=== hssi_lane_rst_seq ===
==> hssi_lane_rst_seq/met1.png <==
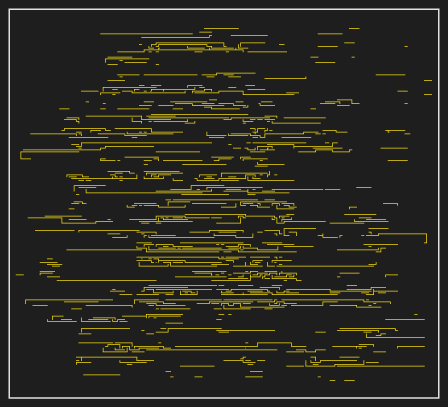
==> hssi_lane_rst_seq/port_nets.png <==
Bar = 20 um.
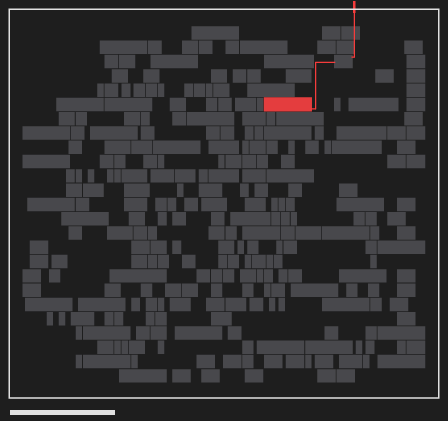
### config.mk
export PLATFORM = sky130hd
export DESIGN_NAME = hssi_lane_rst_seq
export DESIGN_NICKNAME = d
export VERILOG_FILES = /design/src/rtl/hssi_lane_rst_seq.sv
export SDC_FILE = /design/constraint.sdc
export NUM_CORES = 1
export LEC_CHECK = 0
export CAP_MARGIN = 10
export CORE_ASPECT_RATIO = 0.9
export CORE_MARGIN = 2
export CORE_UTILIZATION = 40
export DETAILED_ROUTE_END_ITERATION = 6
export PLACE_DENSITY_LB_ADDON = 0.08
export SLEW_MARGIN = 20
export SYNTH_ARGS = -nofsm -noshare
export SYNTH_HDL_FRONTEND = slang
export SYNTH_SLANG_ARGS = --single-unit
### constraint.sdc
create_clock -name clk -period 3.1 [get_ports clk]
set_clock_uncertainty 0.15 [all_clocks]
set_input_delay 0.31 -clock clk [delete_from_list [all_inputs] [get_ports clk]]
set_output_delay 0.31 -clock clk [all_outputs]
set_load 0.02 [all_outputs]
### src/rtl/hssi_lane_rst_seq.sv
// HSSI lane reset sequencer: steps the TX and RX analog/digital resets of a group of lanes
// through PLL lock and CDR lock, with timeout-driven retries and relock from DONE.
module hssi_lane_rst_seq #(
  parameter int unsigned        NUM_LN      = 4,
  parameter logic [NUM_LN-1:0]  LANE_MASK   = {NUM_LN{1'b1}},
  parameter int unsigned        T_ARST      = 16,
  parameter int unsigned        T_DRST      = 16,
  parameter int unsigned        LOCK_STABLE = 64,
  parameter int unsigned        TIMEOUT_CYC = 4096,
  parameter int unsigned        MAX_RETRY   = 3
) (
  input  logic              clk,
  input  logic              reset_n,
  input  logic              init_start,
  output logic              init_done,
  output logic              init_err,
  output logic [7:0]        retry_cnt,
  output logic [3:0]        seq_state,
  input  logic              tx_pll_locked,
  input  logic              tx_cal_busy,
  input  logic              rx_cal_busy,
  input  logic [NUM_LN-1:0] rx_is_lockedtodata,
  output logic [NUM_LN-1:0] tx_analogreset,
  output logic [NUM_LN-1:0] tx_digitalreset,
  output logic [NUM_LN-1:0] rx_analogreset,
  output logic [NUM_LN-1:0] rx_digitalreset
);

  localparam int unsigned TW = $clog2(TIMEOUT_CYC + 1);
  localparam int unsigned SW = (LOCK_STABLE > 1) ? $clog2(LOCK_STABLE) : 1;

  localparam logic [TW-1:0] LdArst    = TW'(T_ARST - 1);
  localparam logic [TW-1:0] LdDrst    = TW'(T_DRST - 1);
  localparam logic [TW-1:0] LdTimeout = TW'(TIMEOUT_CYC - 1);
  localparam logic [SW-1:0] StabLast  = SW'(LOCK_STABLE - 1);
  localparam logic [7:0]    RetryMax  = 8'(MAX_RETRY);

  typedef enum logic [3:0] {
    StIdle      = 4'd0,
    StTxArst    = 4'd1,
    StTxWaitPll = 4'd2,
    StTxDrst    = 4'd3,
    StRxArst    = 4'd4,
    StRxWaitCdr = 4'd5,
    StRxDrst    = 4'd6,
    StDone      = 4'd7,
    StErr       = 4'd8
  } state_e;

  state_e            state_q, state_d;
  logic [TW-1:0]     timer_q, timer_d, timer_dec;
  logic [SW-1:0]     stab_q, stab_d;
  logic [7:0]        retry_q, retry_d;
  logic              timeout;
  logic              pll_ok, lanes_locked, cdr_ok;
  logic              tx_ar_en, tx_dr_en, rx_ar_en, rx_dr_en;
  logic [NUM_LN-1:0] tx_ar_q, tx_dr_q, rx_ar_q, rx_dr_q;
  logic              done_q, err_q;

  // Disabled lanes always count as locked so they never hold up the sequence.
  assign lanes_locked = &(rx_is_lockedtodata | ~LANE_MASK);
  assign cdr_ok       = lanes_locked & ~rx_cal_busy;
  assign pll_ok       = tx_pll_locked & ~tx_cal_busy;
  assign timer_dec    = (timer_q != '0) ? timer_q - TW'(1) : '0;

  always_comb begin
    state_d = state_q;
    stab_d  = '0;
    retry_d = retry_q;
    timeout = 1'b0;
    unique case (state_q)
      StIdle, StErr: begin
        if (init_start) begin
          state_d = StTxArst;
          retry_d = '0;
        end
      end
      StTxArst:    if (timer_q == '0) state_d = StTxWaitPll;
      StTxWaitPll: begin
        if (pll_ok)              state_d = StTxDrst;
        else if (timer_q == '0)  timeout = 1'b1;
      end
      StTxDrst:    if (timer_q == '0) state_d = StRxArst;
      StRxArst:    if (timer_q == '0) state_d = StRxWaitCdr;
      StRxWaitCdr: begin
        if (cdr_ok) begin
          if (stab_q == StabLast) state_d = StRxDrst;
          else                    stab_d  = stab_q + SW'(1);
        end
        if (state_d == StRxWaitCdr && timer_q == '0) timeout = 1'b1;
      end
      StRxDrst:    if (timer_q == '0) state_d = StDone;
      StDone: begin
        // A restart request takes priority over a simultaneous loss of lock.
        if (init_start) begin
          state_d = StTxArst;
          retry_d = '0;
        end else if (!lanes_locked) begin
          state_d = StRxWaitCdr;
        end
      end
      default:     state_d = StIdle;
    endcase

    if (timeout) begin
      stab_d = '0;
      if (retry_q < RetryMax) begin
        retry_d = retry_q + 8'd1;
        state_d = StTxArst;
      end else begin
        state_d = StErr;
      end
    end
  end

  // Shared timer reloads on every state change, otherwise counts down to zero.
  always_comb begin
    timer_d = timer_dec;
    if (state_d != state_q) begin
      unique case (state_d)
        StTxArst, StRxArst:       timer_d = LdArst;
        StTxDrst, StRxDrst:       timer_d = LdDrst;
        StTxWaitPll, StRxWaitCdr: timer_d = LdTimeout;
        default:                  timer_d = '0;
      endcase
    end
  end

  // Reset outputs are decoded from the next state so they move with the state register.
  always_comb begin
    tx_ar_en = 1'b1;
    tx_dr_en = 1'b1;
    rx_ar_en = 1'b1;
    rx_dr_en = 1'b1;
    unique case (state_d)
      StTxWaitPll, StTxDrst: tx_ar_en = 1'b0;
      StRxArst: begin
        tx_ar_en = 1'b0;
        tx_dr_en = 1'b0;
      end
      StRxWaitCdr, StRxDrst: begin
        tx_ar_en = 1'b0;
        tx_dr_en = 1'b0;
        rx_ar_en = 1'b0;
      end
      StDone: begin
        tx_ar_en = 1'b0;
        tx_dr_en = 1'b0;
        rx_ar_en = 1'b0;
        rx_dr_en = 1'b0;
      end
      default: ;
    endcase
  end

  always_ff @(posedge clk or negedge reset_n) begin
    if (!reset_n) begin
      state_q <= StIdle;
      timer_q <= '0;
      stab_q  <= '0;
      retry_q <= '0;
      tx_ar_q <= '1;
      tx_dr_q <= '1;
      rx_ar_q <= '1;
      rx_dr_q <= '1;
      done_q  <= 1'b0;
      err_q   <= 1'b0;
    end else begin
      state_q <= state_d;
      timer_q <= timer_d;
      stab_q  <= stab_d;
      retry_q <= retry_d;
      tx_ar_q <= {NUM_LN{tx_ar_en}} | ~LANE_MASK;
      tx_dr_q <= {NUM_LN{tx_dr_en}} | ~LANE_MASK;
      rx_ar_q <= {NUM_LN{rx_ar_en}} | ~LANE_MASK;
      rx_dr_q <= {NUM_LN{rx_dr_en}} | ~LANE_MASK;
      done_q  <= (state_d == StDone);
      err_q   <= (state_d == StErr);
    end
  end

  assign seq_state       = state_q;
  assign retry_cnt       = retry_q;
  assign init_done       = done_q;
  assign init_err        = err_q;
  assign tx_analogreset  = tx_ar_q;
  assign tx_digitalreset = tx_dr_q;
  assign rx_analogreset  = rx_ar_q;
  assign rx_digitalreset = rx_dr_q;

endmodule

==> results.txt <==
Reg2reg setup slack: 0.12 ns
Synthesized net count: 230
Clock buf/inv share: 4.124%
Slowest cell on crit path: or4_4
Inserted Clock Buffers: 5
Routability cong.: 0.7932
Post-synthesis register bit count: 37
Post-layout total power: 940.6 uW
CP top delay family: simple AND/OR/NAND/NOR gates
Mux area share: 0.4630%
Yosys top cell by area: dfrtp_1
CORE AREA: 5224 um2
Outcome: finished, final reports clean
Pre-CTS setup slack: 0.04946 ns
Synth Flop Type: dfrtp_1
Sequential power share: 51.4%
Buffering overhead: 20.13%
Fp util: 41.39%
Worst Hold Endpoint: stab_q[0]
Vias in the first global route: 1653
Max reg flops: 13
Worst r2r path cells: 10
H-tree depth: 2
About hssi_lane_rst_seq/met1.png:
share of all routed wire	51%
main direction	horizontal
met1 Resource Use GR: 26.52%
routed wire length: 4739 um
via count: 1772

About hssi_lane_rst_seq/port_nets.png:
color	port	direction	edge	end cells	buffers	wire
red	`init_done`	output	north	1	1	22.6 um
I/O pins: 40
IO Port Bufs: 39


=== hex_display_arbiter ===
File: src/rtl/hex_display_arbiter.sv
// Two-requester arbiter for a shared four-digit hex display: captures a 16-bit value
// over req/ack, writes it one nibble per cycle, then holds ownership for HOLD_CYCLES.
module hex_display_arbiter #(
    parameter int HOLD_CYCLES = 8,
    parameter int CNT_W       = 4
) (
    input  logic        clk,
    input  logic        rst,
    input  logic        req_a,
    input  logic [15:0] data_a,
    input  logic        req_b,
    input  logic [15:0] data_b,
    output logic        ack_a,
    output logic        ack_b,
    output logic [3:0]  nib_out,
    output logic [3:0]  nib_we,
    output logic        owner,
    output logic        busy
);

    typedef enum logic [1:0] {
        IDLE = 2'd0,
        LOAD = 2'd1,
        HOLD = 2'd2
    } state_t;

    localparam logic [CNT_W-1:0] HOLD_INIT =
        (HOLD_CYCLES == 0) ? '0 : CNT_W'(HOLD_CYCLES - 1);

    state_t             state_q, state_d;
    logic [1:0]         idx_q, idx_d;
    logic [CNT_W-1:0]   hold_cnt_q, hold_cnt_d;
    logic [15:0]        shadow_q, shadow_d;
    logic               ack_a_q, ack_a_d;
    logic               ack_b_q, ack_b_d;
    logic [3:0]         nib_out_q, nib_out_d;
    logic [3:0]         nib_we_q, nib_we_d;
    logic               owner_q, owner_d;
    logic               busy_q, busy_d;
    logic               rr_last_q, rr_last_d;

    logic               any_req;
    logic               grant_b;
    logic [1:0]         idx_nxt;

    always_comb begin
        // NOTE: every _d gets a default up front so no path through the case infers a latch.
        state_d    = state_q;
        idx_d      = idx_q;
        hold_cnt_d = hold_cnt_q;
        shadow_d   = shadow_q;
        ack_a_d    = 1'b0;
        ack_b_d    = 1'b0;
        nib_out_d  = 4'h0;
        nib_we_d   = 4'h0;
        owner_d    = owner_q;
        rr_last_d  = rr_last_q;

        any_req = req_a || req_b;
        // On a tie the requester that did not win last time gets the display.
        grant_b = req_b && (!req_a || !rr_last_q);
        idx_nxt = idx_q + 2'd1;

        case (state_q)
            IDLE: begin
                if (any_req) begin
                    shadow_d  = grant_b ? data_b : data_a;
                    ack_a_d   = !grant_b;
                    ack_b_d   = grant_b;
                    owner_d   = grant_b;
                    rr_last_d = grant_b;
                    idx_d     = 2'd0;
                    nib_we_d  = 4'b0001;
                    nib_out_d = shadow_d[3:0];
                    state_d   = LOAD;
                end
            end
            LOAD: begin
                if (idx_q != 2'd3) begin
                    idx_d     = idx_nxt;
                    nib_we_d  = 4'b0001 << idx_nxt;
                    nib_out_d = shadow_q[{idx_nxt, 2'b00} +: 4];
                end else if (HOLD_CYCLES == 0) begin
                    state_d = IDLE;
                end else begin
                    hold_cnt_d = HOLD_INIT;
                    state_d    = HOLD;
                end
            end
            HOLD: begin
                if (hold_cnt_q == '0) begin
                    state_d = IDLE;
                end else begin
                    hold_cnt_d = hold_cnt_q - CNT_W'(1);
                end
            end
            default: state_d = IDLE;
        endcase

        busy_d = (state_d != IDLE);
    end

    // NOTE: sequential state uses non-blocking assignments so all registers update together.
    always_ff @(posedge clk or negedge rst) begin
        if (!rst) begin
            state_q    <= IDLE;
            idx_q      <= 2'd0;
            hold_cnt_q <= '0;
            shadow_q   <= 16'h0000;
            ack_a_q    <= 1'b0;
            ack_b_q    <= 1'b0;
            nib_out_q  <= 4'h0;
            nib_we_q   <= 4'h0;
            owner_q    <= 1'b0;
            busy_q     <= 1'b0;
            rr_last_q  <= 1'b1;
        end else begin
            state_q    <= state_d;
            idx_q      <= idx_d;
            hold_cnt_q <= hold_cnt_d;
            shadow_q   <= shadow_d;
            ack_a_q    <= ack_a_d;
            ack_b_q    <= ack_b_d;
            nib_out_q  <= nib_out_d;
            nib_we_q   <= nib_we_d;
            owner_q    <= owner_d;
            busy_q     <= busy_d;
            rr_last_q  <= rr_last_d;
        end
    end

    assign ack_a   = ack_a_q;
    assign ack_b   = ack_b_q;
    assign nib_out = nib_out_q;
    assign nib_we  = nib_we_q;
    assign owner   = owner_q;
    assign busy    = busy_q;

endmodule

File: config.mk
export PLATFORM = sky130hd
export DESIGN_NAME = hex_display_arbiter
export DESIGN_NICKNAME = d
export VERILOG_FILES = /design/src/rtl/hex_display_arbiter.sv
export SDC_FILE = /design/constraint.sdc
export NUM_CORES = 1
export LEC_CHECK = 0
export CORE_MARGIN = 2
export CORE_UTILIZATION = 48
export DETAILED_ROUTE_END_ITERATION = 6
export PLACE_DENSITY = 0.8
export SLEW_MARGIN = 10
export SYNTH_ARGS = -nofsm -noshare
export SYNTH_HDL_FRONTEND = slang
export SYNTH_SLANG_ARGS = --single-unit
File: constraint.sdc
create_clock -name clk -period 2.15 [get_ports clk]
set_input_delay 0.5375 -clock clk [delete_from_list [all_inputs] [get_ports clk]]
set_output_delay 0.5375 -clock clk [all_outputs]
set_load 0.03 [all_outputs]
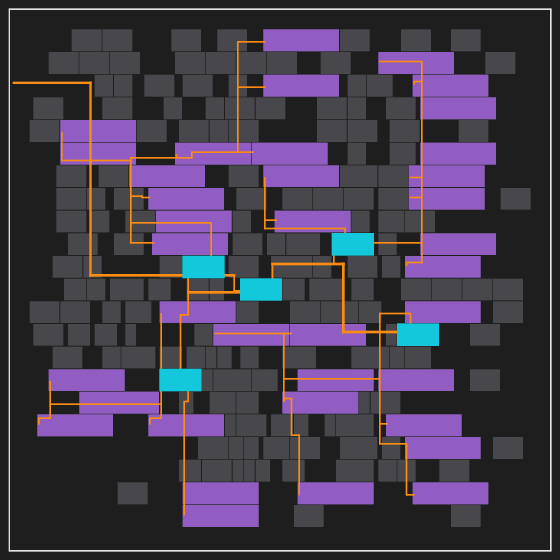
(hex_display_arbiter/clock_map.png)
[orange] clock wires | length: 385 um
[purple] flip-flops | count: 37
[cyan] cells driving clock nets | count: 5
routed clock nets	6
Final Skew: 0.007171 ns
clk latency of the worst-skew pair: 0.28 ns
clock power share: 13.5%
Clk. pwr: 423 uW

==> results.txt <==
WP buf/inv: 1
Clock buf count: 5
Post-layout total power: 3.142 mW
Non-clock inverters: 6
Count of pins over their slew limit: 0
Vias in the first global route: 1462
Highest net fanout along the worst path: 2
Critical-path cell list: clkdlybuf4s50_1
GR peak layer: met2
Final hold vios: 0
WL per Instance: 15.98 um
CTS max path bufs: 2
Critical Path RT: 1.61 ns
Filler cells: 278
Internal Pwr Total: 1.980 mW
Worst Setup SP: owner
P_comb: 1.52 mW
Seq/Total Area, Yosys: 52.18%
Post-CTS Setup Inserts: 0
Max IR drop VDD: 0.6741 mV
Adder share: 4.225%
CP top delay family: buffers and inverters
Yosys Chip Area: 1777 um2
Setup_tns: 0 ns
Die span in y: 64.84 um
Chip Area: 4204 um2
Cell count along the critical path: 1
R2r endpoint: nib_out[0]
Total tool warning count: 30
Area Growth Syn to Fin: 34.51%
Most numerous logic cell after layout: clkdlybuf4s50_1
Syn Area/Cell: 12.51 um2
Outcome: finished, final reports clean
Largest cells by area: dfrtp_1 51%, a221o_1 8.5%, mux2i_1 6.2%, and3_1 5.3%, ha_1 4.2%
Leak: 1.158 nW
Final setup violation count: 0
CP Data Arrival Time: 1.29 ns
Critical R2R Launch: idx_q[0]
Top cells by count, synth: 36 x dfrtp_1, 15 x a221o_1, 15 x and3_1, 11 x mux2i_1
Yosys xor share: 0%
Synth Flop Type: dfrtp_1

=== data_cache ===
[src/rtl/cache_pkg.sv]
// Shared geometry, FSM state type and address field helpers for the data cache.
package cache_pkg;

  localparam int CPU_ADDR_W = 8;
  localparam int TAG_W      = 3;
  localparam int INDEX_W    = 3;
  localparam int OFFSET_W   = 2;
  localparam int BLOCK_W    = 32;
  localparam int MEM_ADDR_W = TAG_W + INDEX_W;

  typedef enum logic [1:0] {
    IDLE      = 2'd0,
    WRITEBACK = 2'd1,
    ALLOCATE  = 2'd2
  } cache_state_e;

  function automatic logic [TAG_W-1:0] addr_tag(input logic [CPU_ADDR_W-1:0] a);
    return a[CPU_ADDR_W-1 -: TAG_W];
  endfunction

  function automatic logic [INDEX_W-1:0] addr_index(input logic [CPU_ADDR_W-1:0] a);
    return a[OFFSET_W +: INDEX_W];
  endfunction

  function automatic logic [OFFSET_W-1:0] addr_offset(input logic [CPU_ADDR_W-1:0] a);
    return a[OFFSET_W-1:0];
  endfunction

endpackage

[src/rtl/cache_ctrl.sv]
// Miss-handling FSM: writes back a dirty victim, then fetches the new block.
module cache_ctrl
  import cache_pkg::*;
(
  input  logic                  clk,
  input  logic                  rst,
  input  logic                  req_i,
  input  logic                  hit_i,
  input  logic                  victim_dirty_i,
  input  logic [TAG_W-1:0]      old_tag_i,
  input  logic [TAG_W-1:0]      new_tag_i,
  input  logic [INDEX_W-1:0]    index_i,
  input  logic [BLOCK_W-1:0]    line_i,
  input  logic                  mem_busywait_i,
  output logic                  mem_read_o,
  output logic                  mem_write_o,
  output logic [MEM_ADDR_W-1:0] mem_address_o,
  output logic [BLOCK_W-1:0]    mem_writedata_o,
  output logic                  fill_o,
  output cache_state_e          state_o
);

  cache_state_e state_q, state_d;

  always_ff @(posedge clk or posedge rst) begin
    if (rst) state_q <= IDLE;
    else     state_q <= state_d;
  end

  // A transfer completes on any edge where the request is up and memory is not busy.
  always_comb begin
    state_d = state_q;
    case (state_q)
      IDLE:      if (req_i && !hit_i) state_d = victim_dirty_i ? WRITEBACK : ALLOCATE;
      WRITEBACK: if (!mem_busywait_i) state_d = ALLOCATE;
      ALLOCATE:  if (!mem_busywait_i) state_d = IDLE;
      default:   state_d = IDLE;
    endcase
  end

  always_comb begin
    mem_read_o      = 1'b0;
    mem_write_o     = 1'b0;
    mem_address_o   = '0;
    mem_writedata_o = '0;
    fill_o          = 1'b0;
    case (state_q)
      WRITEBACK: begin
        mem_write_o     = 1'b1;
        mem_address_o   = {old_tag_i, index_i};
        mem_writedata_o = line_i;
      end
      ALLOCATE: begin
        mem_read_o    = 1'b1;
        mem_address_o = {new_tag_i, index_i};
        fill_o        = !mem_busywait_i;
      end
      default: ;
    endcase
  end

  assign state_o = state_q;

endmodule

[src/rtl/data_cache.sv]
// Direct-mapped write-back, write-allocate data cache; line arrays and hit logic live here.
module data_cache
  import cache_pkg::*;
#(
  parameter int ADDR_W      = 8,
  parameter int DATA_W      = 8,
  parameter int NUM_BLOCKS  = 8,
  parameter int BLOCK_BYTES = 4
) (
  input  logic                           clk,
  input  logic                           rst,
  input  logic                           cpu_read,
  input  logic                           cpu_write,
  input  logic [ADDR_W-1:0]              cpu_address,
  input  logic [DATA_W-1:0]              cpu_writedata,
  output logic [DATA_W-1:0]              cpu_readdata,
  output logic                           cpu_busywait,
  output logic                           mem_read,
  output logic                           mem_write,
  output logic [MEM_ADDR_W-1:0]          mem_address,
  output logic [BLOCK_BYTES*DATA_W-1:0]  mem_writedata,
  input  logic [BLOCK_BYTES*DATA_W-1:0]  mem_readdata,
  input  logic                           mem_busywait
);

  localparam int LINE_W = BLOCK_BYTES * DATA_W;

  logic [NUM_BLOCKS-1:0] valid_q;
  logic [NUM_BLOCKS-1:0] dirty_q;
  logic [TAG_W-1:0]      tag_q  [NUM_BLOCKS];
  logic [LINE_W-1:0]     data_q [NUM_BLOCKS];

  logic [TAG_W-1:0]    req_tag;
  logic [INDEX_W-1:0]  idx;
  logic [OFFSET_W-1:0] off;
  logic [LINE_W-1:0]   line;
  logic                hit;
  logic                req;
  logic                write_hit;
  logic                fill;
  cache_state_e        state;

  assign req_tag = addr_tag(cpu_address);
  assign idx     = addr_index(cpu_address);
  assign off     = addr_offset(cpu_address);
  assign line    = data_q[idx];
  assign hit     = valid_q[idx] && (tag_q[idx] == req_tag);

  // Read and write together is treated as no request at all.
  assign req          = cpu_read ^ cpu_write;
  assign cpu_busywait = req && !(state == IDLE && hit);
  assign write_hit    = cpu_write && !cpu_read && state == IDLE && hit;
  assign cpu_readdata = line[{off, 3'b000} +: DATA_W];

  cache_ctrl u_ctrl (
    .clk             (clk),
    .rst             (rst),
    .req_i           (req),
    .hit_i           (hit),
    .victim_dirty_i  (valid_q[idx] && dirty_q[idx]),
    .old_tag_i       (tag_q[idx]),
    .new_tag_i       (req_tag),
    .index_i         (idx),
    .line_i          (line),
    .mem_busywait_i  (mem_busywait),
    .mem_read_o      (mem_read),
    .mem_write_o     (mem_write),
    .mem_address_o   (mem_address),
    .mem_writedata_o (mem_writedata),
    .fill_o          (fill),
    .state_o         (state)
  );

  // A fill lands clean; the pending store then hits in IDLE and marks the line dirty.
  always_ff @(posedge clk or posedge rst) begin
    if (rst) begin
      valid_q <= '0;
      dirty_q <= '0;
      for (int i = 0; i < NUM_BLOCKS; i++) begin
        tag_q[i]  <= '0;
        data_q[i] <= '0;
      end
    end else if (fill) begin
      data_q[idx]  <= mem_readdata;
      tag_q[idx]   <= req_tag;
      valid_q[idx] <= 1'b1;
      dirty_q[idx] <= 1'b0;
    end else if (write_hit) begin
      data_q[idx][{off, 3'b000} +: DATA_W] <= cpu_writedata;
      dirty_q[idx] <= 1'b1;
    end
  end

endmodule
[config.mk]
export PLATFORM = sky130hd
export DESIGN_NAME = data_cache
export DESIGN_NICKNAME = d
export VERILOG_FILES = /design/src/rtl/cache_pkg.sv /design/src/rtl/cache_ctrl.sv /design/src/rtl/data_cache.sv
export SDC_FILE = /design/constraint.sdc
export NUM_CORES = 1
export LEC_CHECK = 0
export ABC_AREA = 1
export CORE_MARGIN = 2
export CORE_UTILIZATION = 55
export DETAILED_ROUTE_END_ITERATION = 12
export PLACE_DENSITY = 0.75
export RECOVER_POWER = 25
export SYNTH_ARGS = -nofsm -noshare
export SYNTH_HDL_FRONTEND = slang
export SYNTH_HIERARCHICAL = 1
export SYNTH_SLANG_ARGS = --single-unit
[constraint.sdc]
create_clock -name clk -period 11.35 [get_ports clk]
set_input_delay 2.27 -clock clk [delete_from_list [all_inputs] [get_ports clk]]
set_output_delay 2.27 -clock clk [all_outputs]
set_load 0.01 [all_outputs]
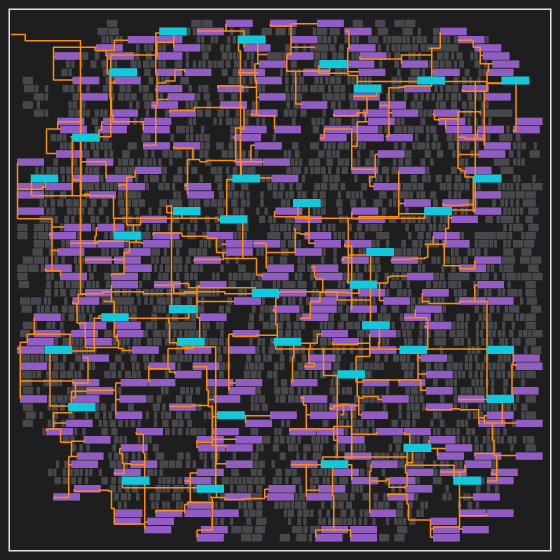
(data_cache/clock_map.png)
[purple] flip-flops | count: 298
[orange] clock wires | length: 3980 um
[cyan] cells driving clock nets | count: 36
routed clock nets	37
flops lie	all over the die
clk latency of the worst-skew pair: 0.52 ns
clock power share: 40.4%

==> results.txt <==
Yosys Warn Count: 6
Post-route insts no fill: 2787
Seq area share: 38.53%
CTS max path bufs: 3
Crit path to: cpu_readdata[4]
Fp util: 55.77%
Seq/Total Area, Yosys: 43.83%
Iter 0 DRT Violations: 2636
Adder share: 0.8824%
Critical-path cell list: dlygate4sd3_1, nor2_2, nand2_1, clkinv_1, buf_4, a221oi_1, nand3_1, o211ai_1, o21ai_0, clkdlybuf4s50_1
Post-route cell area: 19350 um2
Final setup margin: 2.518 ns
Logic share of the area: 43.36%
Vias in the first global route: 16720
Simple share: 32.62%
GR peak layer: met2
Cell Type Count: 34
Crit-path max cell delay: 1.03 ns
Post-DP HPWL: 41350 um
WL per Instance: 22.39 um
Post-route ant nets: 0
Met1 Resource Use GR: 51.56%
Reg with most FFs: data_q
Max-cap violations: 3
Achievable frequency: 113.2 MHz
Buffering overhead: 6.103%
Hold path cells: 2
Layout cells sized above 1: 5.437%
Critical Path RT: 9.08 ns
Cell count along the critical path: 10
Failing checks: capacitance limit, slew limit
Placed cell count: 2724
N_diodes: 0
Worst Hold Endpoint: valid_q[2]
Via count: 18220
Cell row count: 64
Count of pins over their slew limit: 224
Seq group: 1.20 mW
Outcome: finished with violations
Non-clock inverters: 158
Worst Setup SP: cpu_address[3]
Remaining Overflow, GRT: 0
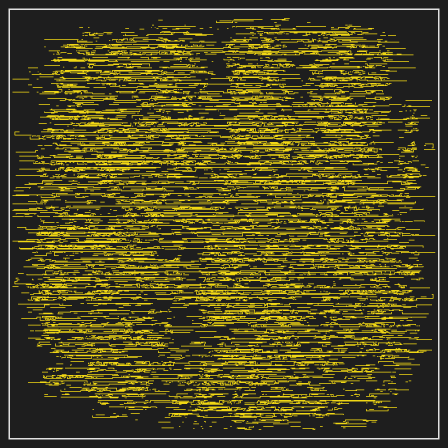
(data_cache/met1.png)
nets with wire on the layer	2214
share of all routed wire	38%


=== uart_tx ===
==> uart_tx/met1.png <==
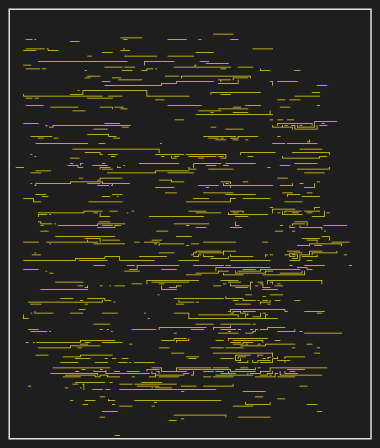
==> uart_tx/registers.png <==
Other sequential cells in the stronger gray, the rest of the logic in the fainter gray.
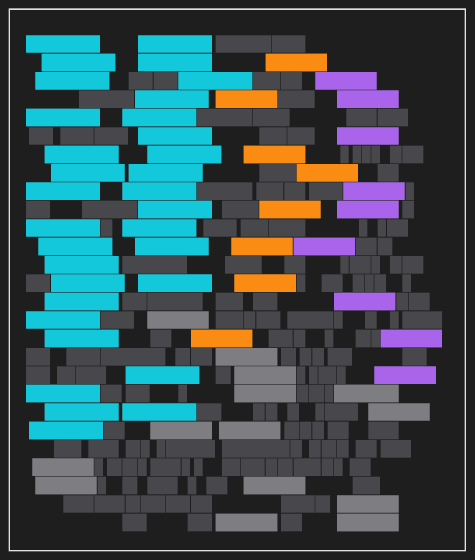
==> uart_tx/final_congestion.png <==
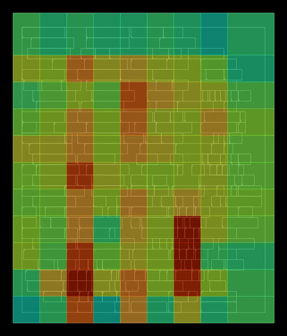
==> src/rtl/uart_tx.sv <==
// uart_tx: buffered serial transmitter for the board UART link.
//
// Bytes from the core are accepted over a valid/ready handshake into a
// small FIFO. An FSM pops them one at a time and shifts each out LSB first
// as an 8N1 frame on io_tx: start bit 0, eight data bits, stop bit 1. Each
// bit is held for CLKS_PER_BIT clocks.
//
// Optional feature: define UART_TX_PARITY_EN to insert an even-parity bit
// between the data bits and the stop bit. The frame is then 8E1, 11 bits.
// With the macro left undefined the frame is 8N1, 10 bits, and no parity
// logic exists.
//
// Parameters:
//   CLKS_PER_BIT  clk cycles per serial bit (>= 2)
//   FIFO_DEPTH    byte FIFO entries (power of 2, >= 2)
//
// Ports:
//   clk         system clock, rising edge
//   reset       asynchronous active-high reset; aborts any frame and
//               flushes the FIFO
//   tx_data     byte to send, sampled when tx_valid && tx_ready
//   tx_valid    producer has a byte
//   tx_ready    FIFO has room (fifo_count < FIFO_DEPTH)
//   io_tx       serial line, idle high, registered
//   busy        FSM not idle or FIFO non-empty
//   fifo_count  bytes buffered, excluding the byte in flight
module uart_tx #(
  parameter int CLKS_PER_BIT = 434,
  parameter int FIFO_DEPTH   = 4
) (
  input  logic                         clk,
  input  logic                         reset,
  input  logic [7:0]                   tx_data,
  input  logic                         tx_valid,
  output logic                         tx_ready,
  output logic                         io_tx,
  output logic                         busy,
  output logic [$clog2(FIFO_DEPTH):0]  fifo_count
);

  localparam int AW = $clog2(FIFO_DEPTH);
  localparam int CW = AW + 1;
  localparam int BW = $clog2(CLKS_PER_BIT);

  localparam logic [BW-1:0] BAUD_LAST = BW'(CLKS_PER_BIT - 1);
  localparam logic [CW-1:0] FULL      = CW'(FIFO_DEPTH);
  localparam logic [2:0]    LAST_BIT  = 3'd7;

  typedef enum logic [2:0] {
    S_IDLE   = 3'd0,
    S_START  = 3'd1,
    S_DATA   = 3'd2,
`ifdef UART_TX_PARITY_EN
    S_PARITY = 3'd3,
`endif
    S_STOP   = 3'd4
  } state_t;

  // ---------------------------------------------------------------------
  // Byte FIFO
  // ---------------------------------------------------------------------
  logic [7:0]    mem_q [FIFO_DEPTH];
  logic [AW-1:0] wr_ptr_q, wr_ptr_d;
  logic [AW-1:0] rd_ptr_q, rd_ptr_d;
  logic [CW-1:0] count_q,  count_d;

  logic          push;
  logic          pop;
  logic          fifo_empty;
  logic [7:0]    head;

  // tx_ready is a function of the count alone. When the FIFO is full, a pop
  // in the same cycle cannot admit a push; the slot opens a cycle later.
  assign tx_ready   = (count_q != FULL);
  assign push       = tx_valid && tx_ready;
  assign fifo_empty = (count_q == '0);
  assign head       = mem_q[rd_ptr_q];

  // Storage has no reset. A flush only needs the pointers and the count.
  always_ff @(posedge clk) begin
    if (push) mem_q[wr_ptr_q] <= tx_data;
  end

  // ---------------------------------------------------------------------
  // Transmit FSM
  // ---------------------------------------------------------------------
  state_t        state_q,   state_d;
  logic [BW-1:0] baud_q,    baud_d;
  logic [2:0]    bit_idx_q, bit_idx_d;
  logic [7:0]    shift_q,   shift_d;
  logic          tx_q,      tx_d;
`ifdef UART_TX_PARITY_EN
  logic          parity_q,  parity_d;
`endif

  logic bit_end;
  assign bit_end = (baud_q == BAUD_LAST);

  always_comb begin
    state_d   = state_q;
    baud_d    = bit_end ? '0 : baud_q + BW'(1);
    bit_idx_d = bit_idx_q;
    shift_d   = shift_q;
    tx_d      = tx_q;
`ifdef UART_TX_PARITY_EN
    parity_d  = parity_q;
`endif
    pop       = 1'b0;

    unique case (state_q)
      S_IDLE: begin
        tx_d   = 1'b1;
        baud_d = '0;
        if (!fifo_empty) begin
          // The start bit is driven on the same edge that pops the byte.
          pop     = 1'b1;
          shift_d = head;
`ifdef UART_TX_PARITY_EN
          parity_d = ^head;
`endif
          tx_d    = 1'b0;
          state_d = S_START;
        end
      end

      S_START: begin
        if (bit_end) begin
          state_d   = S_DATA;
          bit_idx_d = '0;
          tx_d      = shift_q[0];
        end
      end

      S_DATA: begin
        if (bit_end) begin
          if (bit_idx_q == LAST_BIT) begin
`ifdef UART_TX_PARITY_EN
            state_d = S_PARITY;
            tx_d    = parity_q;
`else
            state_d = S_STOP;
            tx_d    = 1'b1;
`endif
          end else begin
            // shift_q[0] is on the line now, so the next bit is shift_q[1].
            bit_idx_d = bit_idx_q + 3'd1;
            shift_d   = shift_q >> 1;
            tx_d      = shift_q[1];
          end
        end
      end

`ifdef UART_TX_PARITY_EN
      S_PARITY: begin
        if (bit_end) begin
          state_d = S_STOP;
          tx_d    = 1'b1;
        end
      end
`endif

      S_STOP: begin
        if (bit_end) begin
          if (!fifo_empty) begin
            // Start the next frame directly, with no idle bit between.
            // baud_d has already wrapped to 0.
            pop     = 1'b1;
            shift_d = head;
`ifdef UART_TX_PARITY_EN
            parity_d = ^head;
`endif
            tx_d    = 1'b0;
            state_d = S_START;
          end else begin
            tx_d    = 1'b1;
            state_d = S_IDLE;
          end
        end
      end

      default: begin
        state_d = S_IDLE;
        tx_d    = 1'b1;
      end
    endcase
  end

  // FIFO pointer/count next state. Simultaneous push and pop leaves the
  // count unchanged while both pointers advance.
  always_comb begin
    wr_ptr_d = push ? wr_ptr_q + AW'(1) : wr_ptr_q;
    rd_ptr_d = pop  ? rd_ptr_q + AW'(1) : rd_ptr_q;
    count_d  = count_q + CW'(push) - CW'(pop);
  end

  always_ff @(posedge clk or posedge reset) begin
    if (reset) begin
      state_q   <= S_IDLE;
      baud_q    <= '0;
      bit_idx_q <= '0;
      shift_q   <= '0;
      tx_q      <= 1'b1;
`ifdef UART_TX_PARITY_EN
      parity_q  <= 1'b0;
`endif
      wr_ptr_q  <= '0;
      rd_ptr_q  <= '0;
      count_q   <= '0;
    end else begin
      state_q   <= state_d;
      baud_q    <= baud_d;
      bit_idx_q <= bit_idx_d;
      shift_q   <= shift_d;
      tx_q      <= tx_d;
`ifdef UART_TX_PARITY_EN
      parity_q  <= parity_d;
`endif
      wr_ptr_q  <= wr_ptr_d;
      rd_ptr_q  <= rd_ptr_d;
      count_q   <= count_d;
    end
  end

  assign io_tx      = tx_q;
  assign fifo_count = count_q;
  assign busy       = (state_q != S_IDLE) || !fifo_empty;

endmodule

==> config.mk <==
export PLATFORM = sky130hd
export DESIGN_NAME = uart_tx
export DESIGN_NICKNAME = d
export VERILOG_FILES = /design/src/rtl/uart_tx.sv
export SDC_FILE = /design/constraint.sdc
export NUM_CORES = 1
export LEC_CHECK = 0
export CAP_MARGIN = 25
export CORE_ASPECT_RATIO = 1.2
export CORE_MARGIN = 2
export CORE_UTILIZATION = 60
export DETAILED_ROUTE_END_ITERATION = 16
export GPL_ROUTABILITY_DRIVEN = 0
export PLACE_DENSITY_LB_ADDON = 0.2
export SKIP_LAST_GASP = 1
export SLEW_MARGIN = 10
export SYNTH_ARGS = -nofsm -noshare
export SYNTH_HDL_FRONTEND = slang
export SYNTH_SLANG_ARGS = --single-unit
==> constraint.sdc <==
create_clock -name clk -period 7.11 [get_ports clk]
set_input_delay 1.0665 -clock clk [delete_from_list [all_inputs] [get_ports clk]]
set_output_delay 1.0665 -clock clk [all_outputs]
set_load 0.01 [all_outputs]
==> results.txt <==
DRC violation count after routing: 0
CP Launch Type: register
Yosys Warn Count: 0
CORE AREA: 4594 um2
TritonCTS clock tree: yes
Final Skew: 0.006295 ns
IO Port Bufs: 16
Slowest cell on crit path: dfrtp_1
Clock buf/inv share: 5.519%
Top cells excl fill/tap: 32 x edfxtp_1, 30 x dfrtp_1, 16 x clkdlybuf4s50_1
Chip Area: 5364 um2
Crit-path max cell delay: 0.51 ns
Outcome: finished, final reports clean
Placed cell count: 265
Logic area: 1033 um2
Nets@finish: 240
Most numerous logic cell after layout: edfxtp_1
WL met2: 2506 um
Internal Pwr Total: 642.5 uW
Synthesized area: 2875 um2
## Picture notes: uart_tx/met1.png
share of all routed wire	40%
main direction	horizontal
nets with wire on the layer	225

## Picture notes: uart_tx/registers.png
color	signal	flops
cyan	`mem_q`	32
purple	`baud_q`	9
orange	`shift_q`	8

## Picture notes: uart_tx/final_congestion.png
WL per Instance: 16.31 um
grt met2 use: 35.45%
routing usage on met3: 4.513%


=== ps2_host_tx_flat ===
`src/rtl/ps2_host_tx_if.sv`:
```
// Host-side command port and PS/2 line levels/pull-down enables for ps2_host_tx.
interface ps2_host_tx_if;
    logic       start;
    logic [7:0] data;
    logic       ps2_clk_s;
    logic       ps2_data_s;
    logic       ps2_clk_oe;
    logic       ps2_data_oe;
    logic       busy;
    logic       done;
    logic [1:0] err;

    modport master (
        output start, data, ps2_clk_s, ps2_data_s,
        input  ps2_clk_oe, ps2_data_oe, busy, done, err
    );

    modport slave (
        input  start, data, ps2_clk_s, ps2_data_s,
        output ps2_clk_oe, ps2_data_oe, busy, done, err
    );
endinterface

```
`src/rtl/ps2_host_tx.sv`:
```
// Host-to-device PS/2 transmitter: inhibit, request-to-send, clock out one
// command byte on device clock falls, then collect the device acknowledge.
module ps2_host_tx #(
    parameter int unsigned INHIBIT_CYCLES = 10000,
    parameter int unsigned TIMEOUT_CYCLES = 200000
) (
    input  logic         CLK,
    input  logic         aclr_i,
    ps2_host_tx_if.slave bus
);
    localparam int unsigned MAX_CYCLES = (INHIBIT_CYCLES > TIMEOUT_CYCLES) ? INHIBIT_CYCLES : TIMEOUT_CYCLES;
    localparam int unsigned CNT_W      = $clog2(MAX_CYCLES + 1);
    localparam int unsigned IDX_W      = 4;
    localparam int unsigned FRAME_W    = 11;

    typedef enum logic [2:0] {
        IDLE,
        INHIBIT,
        REQ,
        SEND,
        ACK,
        WAIT_IDLE
    } state_t;

    state_t               state_q, state_d;
    logic [CNT_W-1:0]     cnt_q, cnt_d;
    logic [IDX_W-1:0]     idx_q, idx_d;
    logic [FRAME_W-1:0]   frame_q, frame_d;
    logic                 nack_q, nack_d;
    logic                 clk_q;
    logic                 clk_oe_q, clk_oe_d;
    logic                 data_oe_q, data_oe_d;
    logic                 busy_q, busy_d;
    logic                 done_q, done_d;
    logic [1:0]           err_q, err_d;

    logic                 fall_c;
    logic                 tmo_c;

    assign fall_c = clk_q & ~bus.ps2_clk_s;
    // Counter holds cycles since the last fall (or state entry); abort lands exactly TIMEOUT_CYCLES later.
    assign tmo_c  = (cnt_q == CNT_W'(TIMEOUT_CYCLES - 1));

    always_ff @(posedge CLK or posedge aclr_i) begin
        if (aclr_i) begin
            state_q   <= IDLE;
            cnt_q     <= '0;
            idx_q     <= '0;
            frame_q   <= '0;
            nack_q    <= 1'b0;
            clk_q     <= 1'b1;
            clk_oe_q  <= 1'b0;
            data_oe_q <= 1'b0;
            busy_q    <= 1'b0;
            done_q    <= 1'b0;
            err_q     <= 2'b00;
        end else begin
            state_q   <= state_d;
            cnt_q     <= cnt_d;
            idx_q     <= idx_d;
            frame_q   <= frame_d;
            nack_q    <= nack_d;
            clk_q     <= bus.ps2_clk_s;
            clk_oe_q  <= clk_oe_d;
            data_oe_q <= data_oe_d;
            busy_q    <= busy_d;
            done_q    <= done_d;
            err_q     <= err_d;
        end
    end

    always_comb begin
        state_d = state_q;
        cnt_d   = cnt_q;
        idx_d   = idx_q;
        frame_d = frame_q;
        nack_d  = nack_q;
        done_d  = 1'b0;
        err_d   = err_q;

        unique case (state_q)
            IDLE: begin
                // A START coinciding with the DONE pulse is dropped.
                if (bus.start && !done_q) begin
                    frame_d = {1'b1, ~^bus.data, bus.data, 1'b0};
                    cnt_d   = '0;
                    err_d   = 2'b00;
                    state_d = INHIBIT;
                end
            end
            INHIBIT: begin
                if (cnt_q == CNT_W'(INHIBIT_CYCLES - 1)) begin
                    state_d = REQ;
                end else begin
                    cnt_d = cnt_q + CNT_W'(1);
                end
            end
            REQ: begin
                idx_d   = '0;
                cnt_d   = CNT_W'(1);
                state_d = SEND;
            end
            SEND: begin
                // Tenth fall puts the stop bit out; ACK releases data, so it carries the stop bit.
                if (fall_c) begin
                    cnt_d = CNT_W'(1);
                    idx_d = idx_q + IDX_W'(1);
                    if (idx_q == IDX_W'(9)) begin
                        state_d = ACK;
                    end
                end else if (tmo_c) begin
                    state_d = IDLE;
                    done_d  = 1'b1;
                    err_d   = 2'b10;
                end else begin
                    cnt_d = cnt_q + CNT_W'(1);
                end
            end
            ACK: begin
                if (fall_c) begin
                    cnt_d   = CNT_W'(1);
                    nack_d  = bus.ps2_data_s;
                    state_d = WAIT_IDLE;
                end else if (tmo_c) begin
                    state_d = IDLE;
                    done_d  = 1'b1;
                    err_d   = 2'b10;
                end else begin
                    cnt_d = cnt_q + CNT_W'(1);
                end
            end
            WAIT_IDLE: begin
                if (bus.ps2_clk_s && bus.ps2_data_s) begin
                    state_d = IDLE;
                    done_d  = 1'b1;
                    err_d   = {1'b0, nack_q};
                end else if (tmo_c) begin
                    state_d = IDLE;
                    done_d  = 1'b1;
                    err_d   = 2'b10;
                end else begin
                    cnt_d = cnt_q + CNT_W'(1);
                end
            end
            default: begin
                state_d = IDLE;
            end
        endcase

        // Line enables are decoded from the next state so they register alongside it.
        clk_oe_d  = (state_d == INHIBIT) || (state_d == REQ);
        data_oe_d = (state_d == REQ) || ((state_d == SEND) && !frame_d[idx_d]);
        busy_d    = (state_d != IDLE);
    end

    assign bus.ps2_clk_oe  = clk_oe_q;
    assign bus.ps2_data_oe = data_oe_q;
    assign bus.busy        = busy_q;
    assign bus.done        = done_q;
    assign bus.err         = err_q;
endmodule

```
`src/flat_wrapper.sv`:
```
// flat-port wrapper written by rule: the top's interface ports become plain ports
module ps2_host_tx_flat 
#(
    parameter int unsigned INHIBIT_CYCLES = 10000,
    parameter int unsigned TIMEOUT_CYCLES = 200000
)
  (CLK, aclr_i, bus_start, bus_data, bus_ps2_clk_s, bus_ps2_data_s, bus_ps2_clk_oe, bus_ps2_data_oe, bus_busy, bus_done, bus_err);
  ps2_host_tx_if bus_i ();
  input  logic CLK;
  input  logic aclr_i;
  input wire logic [$bits(bus_i.start)-1:0] bus_start;
  input wire logic [$bits(bus_i.data)-1:0] bus_data;
  input wire logic [$bits(bus_i.ps2_clk_s)-1:0] bus_ps2_clk_s;
  input wire logic [$bits(bus_i.ps2_data_s)-1:0] bus_ps2_data_s;
  output wire logic [$bits(bus_i.ps2_clk_oe)-1:0] bus_ps2_clk_oe;
  output wire logic [$bits(bus_i.ps2_data_oe)-1:0] bus_ps2_data_oe;
  output wire logic [$bits(bus_i.busy)-1:0] bus_busy;
  output wire logic [$bits(bus_i.done)-1:0] bus_done;
  output wire logic [$bits(bus_i.err)-1:0] bus_err;
  assign bus_i.start = bus_start;
  assign bus_i.data = bus_data;
  assign bus_i.ps2_clk_s = bus_ps2_clk_s;
  assign bus_i.ps2_data_s = bus_ps2_data_s;
  assign bus_ps2_clk_oe = bus_i.ps2_clk_oe;
  assign bus_ps2_data_oe = bus_i.ps2_data_oe;
  assign bus_busy = bus_i.busy;
  assign bus_done = bus_i.done;
  assign bus_err = bus_i.err;
  ps2_host_tx #(.INHIBIT_CYCLES(INHIBIT_CYCLES), .TIMEOUT_CYCLES(TIMEOUT_CYCLES)) u_core (.CLK(CLK), .aclr_i(aclr_i), .bus(bus_i));
endmodule
```
`config.mk`:
```
export PLATFORM = sky130hd
export DESIGN_NAME = ps2_host_tx_flat
export DESIGN_NICKNAME = d
export VERILOG_FILES = /design/src/rtl/ps2_host_tx_if.sv /design/src/rtl/ps2_host_tx.sv /design/src/flat_wrapper.sv
export SDC_FILE = /design/constraint.sdc
export NUM_CORES = 1
export LEC_CHECK = 0
export ABC_AREA = 1
export CAP_MARGIN = 20
export CORE_MARGIN = 2
export CORE_UTILIZATION = 64
export CTS_CLUSTER_SIZE = 8
export DETAILED_ROUTE_END_ITERATION = 10
export PLACE_DENSITY = 0.85
export SETUP_SLACK_MARGIN = 0.2
export SYNTH_ARGS = -nofsm -noshare
export SYNTH_HDL_FRONTEND = slang
export SYNTH_SLANG_ARGS = --single-unit
```
`constraint.sdc`:
```
create_clock -name CLK -period 2.9 [get_ports CLK]
set_clock_uncertainty 0.15 [all_clocks]
set_input_delay 0.29 -clock CLK [delete_from_list [all_inputs] [get_ports CLK]]
set_output_delay 0.29 -clock CLK [all_outputs]
set_load 0.005 [all_outputs]
```
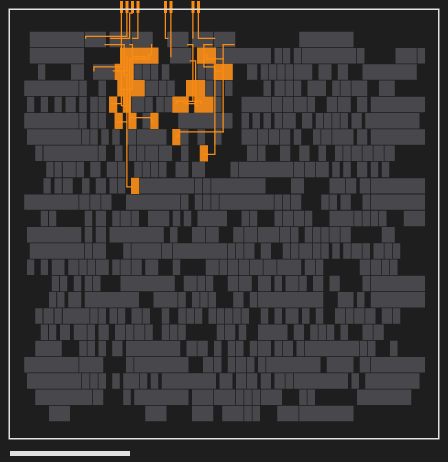
(ps2_host_tx_flat/port_nets.png)
Bar = 20 um.
color	port	direction	edge	end cells	buffers	wire
orange	`bus_data`	input	north	19	8	223 um
IO Port Bufs: 18
I/O pins: 19

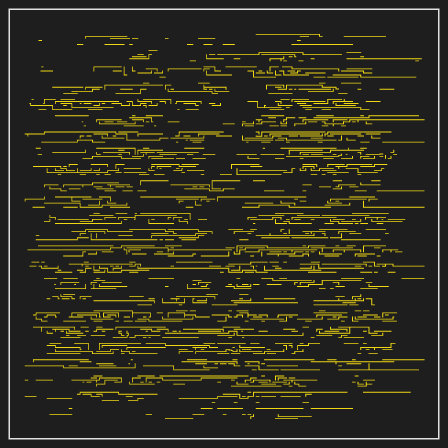
(ps2_host_tx_flat/met1.png)
wire length on this layer	2850 um
main direction	horizontal
share of all routed wire	42%
longest straight run	15.6 um
via count: 2858
met1 Resource Use GR: 34.37%
routed wire length: 6825 um

==> results.txt <==
Outcome: finished, final reports clean
CP Data Arrival Time: 2.25 ns
WL met2: 3402 um
Num tapcells: 52
Clock power share: 22.3%
Reg with most FFs: u_core.cnt_q
CP Launch Type: register
Logic share of the area: 46.18%
Critical R2R Launch: u_core.cnt_q[1]
Mi-comb count: 310
Layout cells sized above 1: 8.061%
Storage cell area: 1102 um2
Drt pass-1 iters: 5
Synthesized net count: 451
Vias in the first global route: 2657
Simple share: 38.54%
Post-route insts no fill: 511
Critical-path cell list: ha_1, nand3_1, nor2_1, nand2_1, inv_2, nand3_2, nor2_1, nor2_4, a21oi_1, nor2_1
Clk latency of the worst-skew pair: 0.30 ns
Clock buf/inv share: 3.299%
Met3 WL post-DR: 409 um
Registers: 44
Seq area share: 33.79%
Top Registers: u_core.cnt_q (18), u_core.frame_q (11), u_core.idx_q (4)
Mux area share: 0%
Largest cells by area: dfrtp_1 37%, nand2_1 16%, inv_1 9.0%, nand3_1 7.5%, nor2_1 4.2%
Remaining Overflow, GRT: 0

=== muldiv_seq_flat ===
==> muldiv_seq_flat/clock_map.png <==
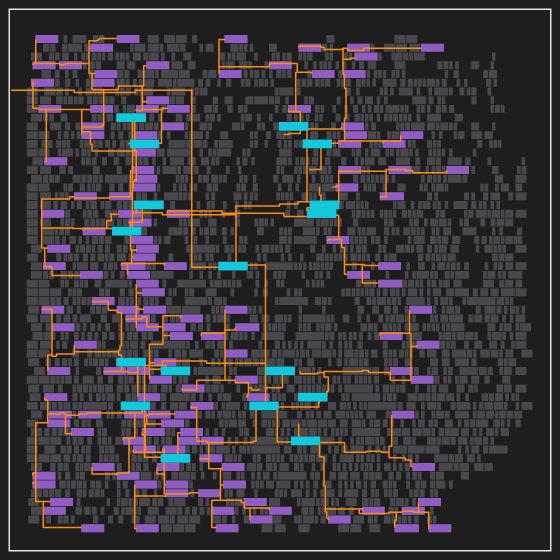
==> muldiv_seq_flat/registers.png <==
Other sequential cells in the stronger gray, the rest of the logic in the fainter gray.
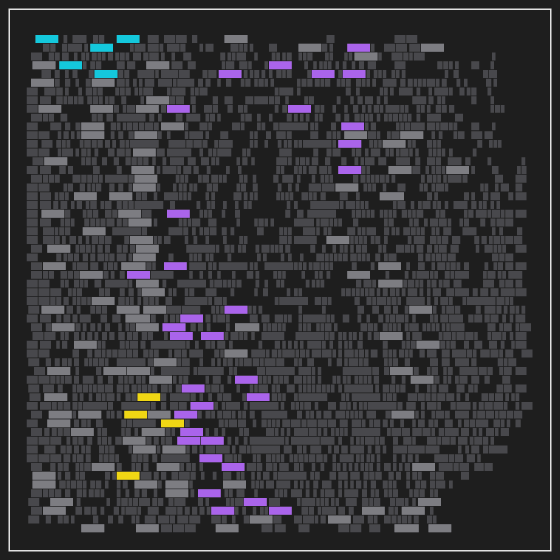
==> muldiv_seq_flat/final_congestion.png <==
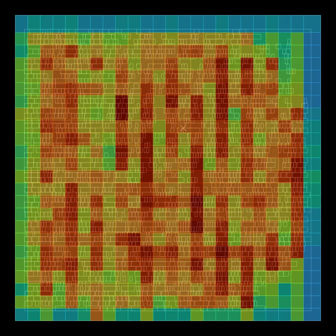
`config.mk`:
```
export PLATFORM = sky130hd
export DESIGN_NAME = muldiv_seq_flat
export DESIGN_NICKNAME = d
export VERILOG_FILES = /design/src/rtl/muldiv_seq_if.sv /design/src/rtl/muldiv_seq.sv /design/src/flat_wrapper.sv
export SDC_FILE = /design/constraint.sdc
export NUM_CORES = 1
export LEC_CHECK = 0
export ABC_AREA = 1
export CAP_MARGIN = 20
export CORE_MARGIN = 5
export CORE_UTILIZATION = 50
export DETAILED_ROUTE_END_ITERATION = 6
export PLACE_DENSITY = 0.84
export RECOVER_POWER = 25
export SYNTH_ARGS = -nofsm -noshare
export SYNTH_HDL_FRONTEND = slang
export SYNTH_SLANG_ARGS = --single-unit
```
`constraint.sdc`:
```
create_clock -name clk -period 2.7 [get_ports clk]
set_clock_uncertainty 0.05 [all_clocks]
set_input_delay 0.81 -clock clk [delete_from_list [all_inputs] [get_ports clk]]
set_output_delay 0.81 -clock clk [all_outputs]
set_load 0.01 [all_outputs]
```
`src/rtl/muldiv_seq_if.sv`:
```
// Request/response bus between the EX-stage controller (master) and the
// sequential multiply/divide unit (slave).
interface muldiv_seq_if #(
    parameter int WIDTH = 32
);
    logic             req_valid;
    logic             req_ready;
    logic [3:0]       op;
    logic [WIDTH-1:0] x;
    logic [WIDTH-1:0] y;
    logic             resp_valid;
    logic             resp_ready;
    logic [WIDTH-1:0] result1;
    logic [WIDTH-1:0] result2;
    logic             busy;

    modport master (
        output req_valid, op, x, y, resp_ready,
        input  req_ready, resp_valid, result1, result2, busy
    );

    modport slave (
        input  req_valid, op, x, y, resp_ready,
        output req_ready, resp_valid, result1, result2, busy
    );
endinterface

```
`src/rtl/muldiv_seq.sv`:
```
// Sequential unsigned shift-add multiplier / restoring divider, one bit per cycle.
// Optional feature: define MULDIV_EARLY_OUT_EN to finish trivial operands in one cycle.
module muldiv_seq #(
    parameter int WIDTH = 32
) (
    input  logic         clk,
    input  logic         rst_n,
    muldiv_seq_if.slave  bus
);
    localparam int         CNT_W  = (WIDTH > 1) ? $clog2(WIDTH) : 1;
    localparam logic [3:0] OP_MUL = 4'b0011;
    localparam logic [3:0] OP_DIV = 4'b0100;

    typedef enum logic [1:0] {S_IDLE, S_MUL, S_DIV, S_DONE} state_t;

    state_t           state, state_next;
    logic [CNT_W-1:0] counter;
    logic [WIDTH-1:0] x_q, y_q;
    logic [3:0]       op_q;
    logic             short_q;
    logic [WIDTH-1:0] result1_q, result2_q;

    logic             accept;
    logic             start_short;
    logic [WIDTH:0]   mul_sum;
    logic [WIDTH:0]   div_shifted;
    logic             div_ge;
    logic [WIDTH-1:0] short_r1, short_r2;

    assign accept         = bus.req_valid && (state == S_IDLE);
    assign bus.req_ready  = (state == S_IDLE);
    assign bus.resp_valid = (state == S_DONE);
    assign bus.busy       = (state == S_MUL) || (state == S_DIV);
    assign bus.result1    = result1_q;
    assign bus.result2    = result2_q;

    // Operations that skip the iteration loop and resolve one cycle after accept
    always_comb begin
        start_short = 1'b0;
        if (bus.op == OP_DIV) begin
            start_short = (bus.y == '0);
        end else if (bus.op != OP_MUL) begin
            start_short = 1'b1;
        end
`ifdef MULDIV_EARLY_OUT_EN
        if (bus.op == OP_MUL && (bus.x == '0 || bus.y == '0)) begin
            start_short = 1'b1;
        end
        if (bus.op == OP_DIV && bus.x < bus.y) begin
            start_short = 1'b1;
        end
`endif
    end

    // Iteration datapath: result2 is the high product / partial remainder,
    // result1 the low product / dividend shifting into quotient.
    always_comb begin
        mul_sum     = {1'b0, result2_q} + (result1_q[0] ? {1'b0, x_q} : '0);
        div_shifted = {result2_q, result1_q[WIDTH-1]};
        div_ge      = (div_shifted >= {1'b0, y_q});
        short_r1    = (op_q == OP_DIV && y_q == '0) ? '1 : '0;
        short_r2    = (op_q == OP_DIV) ? x_q : '0;
    end

    always_ff @(posedge clk) begin
        if (!rst_n) begin
            state <= S_IDLE;
        end else begin
            state <= state_next;
        end
    end

    // Illegal ops park in S_DIV for one cycle with the short flag set
    always_comb begin
        state_next = state;
        case (state)
            S_IDLE: begin
                if (accept) begin
                    state_next = (bus.op == OP_MUL) ? S_MUL : S_DIV;
                end
            end
            S_MUL, S_DIV: begin
                if (short_q || counter == '0) begin
                    state_next = S_DONE;
                end
            end
            S_DONE: begin
                if (bus.resp_ready) begin
                    state_next = S_IDLE;
                end
            end
            default: state_next = S_IDLE;
        endcase
    end

    always_ff @(posedge clk) begin
        if (!rst_n) begin
            counter   <= '0;
            x_q       <= '0;
            y_q       <= '0;
            op_q      <= '0;
            short_q   <= 1'b0;
            result1_q <= '0;
            result2_q <= '0;
        end else begin
            case (state)
                S_IDLE: begin
                    if (accept) begin
                        x_q       <= bus.x;
                        y_q       <= bus.y;
                        op_q      <= bus.op;
                        short_q   <= start_short;
                        counter   <= CNT_W'(WIDTH - 1);
                        result2_q <= '0;
                        result1_q <= (bus.op == OP_MUL) ? bus.y : bus.x;
                    end
                end
                S_MUL: begin
                    if (short_q) begin
                        result1_q <= short_r1;
                        result2_q <= short_r2;
                    end else begin
                        result2_q <= mul_sum[WIDTH:1];
                        result1_q <= {mul_sum[0], result1_q[WIDTH-1:1]};
                        counter   <= counter - 1'b1;
                    end
                end
                S_DIV: begin
                    if (short_q) begin
                        result1_q <= short_r1;
                        result2_q <= short_r2;
                    end else begin
                        result2_q <= div_ge ? WIDTH'(div_shifted - {1'b0, y_q})
                                            : div_shifted[WIDTH-1:0];
                        result1_q <= {result1_q[WIDTH-2:0], div_ge};
                        counter   <= counter - 1'b1;
                    end
                end
                default: ;
            endcase
        end
    end
endmodule

```
`src/flat_wrapper.sv`:
```
// flat-port wrapper written by rule: the top's interface ports become plain ports
module muldiv_seq_flat 
#(
    parameter int WIDTH = 32
)
  (clk, rst_n, bus_req_valid, bus_op, bus_x, bus_y, bus_resp_ready, bus_req_ready, bus_resp_valid, bus_result1, bus_result2, bus_busy);
  muldiv_seq_if #(.WIDTH(WIDTH)) bus_i ();
  input  logic clk;
  input  logic rst_n;
  input wire logic [$bits(bus_i.req_valid)-1:0] bus_req_valid;
  input wire logic [$bits(bus_i.op)-1:0] bus_op;
  input wire logic [$bits(bus_i.x)-1:0] bus_x;
  input wire logic [$bits(bus_i.y)-1:0] bus_y;
  input wire logic [$bits(bus_i.resp_ready)-1:0] bus_resp_ready;
  output wire logic [$bits(bus_i.req_ready)-1:0] bus_req_ready;
  output wire logic [$bits(bus_i.resp_valid)-1:0] bus_resp_valid;
  output wire logic [$bits(bus_i.result1)-1:0] bus_result1;
  output wire logic [$bits(bus_i.result2)-1:0] bus_result2;
  output wire logic [$bits(bus_i.busy)-1:0] bus_busy;
  assign bus_i.req_valid = bus_req_valid;
  assign bus_i.op = bus_op;
  assign bus_i.x = bus_x;
  assign bus_i.y = bus_y;
  assign bus_i.resp_ready = bus_resp_ready;
  assign bus_req_ready = bus_i.req_ready;
  assign bus_resp_valid = bus_i.resp_valid;
  assign bus_result1 = bus_i.result1;
  assign bus_result2 = bus_i.result2;
  assign bus_busy = bus_i.busy;
  muldiv_seq #(.WIDTH(WIDTH)) u_core (.clk(clk), .rst_n(rst_n), .bus(bus_i));
endmodule
```
==> results.txt <==
Seq group: 3.08 mW
Yosys Warn Count: 0
IO Port Bufs: 138
Slew @ Worst Pin: 0.8049 ns
Layout cells sized above 1: 13.86%
Ys cells: 2163
Internal Pwr Total: 7.408 mW
Compound Share, Synth: 16.77%
Registers: 140
Post_cts resized: 3
Placed cell count: 2688
Routed wire length: 49890 um
Top cells excl fill/tap: 634 x nand2_1, 269 x inv_1, 198 x nand3_1
Max IR drop VDD: 0.7019 mV
Cell Type Count: 48
Post-route ant nets: 0
Pin count of the biggest net entering global routing: 92
Top logic family: simple AND/OR/NAND/NOR gates
Failing checks: DRC
DRC violation count after routing: 2
Crit-path max cell delay: 0.32 ns
Hold path cells: 1
Inserted Clock Buffers: 17
Critical R2R Launch: u_core.y_q[11]
Most used cell, CP: nand2_1
Adder share: 7.423%
Pre-CTS setup slack: 0.03509 ns
Switch Pwr: 7.561 mW
Highest metal used: met4
Sequential power share: 20.6%
Mux area share: 0%
Vias in the first global route: 14230
Most common cell in the synthesized netlist: nand2_1
Initial antenna violation count: 0
Reg2reg setup slack: 0.07 ns
Non-clock inverters: 277
Pwr/cell area: 928.3 nW/um2
Cell row count: 57
Hold_sp: u_core.counter[0]
Iter 0 DRT Violations: 1679
WL met2: 21920 um
Outcome: finished with violations
## Picture notes: muldiv_seq_flat/clock_map.png
[cyan] cells driving clock nets | count: 17
[purple] flip-flops | count: 140
[orange] clock wires | length: 2100 um
routed clock nets	18
flops lie	all over the die
clk latency of the worst-skew pair: 0.44 ns
clock power share: 16.3%

## Picture notes: muldiv_seq_flat/registers.png
color	signal	flops
yellow	`u_core.op_q`	4
purple	`u_core.x_q`	32
cyan	`u_core.counter`	5

## Picture notes: muldiv_seq_flat/final_congestion.png
WL per Instance: 18.35 um
Overall Global Routing Usage: 33.82%
final core occ: 65.91%
grt met2 use: 53.53%
met1 Resource Use GR: 46.96%


=== pong_referee ===
==> pong_referee/registers.png <==
Other sequential cells in the stronger gray, the rest of the logic in the fainter gray.
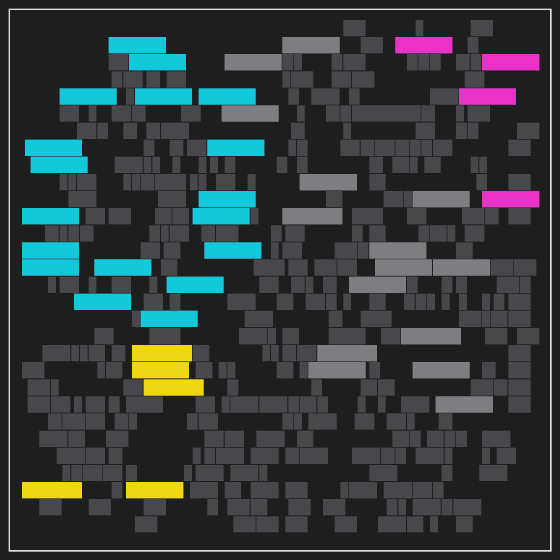
==> pong_referee/final_congestion.png <==
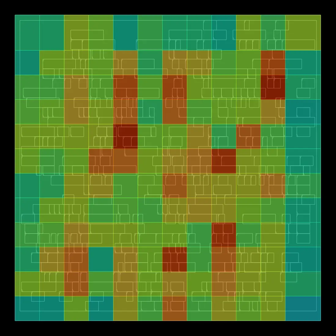
`src/rtl/pong_pkg.sv`:
```
// Shared field geometry, FSM state type and small helpers for the pong referee.
package pong_pkg;

  // Columns that mean "ball at a paddle face" and "ball past a paddle"
  localparam logic [5:0] X_LEFT_HIT   = 6'd1;
  localparam logic [5:0] X_RIGHT_HIT  = 6'd62;
  localparam logic [5:0] X_LEFT_MISS  = 6'd0;
  localparam logic [5:0] X_RIGHT_MISS = 6'd63;

  // Playfield rows and paddle geometry
  localparam logic [4:0] Y_TOP          = 5'd1;
  localparam logic [4:0] Y_BOTTOM       = 5'd30;
  localparam logic [4:0] PADDLE_H       = 5'd4;
  localparam logic [4:0] PADDLE_Y_MAX   = 5'd27;
  localparam logic [4:0] PADDLE_Y_RESET = 5'd14;

  typedef enum logic [1:0] {
    SERVE     = 2'd0,
    PLAY      = 2'd1,
    POINT     = 2'd2,
    GAME_OVER = 2'd3
  } state_e;

  // True when row y lies on a paddle whose top row is top (top..top+PADDLE_H-1)
  function automatic logic in_paddle(input logic [4:0] y, input logic [4:0] top);
    logic [5:0] y_w;
    logic [5:0] top_w;
    y_w   = {1'b0, y};
    top_w = {1'b0, top};
    return (y_w >= top_w) && (y_w <= top_w + {1'b0, PADDLE_H - 5'd1});
  endfunction

  // Score increment that sticks at the 4-bit maximum
  function automatic logic [3:0] sat_inc(input logic [3:0] s);
    return (s == 4'hF) ? s : s + 4'd1;
  endfunction

endpackage

```
`src/rtl/pong_referee_paddle_ctrl.sv`:
```
// One paddle: steps up/down on tick cycles, saturating at the field limits.
module paddle_ctrl
  import pong_pkg::*;
(
  input  logic       clk,
  input  logic       rst_n,
  input  logic       tick_i,
  input  logic       up_i,
  input  logic       down_i,
  output logic [4:0] paddle_y_o
);

  logic [4:0] paddle_q;
  logic [4:0] paddle_d;

  // Next paddle row: move only on a tick with exactly one button, never past a limit
  always_comb begin
    paddle_d = paddle_q;
    if (tick_i) begin
      if (up_i && !down_i && (paddle_q > Y_TOP)) begin
        paddle_d = paddle_q - 5'd1;
      end else if (down_i && !up_i && (paddle_q < PADDLE_Y_MAX)) begin
        paddle_d = paddle_q + 5'd1;
      end
    end
  end

  // Paddle row register, centred on reset
  always_ff @(posedge clk or negedge rst_n) begin
    if (!rst_n) begin
      paddle_q <= PADDLE_Y_RESET;
    end else begin
      paddle_q <= paddle_d;
    end
  end

  assign paddle_y_o = paddle_q;

endmodule

```
`src/rtl/pong_referee.sv`:
```
// Pong referee: paddle timing, paddle-contact detection, scoring and game FSM.
module pong_referee
  import pong_pkg::*;
#(
  parameter int PADDLE_TICK = 250000,
  parameter int WIN_SCORE   = 7
) (
  input  logic       clk,
  input  logic       reset,
  input  logic [5:0] xPosition,
  input  logic [4:0] yPosition,
  input  logic       leftUp,
  input  logic       leftDown,
  input  logic       rightUp,
  input  logic       rightDown,
  input  logic       serve,
  output logic       isHittingLeft,
  output logic       isHittingRight,
  output logic [4:0] leftPaddleY,
  output logic [4:0] rightPaddleY,
  output logic [3:0] leftScore,
  output logic [3:0] rightScore,
  output logic       ballReset,
  output logic       gameOver
);

  localparam int CNT_W = (PADDLE_TICK > 1) ? $clog2(PADDLE_TICK) : 1;

  logic [CNT_W-1:0] tick_cnt_q;
  logic [CNT_W-1:0] tick_cnt_d;
  logic             tick;

  logic             serve_q;
  logic             serve_rise;

  logic             hit_left_q;
  logic             hit_left_d;
  logic             hit_right_q;
  logic             hit_right_d;

  state_e           state_q;
  state_e           state_d;
  logic [3:0]       left_score_q;
  logic [3:0]       left_score_d;
  logic [3:0]       right_score_q;
  logic [3:0]       right_score_d;
  logic             right_pt_q;
  logic             right_pt_d;
  logic [3:0]       new_score;

  // Free-running divider: tick is high for the last count of each period
  assign tick = (tick_cnt_q == CNT_W'(PADDLE_TICK - 1));

  // Divider next count wraps to zero on the tick cycle
  always_comb begin
    tick_cnt_d = tick ? '0 : tick_cnt_q + CNT_W'(1);
  end

  // Divider register
  always_ff @(posedge clk or negedge reset) begin
    if (!reset) begin
      tick_cnt_q <= '0;
    end else begin
      tick_cnt_q <= tick_cnt_d;
    end
  end

  paddle_ctrl u_left_paddle (
    .clk        (clk),
    .rst_n      (reset),
    .tick_i     (tick),
    .up_i       (leftUp),
    .down_i     (leftDown),
    .paddle_y_o (leftPaddleY)
  );

  paddle_ctrl u_right_paddle (
    .clk        (clk),
    .rst_n      (reset),
    .tick_i     (tick),
    .up_i       (rightUp),
    .down_i     (rightDown),
    .paddle_y_o (rightPaddleY)
  );

  // Previous serve level, so only a fresh 0->1 edge starts a rally or new game
  always_ff @(posedge clk or negedge reset) begin
    if (!reset) begin
      serve_q <= 1'b0;
    end else begin
      serve_q <= serve;
    end
  end

  assign serve_rise = serve && !serve_q;

  // Contact is only judged while a rally is live
  always_comb begin
    hit_left_d  = (state_q == PLAY) && (xPosition == X_LEFT_HIT)
                  && in_paddle(yPosition, leftPaddleY);
    hit_right_d = (state_q == PLAY) && (xPosition == X_RIGHT_HIT)
                  && in_paddle(yPosition, rightPaddleY);
  end

  // Contact flags, one cycle behind the ball position
  always_ff @(posedge clk or negedge reset) begin
    if (!reset) begin
      hit_left_q  <= 1'b0;
      hit_right_q <= 1'b0;
    end else begin
      hit_left_q  <= hit_left_d;
      hit_right_q <= hit_right_d;
    end
  end

  // Masked again so a flag from the last PLAY cycle never leaks into POINT
  assign isHittingLeft  = hit_left_q  && (state_q == PLAY);
  assign isHittingRight = hit_right_q && (state_q == PLAY);

  // Game FSM next state and score updates
  always_comb begin
    state_d       = state_q;
    left_score_d  = left_score_q;
    right_score_d = right_score_q;
    right_pt_d    = right_pt_q;
    new_score     = right_pt_q ? sat_inc(right_score_q) : sat_inc(left_score_q);
    case (state_q)
      SERVE: begin
        if (serve_rise) begin
          state_d = PLAY;
        end
      end
      PLAY: begin
        if (xPosition == X_LEFT_MISS) begin
          state_d    = POINT;
          right_pt_d = 1'b1;
        end else if (xPosition == X_RIGHT_MISS) begin
          state_d    = POINT;
          right_pt_d = 1'b0;
        end
      end
      POINT: begin
        if (right_pt_q) begin
          right_score_d = new_score;
        end else begin
          left_score_d = new_score;
        end
        state_d = (new_score == 4'(WIN_SCORE)) ? GAME_OVER : SERVE;
      end
      GAME_OVER: begin
        if (serve_rise) begin
          left_score_d  = 4'd0;
          right_score_d = 4'd0;
          state_d       = SERVE;
        end
      end
      default: begin
        state_d = SERVE;
      end
    endcase
  end

  // FSM state, scores and the pending point owner
  always_ff @(posedge clk or negedge reset) begin
    if (!reset) begin
      state_q       <= SERVE;
      left_score_q  <= 4'd0;
      right_score_q <= 4'd0;
      right_pt_q    <= 1'b0;
    end else begin
      state_q       <= state_d;
      left_score_q  <= left_score_d;
      right_score_q <= right_score_d;
      right_pt_q    <= right_pt_d;
    end
  end

  assign ballReset  = (state_q == PLAY);
  assign gameOver   = (state_q == GAME_OVER);
  assign leftScore  = left_score_q;
  assign rightScore = right_score_q;

endmodule

```
`config.mk`:
```
export PLATFORM = sky130hd
export DESIGN_NAME = pong_referee
export DESIGN_NICKNAME = d
export VERILOG_FILES = /design/src/rtl/pong_pkg.sv /design/src/rtl/pong_referee_paddle_ctrl.sv /design/src/rtl/pong_referee.sv
export SDC_FILE = /design/constraint.sdc
export NUM_CORES = 1
export LEC_CHECK = 0
export CAP_MARGIN = 20
export CELL_PAD_IN_SITES_DETAIL_PLACEMENT = 0
export CELL_PAD_IN_SITES_GLOBAL_PLACEMENT = 1
export CORE_UTILIZATION = 42
export DETAILED_ROUTE_END_ITERATION = 10
export PLACE_DENSITY_LB_ADDON = 0.1
export REMOVE_ABC_BUFFERS = 1
export SLEW_MARGIN = 20
export SYNTH_ARGS = -nofsm -noshare
export SYNTH_HDL_FRONTEND = slang
export SYNTH_HIERARCHICAL = 1
export SYNTH_SLANG_ARGS = --single-unit
```
`constraint.sdc`:
```
create_clock -name clk -period 2.5 [get_ports clk]
set_input_delay 0.5 -clock clk [delete_from_list [all_inputs] [get_ports clk]]
set_output_delay 0.5 -clock clk [all_outputs]
set_load 0.03 [all_outputs]
```
==> results.txt <==
Internal Pwr Total: 1.291 mW
Mux area share: 0.3391%
Compound Share, Synth: 16.62%
N_diodes: 0
Routability cong.: 0.8017
Achievable frequency: 431.3 MHz
Biggest Area Class: combinational gates
Cell row count: 30
Crit-path max cell delay: 0.66 ns
Critical R2R Launch: tick_cnt_q[0]
Highest net fanout along the worst path: 9
Overall Global Routing Usage: 17.75%
Adder share: 13.14%
Critical-path cell list: nor2b_2, and2_1, clkdlybuf4s50_1
Slowest cell on crit path: clkdlybuf4s50_1
Synthesized area: 2952 um2
Plain + repair buffers: 48
Logic area: 1755 um2
Syn Area/Cell: 9.311 um2
Chip Area: 7367 um2
Remaining Overflow, GRT: 0
CP Launch Type: register
Post-route clock period utilization: 92.74%
Outcome: finished, final reports clean
Final setup violation count: 0
Notes on pong_referee/registers.png above:
color	signal	flops
magenta	`leftScore`	4
yellow	`u_left_paddle/paddle_y_o`	5
cyan	`tick_cnt_q`	18
not colored	15
Seq area share: 29.51%
Storage cell area: 1059 um2
Seq group: 864 uW
final core occ: 52.80%

Notes on pong_referee/final_congestion.png above:
GR peak layer: met2
met1 Resource Use GR: 24.83%


=== fft_sdf_stage_ctrl ===
==> fft_sdf_stage_ctrl/registers.png <==
Other sequential cells in the stronger gray, the rest of the logic in the fainter gray.
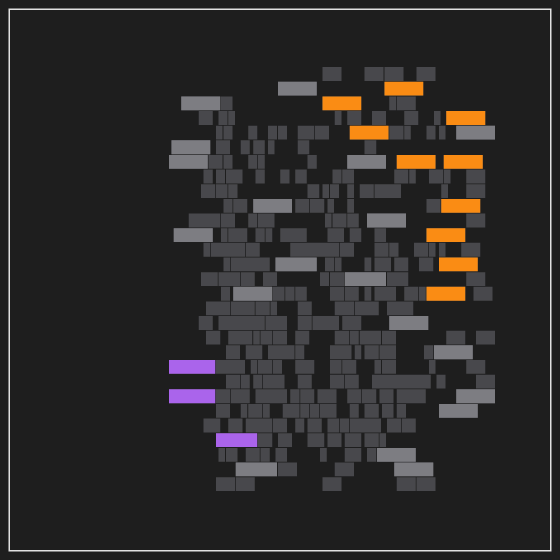
==> fft_sdf_stage_ctrl/port_nets.png <==
Bar = 20 um.
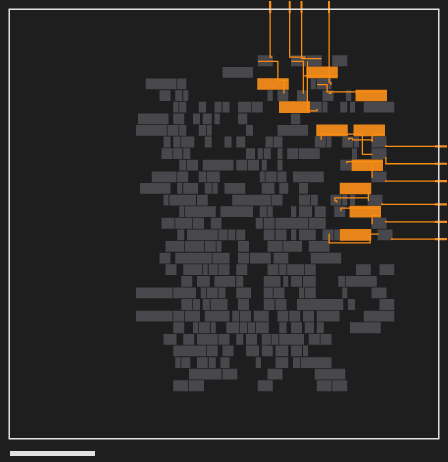
## src/rtl/fft_sdf_stage_ctrl.sv

```systemverilog
// Sequencer for one radix-2 SDF FFT stage: fill / butterfly / hold / drain around a D-deep delay line.
// Latency: every output is registered, so the response to a sample accepted at edge t shows in cycle t+1.
// Backpressure: in_ready is low only while draining; stalls (in_valid=0) freeze the position counter.
module fft_sdf_stage_ctrl #(
  parameter int LAYER    = 11,
  parameter int TW_BITS  = 10,
  parameter int TW_SHIFT = 0
) (
  input  logic               clk,
  input  logic               rst,
  input  logic               in_valid,
  input  logic               in_first,
  input  logic               flush,
  output logic               in_ready,
  output logic               bf_sel,
  output logic               dly_wea,
  output logic [TW_BITS-1:0] tw_addr,
  output logic               out_valid,
  output logic               out_first,
  output logic               out_last,
  output logic               busy,
  output logic               err_sync
);

  // Counter spans one half-frame (D samples); LAYER must be at least 2.
  localparam int CW = LAYER - 1;
  localparam int WW = (CW + TW_SHIFT > TW_BITS) ? (CW + TW_SHIFT) : TW_BITS;
  localparam logic [CW-1:0] CNT_MAX = '1;
  localparam logic [CW-1:0] CNT_ONE = CW'(1);

  typedef enum logic [2:0] {IDLE, FILL, BFLY, HOLD, DRAIN} state_t;

  state_t               state_q, state_d;
  logic [CW-1:0]        cnt_q, cnt_d;
  logic                 pend_q, pend_d;
  logic                 in_ready_q, in_ready_d;
  logic                 bf_sel_q, bf_sel_d;
  logic                 dly_wea_q, dly_wea_d;
  logic [TW_BITS-1:0]   tw_addr_q, tw_addr_d;
  logic                 out_valid_q, out_valid_d;
  logic                 out_first_q, out_first_d;
  logic                 out_last_q, out_last_d;
  logic                 busy_q, busy_d;
  logic                 err_sync_q, err_sync_d;

  logic                 acc;
  logic                 cnt_last;
  logic [WW-1:0]        tw_wide;

  assign acc      = in_valid && in_ready_q;
  assign cnt_last = (cnt_q == CNT_MAX);
  // Shared-ROM stride; the upper bits fall off when truncated to TW_BITS.
  assign tw_wide  = WW'(cnt_q) << TW_SHIFT;

  // Next-state and next-output decode; bf_sel/tw_addr hold through stalls.
  always_comb begin
    state_d     = state_q;
    cnt_d       = cnt_q;
    pend_d      = pend_q;
    bf_sel_d    = bf_sel_q;
    tw_addr_d   = tw_addr_q;
    dly_wea_d   = 1'b0;
    out_valid_d = 1'b0;
    out_first_d = 1'b0;
    out_last_d  = 1'b0;
    err_sync_d  = 1'b0;
    case (state_q)
      IDLE: begin
        if (acc && in_first) begin
          state_d   = FILL;
          cnt_d     = CNT_ONE;
          pend_d    = 1'b0;
          dly_wea_d = 1'b1;
          bf_sel_d  = 1'b0;
          tw_addr_d = '0;
        end
      end
      FILL, BFLY: begin
        if (acc) begin
          dly_wea_d = 1'b1;
          if (in_first) begin
            // Frame start seen mid-frame: realign and forget the stored differences.
            err_sync_d = 1'b1;
            state_d    = FILL;
            cnt_d      = CNT_ONE;
            pend_d     = 1'b0;
            bf_sel_d   = 1'b0;
            tw_addr_d  = '0;
          end else if (state_q == FILL) begin
            bf_sel_d    = 1'b0;
            tw_addr_d   = '0;
            out_valid_d = pend_q;
            out_last_d  = pend_q && cnt_last;
            if (cnt_last) begin
              state_d = BFLY;
              cnt_d   = '0;
              pend_d  = 1'b0;
            end else begin
              cnt_d = cnt_q + CNT_ONE;
            end
          end else begin
            bf_sel_d    = 1'b1;
            tw_addr_d   = tw_wide[TW_BITS-1:0];
            out_valid_d = 1'b1;
            out_first_d = (cnt_q == '0);
            if (cnt_last) begin
              state_d = HOLD;
              cnt_d   = '0;
              pend_d  = 1'b1;
            end else begin
              cnt_d = cnt_q + CNT_ONE;
            end
          end
        end
      end
      HOLD: begin
        if (acc && in_first) begin
          // Next frame starts; its fill phase streams out the held differences.
          state_d     = FILL;
          cnt_d       = CNT_ONE;
          dly_wea_d   = 1'b1;
          out_valid_d = pend_q;
          bf_sel_d    = 1'b0;
          tw_addr_d   = '0;
        end else begin
          err_sync_d = acc;
          if (flush) begin
            state_d = DRAIN;
            cnt_d   = '0;
          end
        end
      end
      DRAIN: begin
        out_valid_d = 1'b1;
        dly_wea_d   = 1'b1;
        bf_sel_d    = 1'b0;
        tw_addr_d   = '0;
        if (cnt_last) begin
          state_d    = IDLE;
          cnt_d      = '0;
          pend_d     = 1'b0;
          out_last_d = 1'b1;
        end else begin
          cnt_d = cnt_q + CNT_ONE;
        end
      end
      default: state_d = IDLE;
    endcase
    busy_d     = (state_q != IDLE);
    in_ready_d = (state_d != DRAIN);
  end

  // State, counter and registered outputs.
  always_ff @(posedge clk) begin
    if (rst) begin
      state_q     <= IDLE;
      cnt_q       <= '0;
      pend_q      <= 1'b0;
      in_ready_q  <= 1'b1;
      bf_sel_q    <= 1'b0;
      dly_wea_q   <= 1'b0;
      tw_addr_q   <= '0;
      out_valid_q <= 1'b0;
      out_first_q <= 1'b0;
      out_last_q  <= 1'b0;
      busy_q      <= 1'b0;
      err_sync_q  <= 1'b0;
    end else begin
      state_q     <= state_d;
      cnt_q       <= cnt_d;
      pend_q      <= pend_d;
      in_ready_q  <= in_ready_d;
      bf_sel_q    <= bf_sel_d;
      dly_wea_q   <= dly_wea_d;
      tw_addr_q   <= tw_addr_d;
      out_valid_q <= out_valid_d;
      out_first_q <= out_first_d;
      out_last_q  <= out_last_d;
      busy_q      <= busy_d;
      err_sync_q  <= err_sync_d;
    end
  end

  assign in_ready  = in_ready_q;
  assign bf_sel    = bf_sel_q;
  assign dly_wea   = dly_wea_q;
  assign tw_addr   = tw_addr_q;
  assign out_valid = out_valid_q;
  assign out_first = out_first_q;
  assign out_last  = out_last_q;
  assign busy      = busy_q;
  assign err_sync  = err_sync_q;

endmodule

```

## config.mk

```make
export PLATFORM = sky130hd
export DESIGN_NAME = fft_sdf_stage_ctrl
export DESIGN_NICKNAME = d
export VERILOG_FILES = /design/src/rtl/fft_sdf_stage_ctrl.sv
export SDC_FILE = /design/constraint.sdc
export NUM_CORES = 1
export LEC_CHECK = 0
export CORE_MARGIN = 10
export CORE_UTILIZATION = 25
export CTS_CLUSTER_DIAMETER = 120
export DETAILED_ROUTE_END_ITERATION = 10
export HOLD_SLACK_MARGIN = 0.06
export MAX_ROUTING_LAYER = met4
export PLACE_DENSITY = 0.49
export SLEW_MARGIN = 25
export SYNTH_ARGS = -nofsm -noshare
export SYNTH_HDL_FRONTEND = slang
export SYNTH_SLANG_ARGS = --single-unit
export TNS_END_PERCENT = 5
```

## constraint.sdc

```tcl
create_clock -name clk -period 1.5 [get_ports clk]
set_input_delay 0.15 -clock clk [delete_from_list [all_inputs] [get_ports clk]]
set_output_delay 0.15 -clock clk [all_outputs]
set_load 0.01 [all_outputs]
```

==> results.txt <==
Routed wire length: 4921 um
Area Growth Syn to Fin: 56.44%
Routing usage on met3: 2.198%
Final setup margin: -0.2178 ns
CP Data Arrival Time: 1.94 ns
Worst setup EP type: register
Failing checks: setup timing
Outcome: finished with violations
Synth Flop Type: dfxtp_1
Final setup violation count: 23
Final hold vios: 0
Critical-path cell list: buf_6, buf_12, nor4b_4, a211oi_2, or4b_1, a21oi_2
Post-route insts no fill: 342
Met1 Resource Use GR: 12.79%
CORE AREA: 6314 um2
Remaining Overflow, GRT: 0
Notes on fft_sdf_stage_ctrl/registers.png above:
color	signal	flops
purple	`state_q`	3
orange	`tw_addr`	10
not colored	19
Storage cell area: 653.1 um2
Seq group: 854 uW
final core occ: 39.93%
Seq area share: 25.91%

Notes on fft_sdf_stage_ctrl/port_nets.png above:
color	port	direction	edge	end cells	buffers	wire
orange	`tw_addr`	output	6 east, 4 north	10	10	279 um


=== mux_select_sequencer ===
==> mux_select_sequencer/registers.png <==
Other sequential cells in the stronger gray, the rest of the logic in the fainter gray.
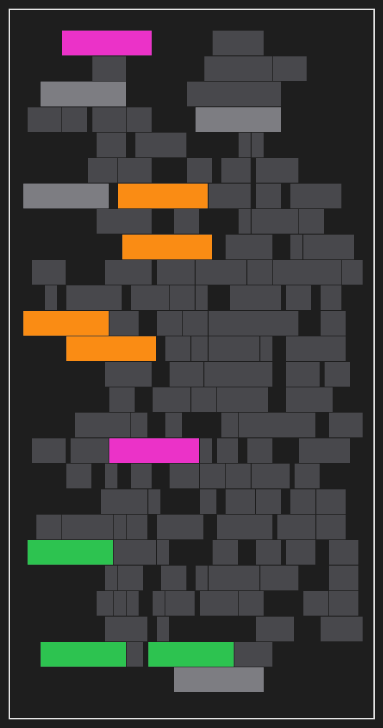
==> mux_select_sequencer/port_nets.png <==
Bar = 10 um.
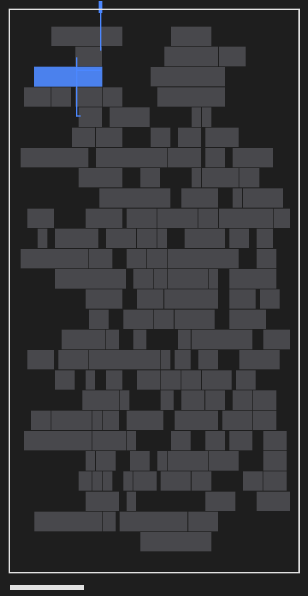
File: src/rtl/mux_sel_pkg.sv
// rtl/mux_sel_pkg.sv - shared types, constants and helpers for the mux select sequencer
package mux_sel_pkg;

    localparam int NUM_CH = 4;

    typedef enum logic {
        IDLE = 1'b0,
        HOLD = 1'b1
    } seq_state_t;

    function automatic logic [1:0] onehot_to_sel(input logic [NUM_CH-1:0] oh);
        logic [1:0] sel;
        sel = '0;
        for (int i = 0; i < NUM_CH; i++) begin
            if (oh[i]) sel = 2'(i);
        end
        return sel;
    endfunction

endpackage

File: src/rtl/mux_select_sequencer_pick.sv
// rtl/mux_select_sequencer_pick.sv - circular priority pick of the next requester after last
module rr_priority_pick
    import mux_sel_pkg::*;
(
    input  logic [NUM_CH-1:0] req,
    input  logic [1:0]        last,
    output logic              any,
    output logic [1:0]        pick
);

    // Scan from lowest to highest priority so the nearest channel after last wins.
    always_comb begin
        any  = |req;
        pick = last;
        for (int i = NUM_CH; i >= 1; i--) begin
            if (req[last + 2'(i)]) pick = last + 2'(i);
        end
    end

endmodule

File: src/rtl/mux_select_sequencer.sv
// rtl/mux_select_sequencer.sv - round-robin dwell-timed select generator for a 4:1 mux
module mux_select_sequencer
    import mux_sel_pkg::*;
#(
    parameter int DWELL = 4,
    parameter int CNT_W = 3
) (
    input  logic              clk,
    input  logic              rst_n,
    input  logic              en,
    input  logic [NUM_CH-1:0] req,
    output logic              s1,
    output logic              s0,
    output logic [NUM_CH-1:0] gnt,
    output logic              sel_valid,
    output logic              switch_p
);

    localparam logic [CNT_W-1:0] RELOAD = CNT_W'(DWELL - 1);

    seq_state_t        state_q, state_d;
    logic [CNT_W-1:0]  cnt_q, cnt_d;
    logic [1:0]        last_q, last_d;
    logic [1:0]        sel_q, sel_d;
    logic [NUM_CH-1:0] gnt_q, gnt_d;
    logic              sel_valid_q, sel_valid_d;
    logic              switch_p_q, switch_p_d;

    logic [1:0]        cur;
    logic [1:0]        pick_from;
    logic              any;
    logic [1:0]        pick;

    assign cur       = onehot_to_sel(gnt_q);
    // While holding, the current channel is the round-robin reference point.
    assign pick_from = (state_q == HOLD) ? cur : last_q;

    rr_priority_pick u_pick (
        .req  (req),
        .last (pick_from),
        .any  (any),
        .pick (pick)
    );

    always_comb begin
        state_d     = state_q;
        cnt_d       = cnt_q;
        last_d      = last_q;
        sel_d       = sel_q;
        gnt_d       = gnt_q;
        sel_valid_d = sel_valid_q;
        switch_p_d  = 1'b0;

        if (!en || (state_q == HOLD && (cnt_q == '0 || !req[cur]) && !any)) begin
            state_d     = IDLE;
            cnt_d       = '0;
            sel_d       = '0;
            gnt_d       = '0;
            sel_valid_d = 1'b0;
        end else if ((state_q == IDLE && any) ||
                     (state_q == HOLD && (cnt_q == '0 || !req[cur]))) begin
            state_d     = HOLD;
            cnt_d       = RELOAD;
            last_d      = pick;
            sel_d       = pick;
            gnt_d       = NUM_CH'(1) << pick;
            sel_valid_d = 1'b1;
            switch_p_d  = (state_q == IDLE) || (pick != cur);
        end else if (state_q == HOLD) begin
            cnt_d = cnt_q - 1'b1;
        end
    end

    always_ff @(posedge clk or negedge rst_n) begin
        if (!rst_n) begin
            state_q     <= IDLE;
            cnt_q       <= '0;
            last_q      <= 2'd3;
            sel_q       <= '0;
            gnt_q       <= '0;
            sel_valid_q <= 1'b0;
            switch_p_q  <= 1'b0;
        end else begin
            state_q     <= state_d;
            cnt_q       <= cnt_d;
            last_q      <= last_d;
            sel_q       <= sel_d;
            gnt_q       <= gnt_d;
            sel_valid_q <= sel_valid_d;
            switch_p_q  <= switch_p_d;
        end
    end

    assign s1        = sel_q[1];
    assign s0        = sel_q[0];
    assign gnt       = gnt_q;
    assign sel_valid = sel_valid_q;
    assign switch_p  = switch_p_q;

endmodule

File: config.mk
export PLATFORM = sky130hd
export DESIGN_NAME = mux_select_sequencer
export DESIGN_NICKNAME = d
export VERILOG_FILES = /design/src/rtl/mux_sel_pkg.sv /design/src/rtl/mux_select_sequencer_pick.sv /design/src/rtl/mux_select_sequencer.sv
export SDC_FILE = /design/constraint.sdc
export NUM_CORES = 1
export LEC_CHECK = 0
export CAP_MARGIN = 10
export CORE_ASPECT_RATIO = 2
export CORE_UTILIZATION = 35
export DETAILED_ROUTE_END_ITERATION = 10
export PLACE_DENSITY_LB_ADDON = 0.15
export REMOVE_ABC_BUFFERS = 1
export SETUP_SLACK_MARGIN = 0.1
export SLEW_MARGIN = 20
export SYNTH_ARGS = -nofsm -noshare
export SYNTH_HDL_FRONTEND = slang
export SYNTH_SLANG_ARGS = --single-unit
File: constraint.sdc
create_clock -name clk -period 1.7 [get_ports clk]
set_input_delay 0.34 -clock clk [delete_from_list [all_inputs] [get_ports clk]]
set_output_delay 0.34 -clock clk [all_outputs]
set_load 0.005 [all_outputs]
==> results.txt <==
Leak: 0.6865 nW
Highest net fanout along the worst path: 5
Seq area share: 20.85%
Switch Pwr: 723.9 uW
Internal Pwr Total: 1.212 mW
Iter 0 DRT Violations: 18
Reg2reg setup slack: -0.009 ns
Final setup margin: -0.009367 ns
Routing usage on met3: 2.624%
Vias/cell: 5.661
Final setup violation count: 2
Max-cap violations: 0
Met3 WL post-DR: 76 um
Achievable frequency: 585.0 MHz
Yosys Chip Area: 948.4 um2
Outcome: finished with violations
Failing checks: setup timing
Die W: 38.81 um
Mapped Cells: 94
Post-DP HPWL: 1903 um
Mi-comb count: 67
Post-route cell area: 1597 um2
Clk pin slew, worst setup/hold paths: 0.06 ns
Critical Path RT: 1.83 ns
Worst Hold Class: input port to asynchronous set/reset pin
Post-CTS Setup Inserts: 10
Largest cells by area: dfrtp_1 29%, dfstp_2 5.5%, inv_1 4.4%, o221ai_1 3.7%, mux2_2 3.6%
About mux_select_sequencer/registers.png:
color	signal	flops
orange	`gnt`	4
green	`cnt_q`	3
magenta	`last_q`	2

About mux_select_sequencer/port_nets.png:
color	port	direction	edge	end cells	buffers	wire
blue	`s0`	output	north	1	1	16.4 um
I/O pins: 15
IO Port Bufs: 14


=== sram_dp_param ===
`src/rtl/sram_pkg.sv`:
```
// rtl/sram_pkg.sv - shared types, read-mode constants and byte-lane merge for the dual-port SRAM
package sram_pkg;

  typedef enum logic {CLEAR, READY} state_t;

  localparam int RD_FIRST = 0;
  localparam int WR_FIRST = 1;

  // Widest word the merge helper handles; callers zero-extend and truncate.
  localparam int MAX_W  = 1024;
  localparam int MAX_BE = MAX_W / 8;

  function automatic logic [MAX_W-1:0] be_merge(input logic [MAX_W-1:0]  old_word,
                                                input logic [MAX_W-1:0]  new_word,
                                                input logic [MAX_BE-1:0] be);
    logic [MAX_W-1:0] res;
    res = old_word;
    for (int i = 0; i < MAX_BE; i++) begin
      if (be[i]) res[8*i +: 8] = new_word[8*i +: 8];
    end
    return res;
  endfunction

endpackage

```
`src/rtl/sram_clear_seq.sv`:
```
// rtl/sram_clear_seq.sv - post-reset clear sequencer: walks every address once, then releases busy
module sram_clear_seq
  import sram_pkg::*;
#(
  parameter int              DATA_W    = 8,
  parameter int              ADDR_W    = 3,
  parameter logic [DATA_W-1:0] CLEAR_VAL = '0
) (
  input  logic              clok,
  input  logic              rst,
  output logic              busy,
  output logic              clr_we,
  output logic [ADDR_W-1:0] clr_add,
  output logic [DATA_W-1:0] clr_data
);

  state_t            state;
  logic [ADDR_W-1:0] clr_ptr;

  always_ff @(posedge clok) begin
    if (rst) begin
      state   <= CLEAR;
      clr_ptr <= '0;
      busy    <= 1'b1;
    end else if (state == CLEAR) begin
      clr_ptr <= clr_ptr + 1'b1;
      if (clr_ptr == {ADDR_W{1'b1}}) begin
        state <= READY;
        busy  <= 1'b0;
      end
    end
  end

  // The reset edge itself must leave memory untouched.
  assign clr_we   = (state == CLEAR) && !rst;
  assign clr_add  = clr_ptr;
  assign clr_data = CLEAR_VAL;

endmodule

```
`src/rtl/sram_dp_param.sv`:
```
// rtl/sram_dp_param.sv - simple-dual-port SRAM with byte enables, registered read and hardware clear
module sram_dp_param
  import sram_pkg::*;
#(
  parameter int                DATA_W    = 8,
  parameter int                ADDR_W    = 3,
  parameter int                RD_MODE   = 0,
  parameter logic [DATA_W-1:0] CLEAR_VAL = '0
) (
  input  logic                  clok,
  input  logic                  rst,
  input  logic                  wri,
  input  logic [ADDR_W-1:0]     wr_add,
  input  logic [DATA_W/8-1:0]   wr_be,
  input  logic [DATA_W-1:0]     data_in,
  input  logic                  rd,
  input  logic [ADDR_W-1:0]     rd_add,
  output logic [DATA_W-1:0]     data_out,
  output logic                  rd_valid,
  output logic                  busy
);

  localparam int DEPTH = 2 ** ADDR_W;

  generate
    if ((DATA_W % 8) != 0 || DATA_W < 8 || DATA_W > MAX_W) begin : g_bad_width
      $error("sram_dp_param: DATA_W must be a positive multiple of 8");
    end
  endgenerate

  logic [DATA_W-1:0] ram [DEPTH];
  logic [DATA_W-1:0] merged;
  logic [DATA_W-1:0] clr_data;
  logic [ADDR_W-1:0] clr_add;
  logic              clr_we;
  logic              user_ok;

  sram_clear_seq #(
    .DATA_W    (DATA_W),
    .ADDR_W    (ADDR_W),
    .CLEAR_VAL (CLEAR_VAL)
  ) u_clear_seq (
    .clok     (clok),
    .rst      (rst),
    .busy     (busy),
    .clr_we   (clr_we),
    .clr_add  (clr_add),
    .clr_data (clr_data)
  );

  assign user_ok = !busy && !rst;
  assign merged  = DATA_W'(be_merge(MAX_W'(ram[wr_add]), MAX_W'(data_in), MAX_BE'(wr_be)));

  always_ff @(posedge clok) begin
    if (clr_we) begin
      ram[clr_add] <= clr_data;
    end else if (user_ok && wri) begin
      ram[wr_add] <= merged;
    end
  end

  // Write-first bypasses the array so a same-edge read sees the merged word.
  always_ff @(posedge clok) begin
    if (rst) begin
      data_out <= '0;
      rd_valid <= 1'b0;
    end else if (user_ok && rd) begin
      rd_valid <= 1'b1;
      if (RD_MODE == WR_FIRST && wri && wr_add == rd_add) data_out <= merged;
      else                                                data_out <= ram[rd_add];
    end else begin
      rd_valid <= 1'b0;
    end
  end

endmodule
```
`config.mk`:
```
export PLATFORM = sky130hd
export DESIGN_NAME = sram_dp_param
export DESIGN_NICKNAME = d
export VERILOG_FILES = /design/src/rtl/sram_pkg.sv /design/src/rtl/sram_clear_seq.sv /design/src/rtl/sram_dp_param.sv
export SDC_FILE = /design/constraint.sdc
export NUM_CORES = 1
export LEC_CHECK = 0
export ABC_AREA = 1
export CAP_MARGIN = 25
export CORE_ASPECT_RATIO = 1.2
export CORE_UTILIZATION = 52
export CTS_BUF_LIST = sky130_fd_sc_hd__clkbuf_16
export DETAILED_ROUTE_END_ITERATION = 7
export PLACE_DENSITY_LB_ADDON = 0.2
export SLEW_MARGIN = 20
export SYNTH_ARGS = -nofsm -noshare
export SYNTH_HDL_FRONTEND = slang
export SYNTH_SLANG_ARGS = --single-unit
```
`constraint.sdc`:
```
create_clock -name clok -period 1.85 [get_ports clok]
set_clock_uncertainty 0.05 [all_clocks]
set_input_delay 0.185 -clock clok [delete_from_list [all_inputs] [get_ports clok]]
set_output_delay 0.185 -clock clok [all_outputs]
set_load 0.02 [all_outputs]
```
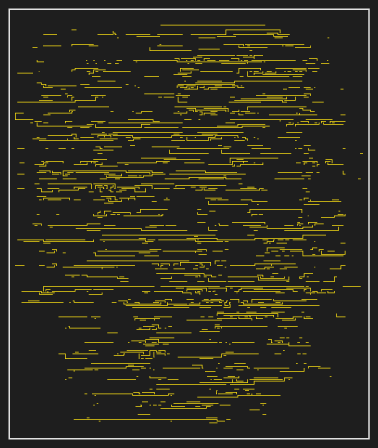
(sram_dp_param/met1.png)
nets with wire on the layer	389
share of all routed wire	39%
wire length on this layer	2830 um
longest straight run	30.4 um
via count: 2466
met1 Resource Use GR: 27.18%
routed wire length: 7199 um

==> results.txt <==
Outcome: finished, final reports clean
N_diodes: 0
TritonCTS clock tree: yes
Most numerous logic cell after layout: nand2_1
Switch Pwr: 821.9 uW
Yosys Warn Count: 0
Most used cell, CP: nand2_1
Critical Path RT: 1.84 ns
H-tree depth: 3
Worst Hold Class: register to register
Top cells by count, synth: 101 x nand2_1, 64 x edfxtp_1, 61 x inv_1, 51 x nand3_1, 20 x nor2_1
P_comb: 275 uW
Net Sw Frac: 21.09%
Die span in y: 90.74 um
Simple share: 22.99%
RSZ-0062 raised after global routing: false
Top logic family: simple AND/OR/NAND/NOR gates
Post-layout total power: 3.897 mW
CP Data Arrival Time: 1.64 ns
Critical-path cell list: nor2_4, nand2_4, nand2_1, nand2_1, inv_1, nand2_1, nor2_1, buf_4
Post-DP HPWL: 4967 um
Hold Slack: 0.4111 ns
Slowest cell on crit path: dfxtp_1
Final setup violation count: 0
CP Launch Type: register
Largest cells by area: edfxtp_1 56%, nand2_1 11%, dfxtp_1 8.2%, nand3_1 7.5%, inv_1 6.7%
CTS max path bufs: 2
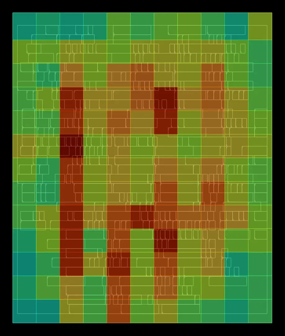
(sram_dp_param/final_congestion.png)
GR peak layer: met2
WL per Instance: 14.81 um
grt met2 use: 39.62%
routing usage on met3: 5.657%


=== div16x16_seq_flat ===
$ cat src/rtl/div16x16_seq_if.sv
// -----------------------------------------------------------------------------
// div16x16_seq_if
// Handshake and data bundle for the iterative divider.
//   start        request a division (master -> slave)
//   signed_mode  1 = two's-complement operands, 0 = unsigned
//   dividend     numerator (Rs1 data)
//   divisor      denominator (Rs2 data)
//   busy         operation in flight (slave -> master)
//   done         one-cycle result-valid pulse
//   quotient     result, aluout1 equivalent
//   remainder    result, aluout2 equivalent
//   flag_zero    quotient == 0
//   flag_neg     quotient MSB
//   flag_ovf     signed -32768 / -1
//   flag_dbz     divisor was zero
// -----------------------------------------------------------------------------
interface div16x16_seq_if #(
   parameter int WIDTH = 16
);
   logic             start;
   logic             signed_mode;
   logic [WIDTH-1:0] dividend;
   logic [WIDTH-1:0] divisor;
   logic             busy;
   logic             done;
   logic [WIDTH-1:0] quotient;
   logic [WIDTH-1:0] remainder;
   logic             flag_zero;
   logic             flag_neg;
   logic             flag_ovf;
   logic             flag_dbz;

   modport master (
      output start, signed_mode, dividend, divisor,
      input  busy, done, quotient, remainder,
      input  flag_zero, flag_neg, flag_ovf, flag_dbz
   );

   modport slave (
      input  start, signed_mode, dividend, divisor,
      output busy, done, quotient, remainder,
      output flag_zero, flag_neg, flag_ovf, flag_dbz
   );
endinterface

$ cat src/rtl/div16x16_seq.sv
// -----------------------------------------------------------------------------
// div16x16_seq
// Restoring shift-subtract divider, one quotient bit per clock. Operands are
// converted to magnitudes at capture, divided unsigned, and the signs are
// re-applied when the result is registered.
// Ports:
//   clk      system clock, rising edge
//   reset_n  asynchronous active-low reset
//   bus      div16x16_seq_if.slave (start/operands in, busy/done/results out)
// Only WIDTH = 16 is supported.
//
// state  | meaning
// -------+-----------------------------------------------------------------
// IDLE   | waiting for start; done pulse is cleared here
// RUN    | one shift/trial-subtract step per cycle, counter WIDTH-1 .. 0
// DONE   | register quotient/remainder/flags, pulse done, back to IDLE
// -----------------------------------------------------------------------------
module div16x16_seq #(
   parameter int WIDTH = 16
) (
   input  logic           clk,
   input  logic           reset_n,
   div16x16_seq_if.slave  bus
);
   localparam int CW = $clog2(WIDTH);

   typedef enum logic [1:0] {
      S_IDLE = 2'd0,
      S_RUN  = 2'd1,
      S_DONE = 2'd2
   } state_t;

   state_t           state;
   logic [WIDTH-1:0] dvd_work;   // dividend magnitude, becomes quotient as bits shift in
   logic [WIDTH-1:0] dvs_mag;
   logic [WIDTH-1:0] dvd_raw;    // untouched dividend, returned as remainder on divide by zero
   logic [WIDTH-1:0] prem;       // partial remainder; always < divisor so MSB of 17 never needed
   logic [CW-1:0]    cnt;
   logic             q_neg;
   logic             r_neg;
   logic             dbz;
   logic             ovf;

   logic [WIDTH:0]   rem_shift;
   logic [WIDTH:0]   rem_diff;
   logic [WIDTH-1:0] q_res;
   logic [WIDTH-1:0] r_res;

   function automatic logic [WIDTH-1:0] magnitude(input logic [WIDTH-1:0] v,
                                                 input logic              s);
      return (s && v[WIDTH-1]) ? ('0 - v) : v;
   endfunction

   always_comb begin
      rem_shift = {prem, dvd_work[WIDTH-1]};
      rem_diff  = rem_shift - {1'b0, dvs_mag};
      q_res     = dvd_work;
      r_res     = prem;
      if (dbz) begin
         q_res = '1;
         r_res = dvd_raw;
      end else begin
         // -32768 / -1 falls out naturally: magnitude 0x8000 negates to 0x8000
         if (q_neg) q_res = '0 - dvd_work;
         if (r_neg) r_res = '0 - prem;
      end
   end

   always_ff @(posedge clk or negedge reset_n) begin
      if (!reset_n) begin
         state         <= S_IDLE;
         dvd_work      <= '0;
         dvs_mag       <= '0;
         dvd_raw       <= '0;
         prem          <= '0;
         cnt           <= '0;
         q_neg         <= 1'b0;
         r_neg         <= 1'b0;
         dbz           <= 1'b0;
         ovf           <= 1'b0;
         bus.busy      <= 1'b0;
         bus.done      <= 1'b0;
         bus.quotient  <= '0;
         bus.remainder <= '0;
         bus.flag_zero <= 1'b0;
         bus.flag_neg  <= 1'b0;
         bus.flag_ovf  <= 1'b0;
         bus.flag_dbz  <= 1'b0;
      end else begin
         case (state)
            S_IDLE: begin
               bus.done <= 1'b0;
               if (bus.start) begin
                  dvd_work <= magnitude(bus.dividend, bus.signed_mode);
                  dvs_mag  <= magnitude(bus.divisor, bus.signed_mode);
                  dvd_raw  <= bus.dividend;
                  q_neg    <= bus.signed_mode &
                              (bus.dividend[WIDTH-1] ^ bus.divisor[WIDTH-1]);
                  r_neg    <= bus.signed_mode & bus.dividend[WIDTH-1];
                  dbz      <= (bus.divisor == '0);
                  ovf      <= bus.signed_mode &&
                              (bus.dividend == {1'b1, {(WIDTH-1){1'b0}}}) &&
                              (bus.divisor == '1);
                  prem     <= '0;
                  cnt      <= CW'(WIDTH - 1);
                  bus.busy <= 1'b1;
                  state    <= (bus.divisor == '0) ? S_DONE : S_RUN;
               end else begin
                  bus.busy <= 1'b0;
               end
            end

            S_RUN: begin
               // rem_diff MSB set means the trial subtract went negative: restore
               if (rem_diff[WIDTH]) begin
                  prem <= rem_shift[WIDTH-1:0];
               end else begin
                  prem <= rem_diff[WIDTH-1:0];
               end
               dvd_work <= {dvd_work[WIDTH-2:0], ~rem_diff[WIDTH]};
               if (cnt == '0) begin
                  state <= S_DONE;
               end else begin
                  cnt <= cnt - 1'b1;
               end
            end

            S_DONE: begin
               bus.quotient  <= q_res;
               bus.remainder <= r_res;
               bus.flag_zero <= (q_res == '0);
               bus.flag_neg  <= q_res[WIDTH-1];
               bus.flag_ovf  <= ovf;
               bus.flag_dbz  <= dbz;
               bus.done      <= 1'b1;
               state         <= S_IDLE;
            end

            default: begin
               state    <= S_IDLE;
               bus.busy <= 1'b0;
               bus.done <= 1'b0;
            end
         endcase
      end
   end
endmodule

$ cat src/flat_wrapper.sv
// flat-port wrapper written by rule: the top's interface ports become plain ports
module div16x16_seq_flat 
#(
   parameter int WIDTH = 16
)
  (clk, reset_n, bus_start, bus_signed_mode, bus_dividend, bus_divisor, bus_busy, bus_done, bus_quotient, bus_remainder, bus_flag_zero, bus_flag_neg, bus_flag_ovf, bus_flag_dbz);
  div16x16_seq_if #(.WIDTH(WIDTH)) bus_i ();
  input  logic clk;
  input  logic reset_n;
  input wire logic [$bits(bus_i.start)-1:0] bus_start;
  input wire logic [$bits(bus_i.signed_mode)-1:0] bus_signed_mode;
  input wire logic [$bits(bus_i.dividend)-1:0] bus_dividend;
  input wire logic [$bits(bus_i.divisor)-1:0] bus_divisor;
  output wire logic [$bits(bus_i.busy)-1:0] bus_busy;
  output wire logic [$bits(bus_i.done)-1:0] bus_done;
  output wire logic [$bits(bus_i.quotient)-1:0] bus_quotient;
  output wire logic [$bits(bus_i.remainder)-1:0] bus_remainder;
  output wire logic [$bits(bus_i.flag_zero)-1:0] bus_flag_zero;
  output wire logic [$bits(bus_i.flag_neg)-1:0] bus_flag_neg;
  output wire logic [$bits(bus_i.flag_ovf)-1:0] bus_flag_ovf;
  output wire logic [$bits(bus_i.flag_dbz)-1:0] bus_flag_dbz;
  assign bus_i.start = bus_start;
  assign bus_i.signed_mode = bus_signed_mode;
  assign bus_i.dividend = bus_dividend;
  assign bus_i.divisor = bus_divisor;
  assign bus_busy = bus_i.busy;
  assign bus_done = bus_i.done;
  assign bus_quotient = bus_i.quotient;
  assign bus_remainder = bus_i.remainder;
  assign bus_flag_zero = bus_i.flag_zero;
  assign bus_flag_neg = bus_i.flag_neg;
  assign bus_flag_ovf = bus_i.flag_ovf;
  assign bus_flag_dbz = bus_i.flag_dbz;
  div16x16_seq #(.WIDTH(WIDTH)) u_core (.clk(clk), .reset_n(reset_n), .bus(bus_i));
endmodule
$ cat config.mk
export PLATFORM = sky130hd
export DESIGN_NAME = div16x16_seq_flat
export DESIGN_NICKNAME = d
export VERILOG_FILES = /design/src/rtl/div16x16_seq_if.sv /design/src/rtl/div16x16_seq.sv /design/src/flat_wrapper.sv
export SDC_FILE = /design/constraint.sdc
export NUM_CORES = 1
export LEC_CHECK = 0
export CORE_ASPECT_RATIO = 0.7
export CORE_MARGIN = 3
export CORE_UTILIZATION = 34
export DETAILED_ROUTE_END_ITERATION = 7
export GPL_TIMING_DRIVEN = 0
export PLACE_DENSITY = 0.63
export SLEW_MARGIN = 0
export SYNTH_ARGS = -nofsm -noshare
export SYNTH_HDL_FRONTEND = slang
export SYNTH_SLANG_ARGS = --single-unit
$ cat constraint.sdc
create_clock -name clk -period 5.9 [get_ports clk]
set_input_delay 1.18 -clock clk [delete_from_list [all_inputs] [get_ports clk]]
set_output_delay 1.18 -clock clk [all_outputs]
set_load 0.005 [all_outputs]
==> results.txt <==
Hold_sp: u_core.ovf
Setup_tns: 0 ns
Outcome: finished, final reports clean
Initial antenna violation count: 0
Biggest Area Class: combinational gates
Post-route ant nets: 0
Routability cong.: 0.9137
Slowest cell on crit path: or4b_1
Cell count along the critical path: 10
CP top delay family: simple AND/OR/NAND/NOR gates
Top cells by count, synth: 111 x dfrtp_1, 90 x o21ai_0, 89 x nand2_1, 67 x nor2_1, 54 x a21oi_1
Comb power frac: 50.7%
R2r endpoint: u_core.prem[8]
Overall Global Routing Usage: 17.59%
Highest net fanout along the worst path: 4
Post-route clock period utilization: 62.03%
Final hold vios: 0
Hold Slack: 0.4653 ns
Post-synth EDFFs: 0
Mi-comb count: 588
Num tapcells: 264
Plain + repair buffers: 116
Critical-path cell list: clkdlybuf4s50_1, inv_1, ha_1, or4b_1, nand2b_1, or4_1, or3_1, nand3_1, o21ai_0, o2bb2ai_1
Reg2reg setup slack: 2.58 ns
Area Growth Syn to Fin: 19.93%
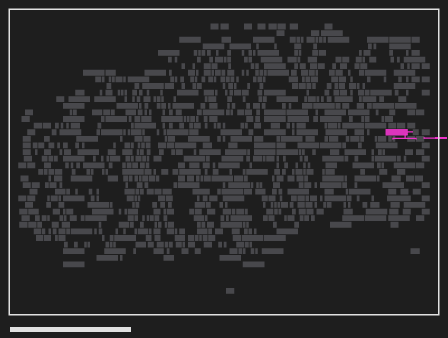
(div16x16_seq_flat/port_nets.png)
Bar = 50 um.
color	port	direction	edge	end cells	buffers	wire
magenta	`bus_flag_neg`	output	east	1	1	21.1 um

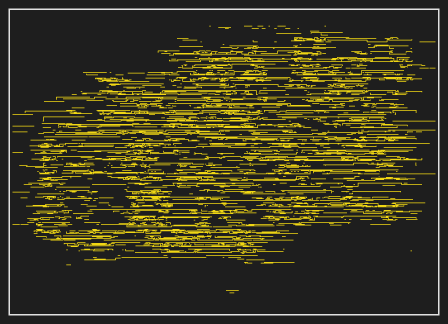
(div16x16_seq_flat/met1.png)
wire length on this layer	10200 um
nets with wire on the layer	845
share of all routed wire	53%
main direction	horizontal
longest straight run	66.7 um
routed wire length: 19220 um
met1 Resource Use GR: 29.32%

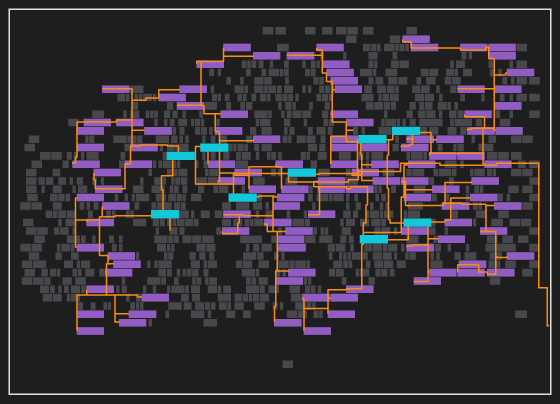
(div16x16_seq_flat/clock_map.png)
[purple] flip-flops | count: 111
[orange] clock wires | length: 1430 um
[cyan] cells driving clock nets | count: 9
routed clock nets	10
clk latency of the worst-skew pair: 0.35 ns
Clk. pwr: 589 uW
Final Skew: 0.01165 ns
clock power share: 15.3%


=== dispatch_unit ===
$ cat src/rtl/dispatch_pkg.sv
// Shared opcodes, register/tag bases, field positions and decode helpers for the dispatcher.
// Pure declarations: no latency, no backpressure.
package dispatch_pkg;

  localparam logic [7:0] OP_LOAD  = 8'h01;
  localparam logic [7:0] OP_STORE = 8'h02;
  localparam logic [7:0] OP_ADD   = 8'h03;
  localparam logic [7:0] OP_MULT  = 8'h04;

  localparam logic [7:0] REG_R0   = 8'h10;
  localparam logic [7:0] TAG_A0   = 8'h20;
  localparam logic [7:0] TAG_M0   = 8'h30;
  localparam logic [7:0] TAG_LD0  = 8'h40;
  localparam logic [7:0] TAG_ST0  = 8'h50;
  localparam logic [7:0] TAG_NONE = 8'h00;

  // fetch word {op, src1, src2, dest}; instbus prepends the station tag; result bus {tag, data}
  localparam int OP_LSB      = 24;
  localparam int S1_LSB      = 16;
  localparam int S2_LSB      = 8;
  localparam int DST_LSB     = 0;
  localparam int BUS_TAG_LSB = 32;

  typedef enum logic [2:0] {
    CLS_ADD  = 3'd0,
    CLS_MULT = 3'd1,
    CLS_LD   = 3'd2,
    CLS_ST   = 3'd3,
    CLS_NONE = 3'd4
  } dclass_e;

  function automatic dclass_e op_class(input logic [7:0] op);
    case (op)
      OP_ADD:   return CLS_ADD;
      OP_MULT:  return CLS_MULT;
      OP_LOAD:  return CLS_LD;
      OP_STORE: return CLS_ST;
      default:  return CLS_NONE;
    endcase
  endfunction

  function automatic logic is_reg(input logic [7:0] x);
    return x[7:2] == REG_R0[7:2];
  endfunction

endpackage

$ cat src/rtl/station_pool.sv
// Busy tracker for one station class: frees on tag match, hands out the two lowest free tags.
// Allocation is combinational on the current cycle's frees; busy state updates on the next edge.
module station_pool
  import dispatch_pkg::*;
#(
  parameter int         COUNT = 2,
  parameter logic [7:0] BASE  = TAG_A0
) (
  input  logic       clk,
  input  logic       rst,
  input  logic [7:0] free_tag,
  input  logic [1:0] alloc_num,
  output logic [7:0] tag0,
  output logic [7:0] tag1,
  output logic [1:0] avail
);

  localparam int IW = (COUNT > 1) ? $clog2(COUNT) : 1;

  logic [COUNT-1:0] busy_q, busy_d, free_now;
  logic [IW-1:0]    idx0, idx1;
  logic [1:0]       n_free;

  always_comb begin
    free_now = '0;
    idx0     = '0;
    idx1     = '0;
    n_free   = '0;
    // a station whose tag is on the snooped bus counts as free right now
    for (int i = 0; i < COUNT; i++) begin
      free_now[i] = !busy_q[i] || (free_tag == BASE + 8'(i));
      if (free_now[i]) begin
        if (n_free == 2'd0)      idx0 = IW'(i);
        else if (n_free == 2'd1) idx1 = IW'(i);
        if (n_free != 2'd2) n_free = n_free + 2'd1;
      end
    end
    busy_d = busy_q & ~free_now;
    if (alloc_num != 2'd0) busy_d[idx0] = 1'b1;
    if (alloc_num == 2'd2) busy_d[idx1] = 1'b1;
  end

  always_ff @(posedge clk or posedge rst) begin
    if (rst) busy_q <= '0;
    else     busy_q <= busy_d;
  end

  assign tag0  = BASE + 8'(idx0);
  assign tag1  = BASE + 8'(idx1);
  assign avail = n_free;

endmodule

$ cat src/rtl/dispatch_unit.sv
// Dual-issue in-order dispatcher: renames sources, allocates stations, drives instbus1/2 one cycle later.
// fetch_ready is combinational; a slot stalls when its class has no free station or its opcode is unknown.
module dispatch_unit
  import dispatch_pkg::*;
#(
  parameter int NUM_ADD  = 3,
  parameter int NUM_MULT = 2,
  parameter int NUM_LD   = 2,
  parameter int NUM_ST   = 2
) (
  input  logic        clk,
  input  logic        rst,
  input  logic [31:0] fetch1,
  input  logic [31:0] fetch2,
  input  logic [1:0]  fetch_valid,
  output logic [1:0]  fetch_ready,
  output logic [39:0] instbus1,
  output logic [39:0] instbus2,
  input  logic [39:0] addbus,
  input  logic [39:0] multbus,
  input  logic [39:0] loadbus,
  input  logic [7:0]  storeack
);

  logic [7:0]  free_tag [4];
  logic [1:0]  avail [4];
  logic [1:0]  alloc_num [4];
  logic [7:0]  ptag0 [4];
  logic [7:0]  ptag1 [4];
  logic [7:0]  rstat_q [4];
  logic [7:0]  rstat_d [4];
  logic [7:0]  rs_view [4];
  logic [39:0] instbus1_q, instbus1_d, instbus2_q, instbus2_d;
  logic [7:0]  op1, op2, d1, d2, tag1, tag2, s1a, s1b, s2a, s2b;
  dclass_e     cls1, cls2;
  logic        acc1, acc2, wr1, wr2;

  assign free_tag[0] = addbus[BUS_TAG_LSB +: 8];
  assign free_tag[1] = multbus[BUS_TAG_LSB +: 8];
  assign free_tag[2] = loadbus[BUS_TAG_LSB +: 8];
  assign free_tag[3] = storeack;

  station_pool #(.COUNT(NUM_ADD),  .BASE(TAG_A0))  u_add  (.clk(clk), .rst(rst), .free_tag(free_tag[0]), .alloc_num(alloc_num[0]), .tag0(ptag0[0]), .tag1(ptag1[0]), .avail(avail[0]));
  station_pool #(.COUNT(NUM_MULT), .BASE(TAG_M0))  u_mult (.clk(clk), .rst(rst), .free_tag(free_tag[1]), .alloc_num(alloc_num[1]), .tag0(ptag0[1]), .tag1(ptag1[1]), .avail(avail[1]));
  station_pool #(.COUNT(NUM_LD),   .BASE(TAG_LD0)) u_ld   (.clk(clk), .rst(rst), .free_tag(free_tag[2]), .alloc_num(alloc_num[2]), .tag0(ptag0[2]), .tag1(ptag1[2]), .avail(avail[2]));
  station_pool #(.COUNT(NUM_ST),   .BASE(TAG_ST0)) u_st   (.clk(clk), .rst(rst), .free_tag(free_tag[3]), .alloc_num(alloc_num[3]), .tag0(ptag0[3]), .tag1(ptag1[3]), .avail(avail[3]));

  always_comb begin
    op1  = fetch1[OP_LSB +: 8];
    op2  = fetch2[OP_LSB +: 8];
    d1   = fetch1[DST_LSB +: 8];
    d2   = fetch2[DST_LSB +: 8];
    cls1 = op_class(op1);
    cls2 = op_class(op2);

    acc1 = fetch_valid[0] && (cls1 != CLS_NONE) && (avail[cls1[1:0]] != 2'd0);
    acc2 = acc1 && fetch_valid[1] && (cls2 != CLS_NONE) &&
           ((cls2 == cls1) ? (avail[cls2[1:0]] == 2'd2) : (avail[cls2[1:0]] != 2'd0));
    tag1 = ptag0[cls1[1:0]];
    tag2 = (cls2 == cls1) ? ptag1[cls2[1:0]] : ptag0[cls2[1:0]];
    wr1  = acc1 && (op1 != OP_STORE) && is_reg(d1);
    wr2  = acc2 && (op2 != OP_STORE) && is_reg(d2);

    for (int c = 0; c < 4; c++) begin
      alloc_num[c] = {1'b0, acc1 && (cls1[1:0] == 2'(c))} + {1'b0, acc2 && (cls2[1:0] == 2'(c))};
    end

    // producers completing this cycle read as ready, both for renaming and for the next table
    for (int r = 0; r < 4; r++) begin
      rs_view[r] = rstat_q[r];
      if (rstat_q[r] == free_tag[0] || rstat_q[r] == free_tag[1] || rstat_q[r] == free_tag[2])
        rs_view[r] = REG_R0 + 8'(r);
    end

    s1a = is_reg(fetch1[S1_LSB +: 8]) ? rs_view[fetch1[S1_LSB +: 2]] : fetch1[S1_LSB +: 8];
    s1b = is_reg(fetch1[S2_LSB +: 8]) ? rs_view[fetch1[S2_LSB +: 2]] : fetch1[S2_LSB +: 8];
    s2a = is_reg(fetch2[S1_LSB +: 8]) ? rs_view[fetch2[S1_LSB +: 2]] : fetch2[S1_LSB +: 8];
    s2b = is_reg(fetch2[S2_LSB +: 8]) ? rs_view[fetch2[S2_LSB +: 2]] : fetch2[S2_LSB +: 8];
    if (wr1 && fetch2[S1_LSB +: 8] == d1) s2a = tag1;
    if (wr1 && fetch2[S2_LSB +: 8] == d1) s2b = tag1;

    rstat_d = rs_view;
    if (wr1) rstat_d[d1[1:0]] = tag1;
    if (wr2) rstat_d[d2[1:0]] = tag2;

    instbus1_d = acc1 ? {tag1, op1, s1a, s1b, d1} : 40'h0;
    instbus2_d = acc2 ? {tag2, op2, s2a, s2b, d2} : 40'h0;
  end

  always_ff @(posedge clk or posedge rst) begin
    if (rst) begin
      for (int r = 0; r < 4; r++) rstat_q[r] <= REG_R0 + 8'(r);
      instbus1_q <= 40'h0;
      instbus2_q <= 40'h0;
    end else begin
      rstat_q    <= rstat_d;
      instbus1_q <= instbus1_d;
      instbus2_q <= instbus2_d;
    end
  end

  assign fetch_ready = {acc2, acc1};
  assign instbus1    = instbus1_q;
  assign instbus2    = instbus2_q;

  logic unused_bus_data;
  assign unused_bus_data = ^{addbus[31:0], multbus[31:0], loadbus[31:0]};

endmodule

$ cat config.mk
export PLATFORM = sky130hd
export DESIGN_NAME = dispatch_unit
export DESIGN_NICKNAME = d
export VERILOG_FILES = /design/src/rtl/dispatch_pkg.sv /design/src/rtl/station_pool.sv /design/src/rtl/dispatch_unit.sv
export SDC_FILE = /design/constraint.sdc
export NUM_CORES = 1
export LEC_CHECK = 0
export CORE_MARGIN = 1
export CORE_UTILIZATION = 45
export CTS_BUF_LIST = sky130_fd_sc_hd__clkbuf_16
export DETAILED_ROUTE_END_ITERATION = 10
export PLACE_DENSITY = 0.8
export SYNTH_ARGS = -nofsm -noshare
export SYNTH_HDL_FRONTEND = slang
export SYNTH_SLANG_ARGS = --single-unit
$ cat constraint.sdc
create_clock -name clk -period 9.9 [get_ports clk]
set_input_delay 2.97 -clock clk [delete_from_list [all_inputs] [get_ports clk]]
set_output_delay 2.97 -clock clk [all_outputs]
set_load 0.02 [all_outputs]
==> results.txt <==
Crit-path max cell delay: 0.59 ns
CTS Hold Buffers Added: 0
Outcome: finished, final reports clean
Registers: 115
Most numerous logic cell after layout: clkdlybuf4s50_1
M1 WL: 10930 um
Post-CTS Setup Inserts: 0
Most common cell in the synthesized netlist: dfrtp_1
DRC violation count after routing: 0
Critical path type: input port to primary output
Chip Area: 18410 um2
Post-route clock period utilization: 95.86%
Largest cells by area: dfrtp_1 33%, xnor2_1 8.5%, mux4_2 6.4%, xor2_1 4.7%, mux2i_1 3.6%
Pwr/cell area: 152.1 nW/um2
P_comb: 390 uW
Sequential power share: 37.0%
Final Skew: 0.01026 ns
Logic share of the area: 45.11%
Setup_tns: 0 ns
Clock buf/inv share: 5.651%
Cell row count: 48
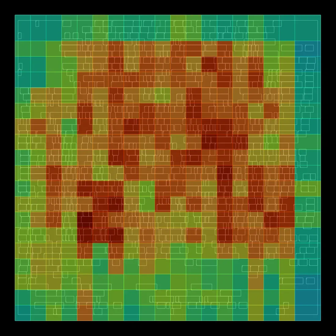
(dispatch_unit/final_congestion.png)
met1 Resource Use GR: 39.55%
routing usage on met3: 6.322%
WL per Instance: 20.97 um
GR peak layer: met2
final core occ: 60.47%

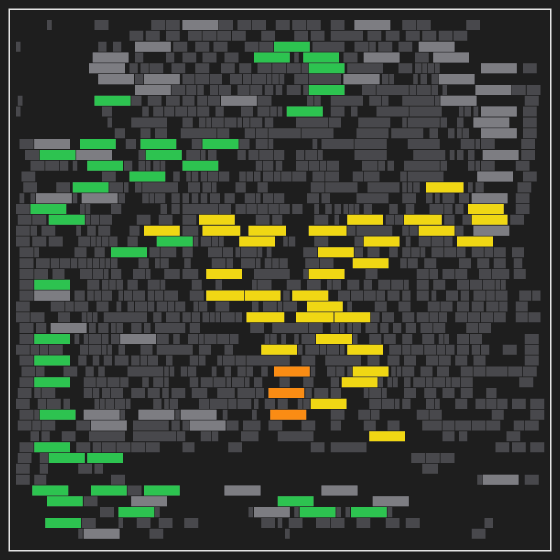
(dispatch_unit/registers.png)
Other sequential cells in the stronger gray, the rest of the logic in the fainter gray.
color	signal	flops
green	`instbus2`	37
yellow	`rstat_q`	32
orange	`u_add.busy_q`	3
Seq area share: 27.52%
Seq group: 591 uW
Storage cell area: 2888 um2

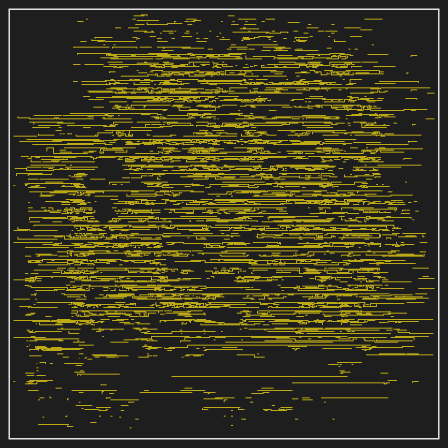
(dispatch_unit/met1.png)
longest straight run	76.4 um
main direction	horizontal
share of all routed wire	42%
nets with wire on the layer	983
via count: 7390
routed wire length: 26010 um



==> notes/layouts.md <==
Pictures saved along the way, in no particular order.

Clock distribution.
(a)
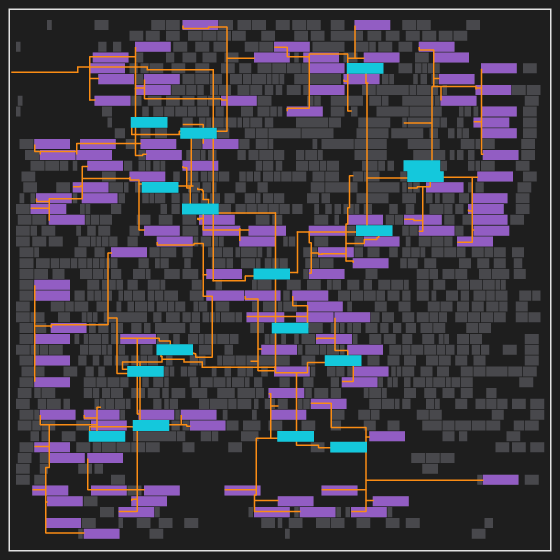
(b)
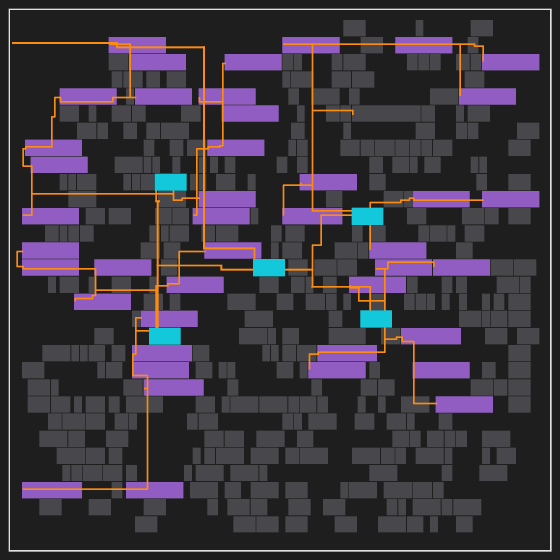
(c)
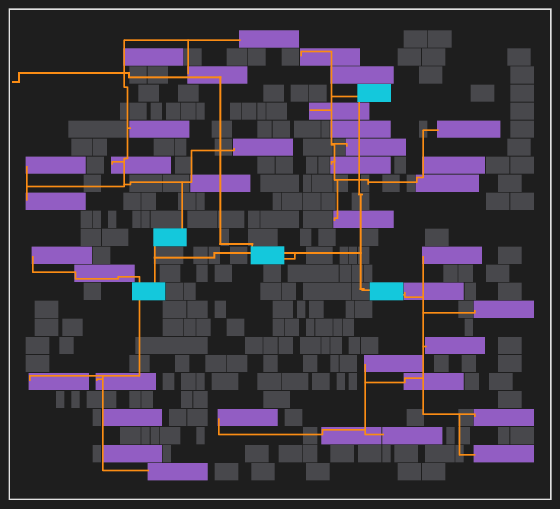
(d)
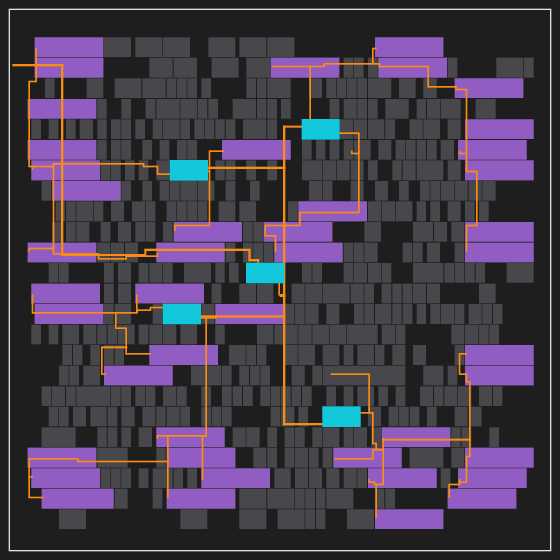
(e)
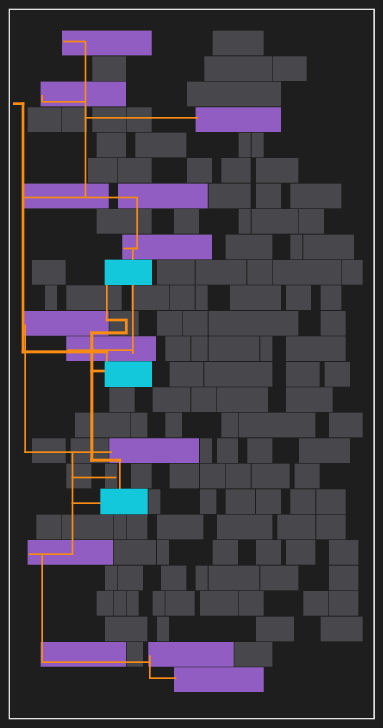
(f)
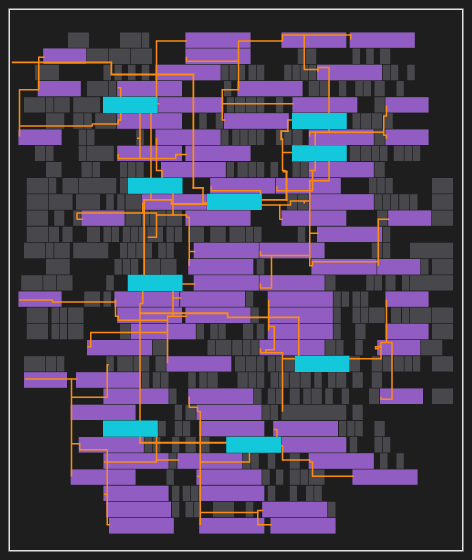
sram_dp_param is (f).
hssi_lane_rst_seq is (c).
pong_referee is (b).
dispatch_unit is (a).
ps2_host_tx_flat is (d).
mux_select_sequencer is (e).
The one with the most sequential cells is (a).
The one with the fewest sequential cells is (e).


## Gallery

Sequential cells colored by netlist name.
Other sequential cells in the stronger gray, the rest of the logic in the fainter gray.
shot_01.png
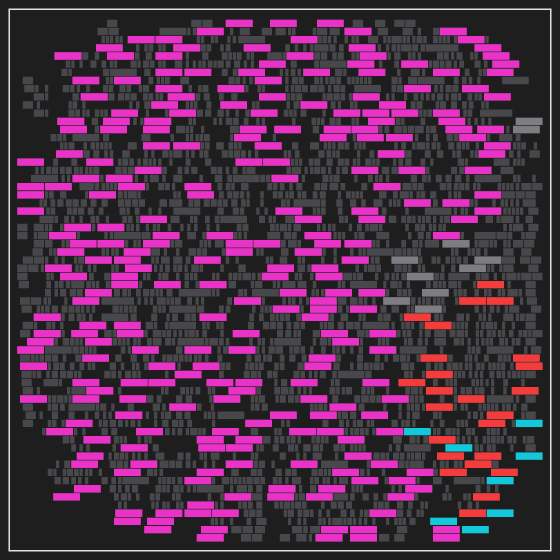
shot_02.png
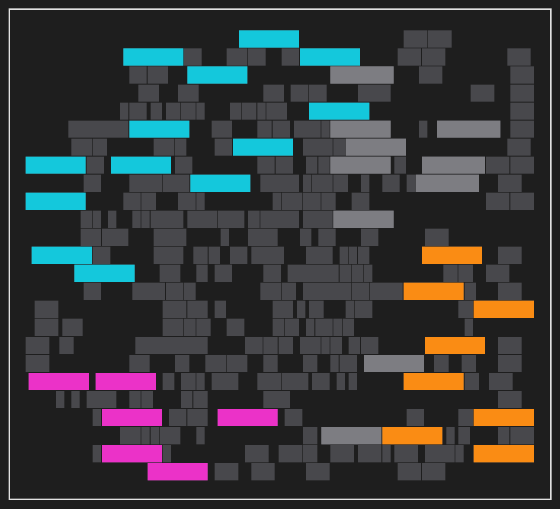
shot_03.png
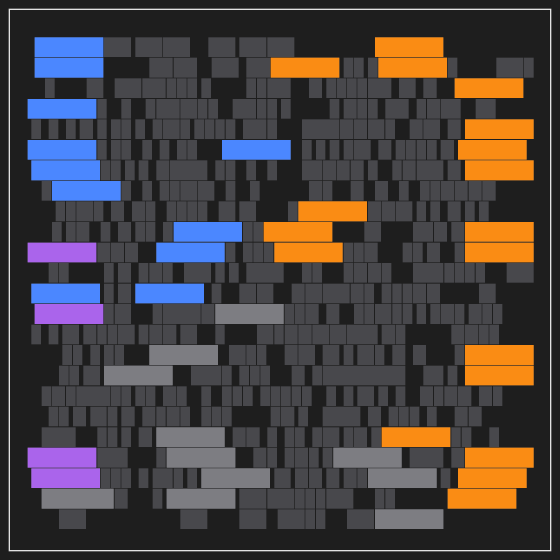
shot_04.png
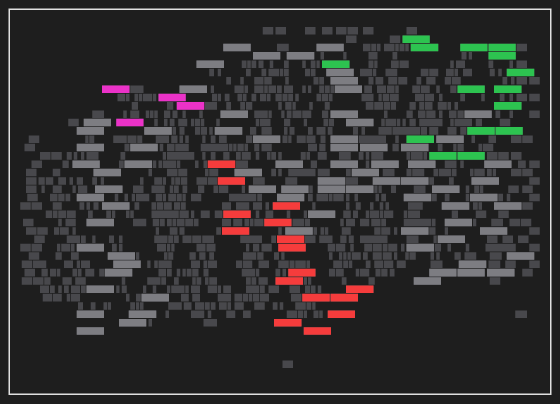
shot_05.png
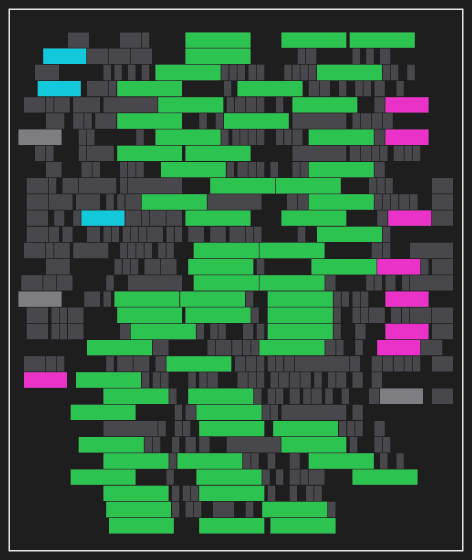
shot_06.png
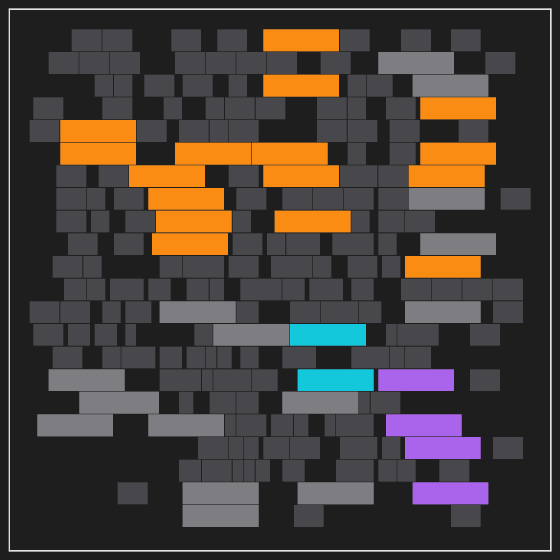
- most cells: shot_01.png
- fewest cells: shot_06.png
| picture | from |
|---|---|
| shot_02.png | hssi_lane_rst_seq |
| shot_04.png | div16x16_seq_flat |
| shot_06.png | hex_display_arbiter |
| shot_03.png | ps2_host_tx_flat |
| shot_01.png | data_cache |
| shot_05.png | sram_dp_param |

Key to shot_01.png:
color	signal	flops
red	`tag_q`	24
cyan	`valid_q`	8
magenta	`data_q`	256
not colored	10

No activity file was given, so power comes from the tool's default toggle rates.
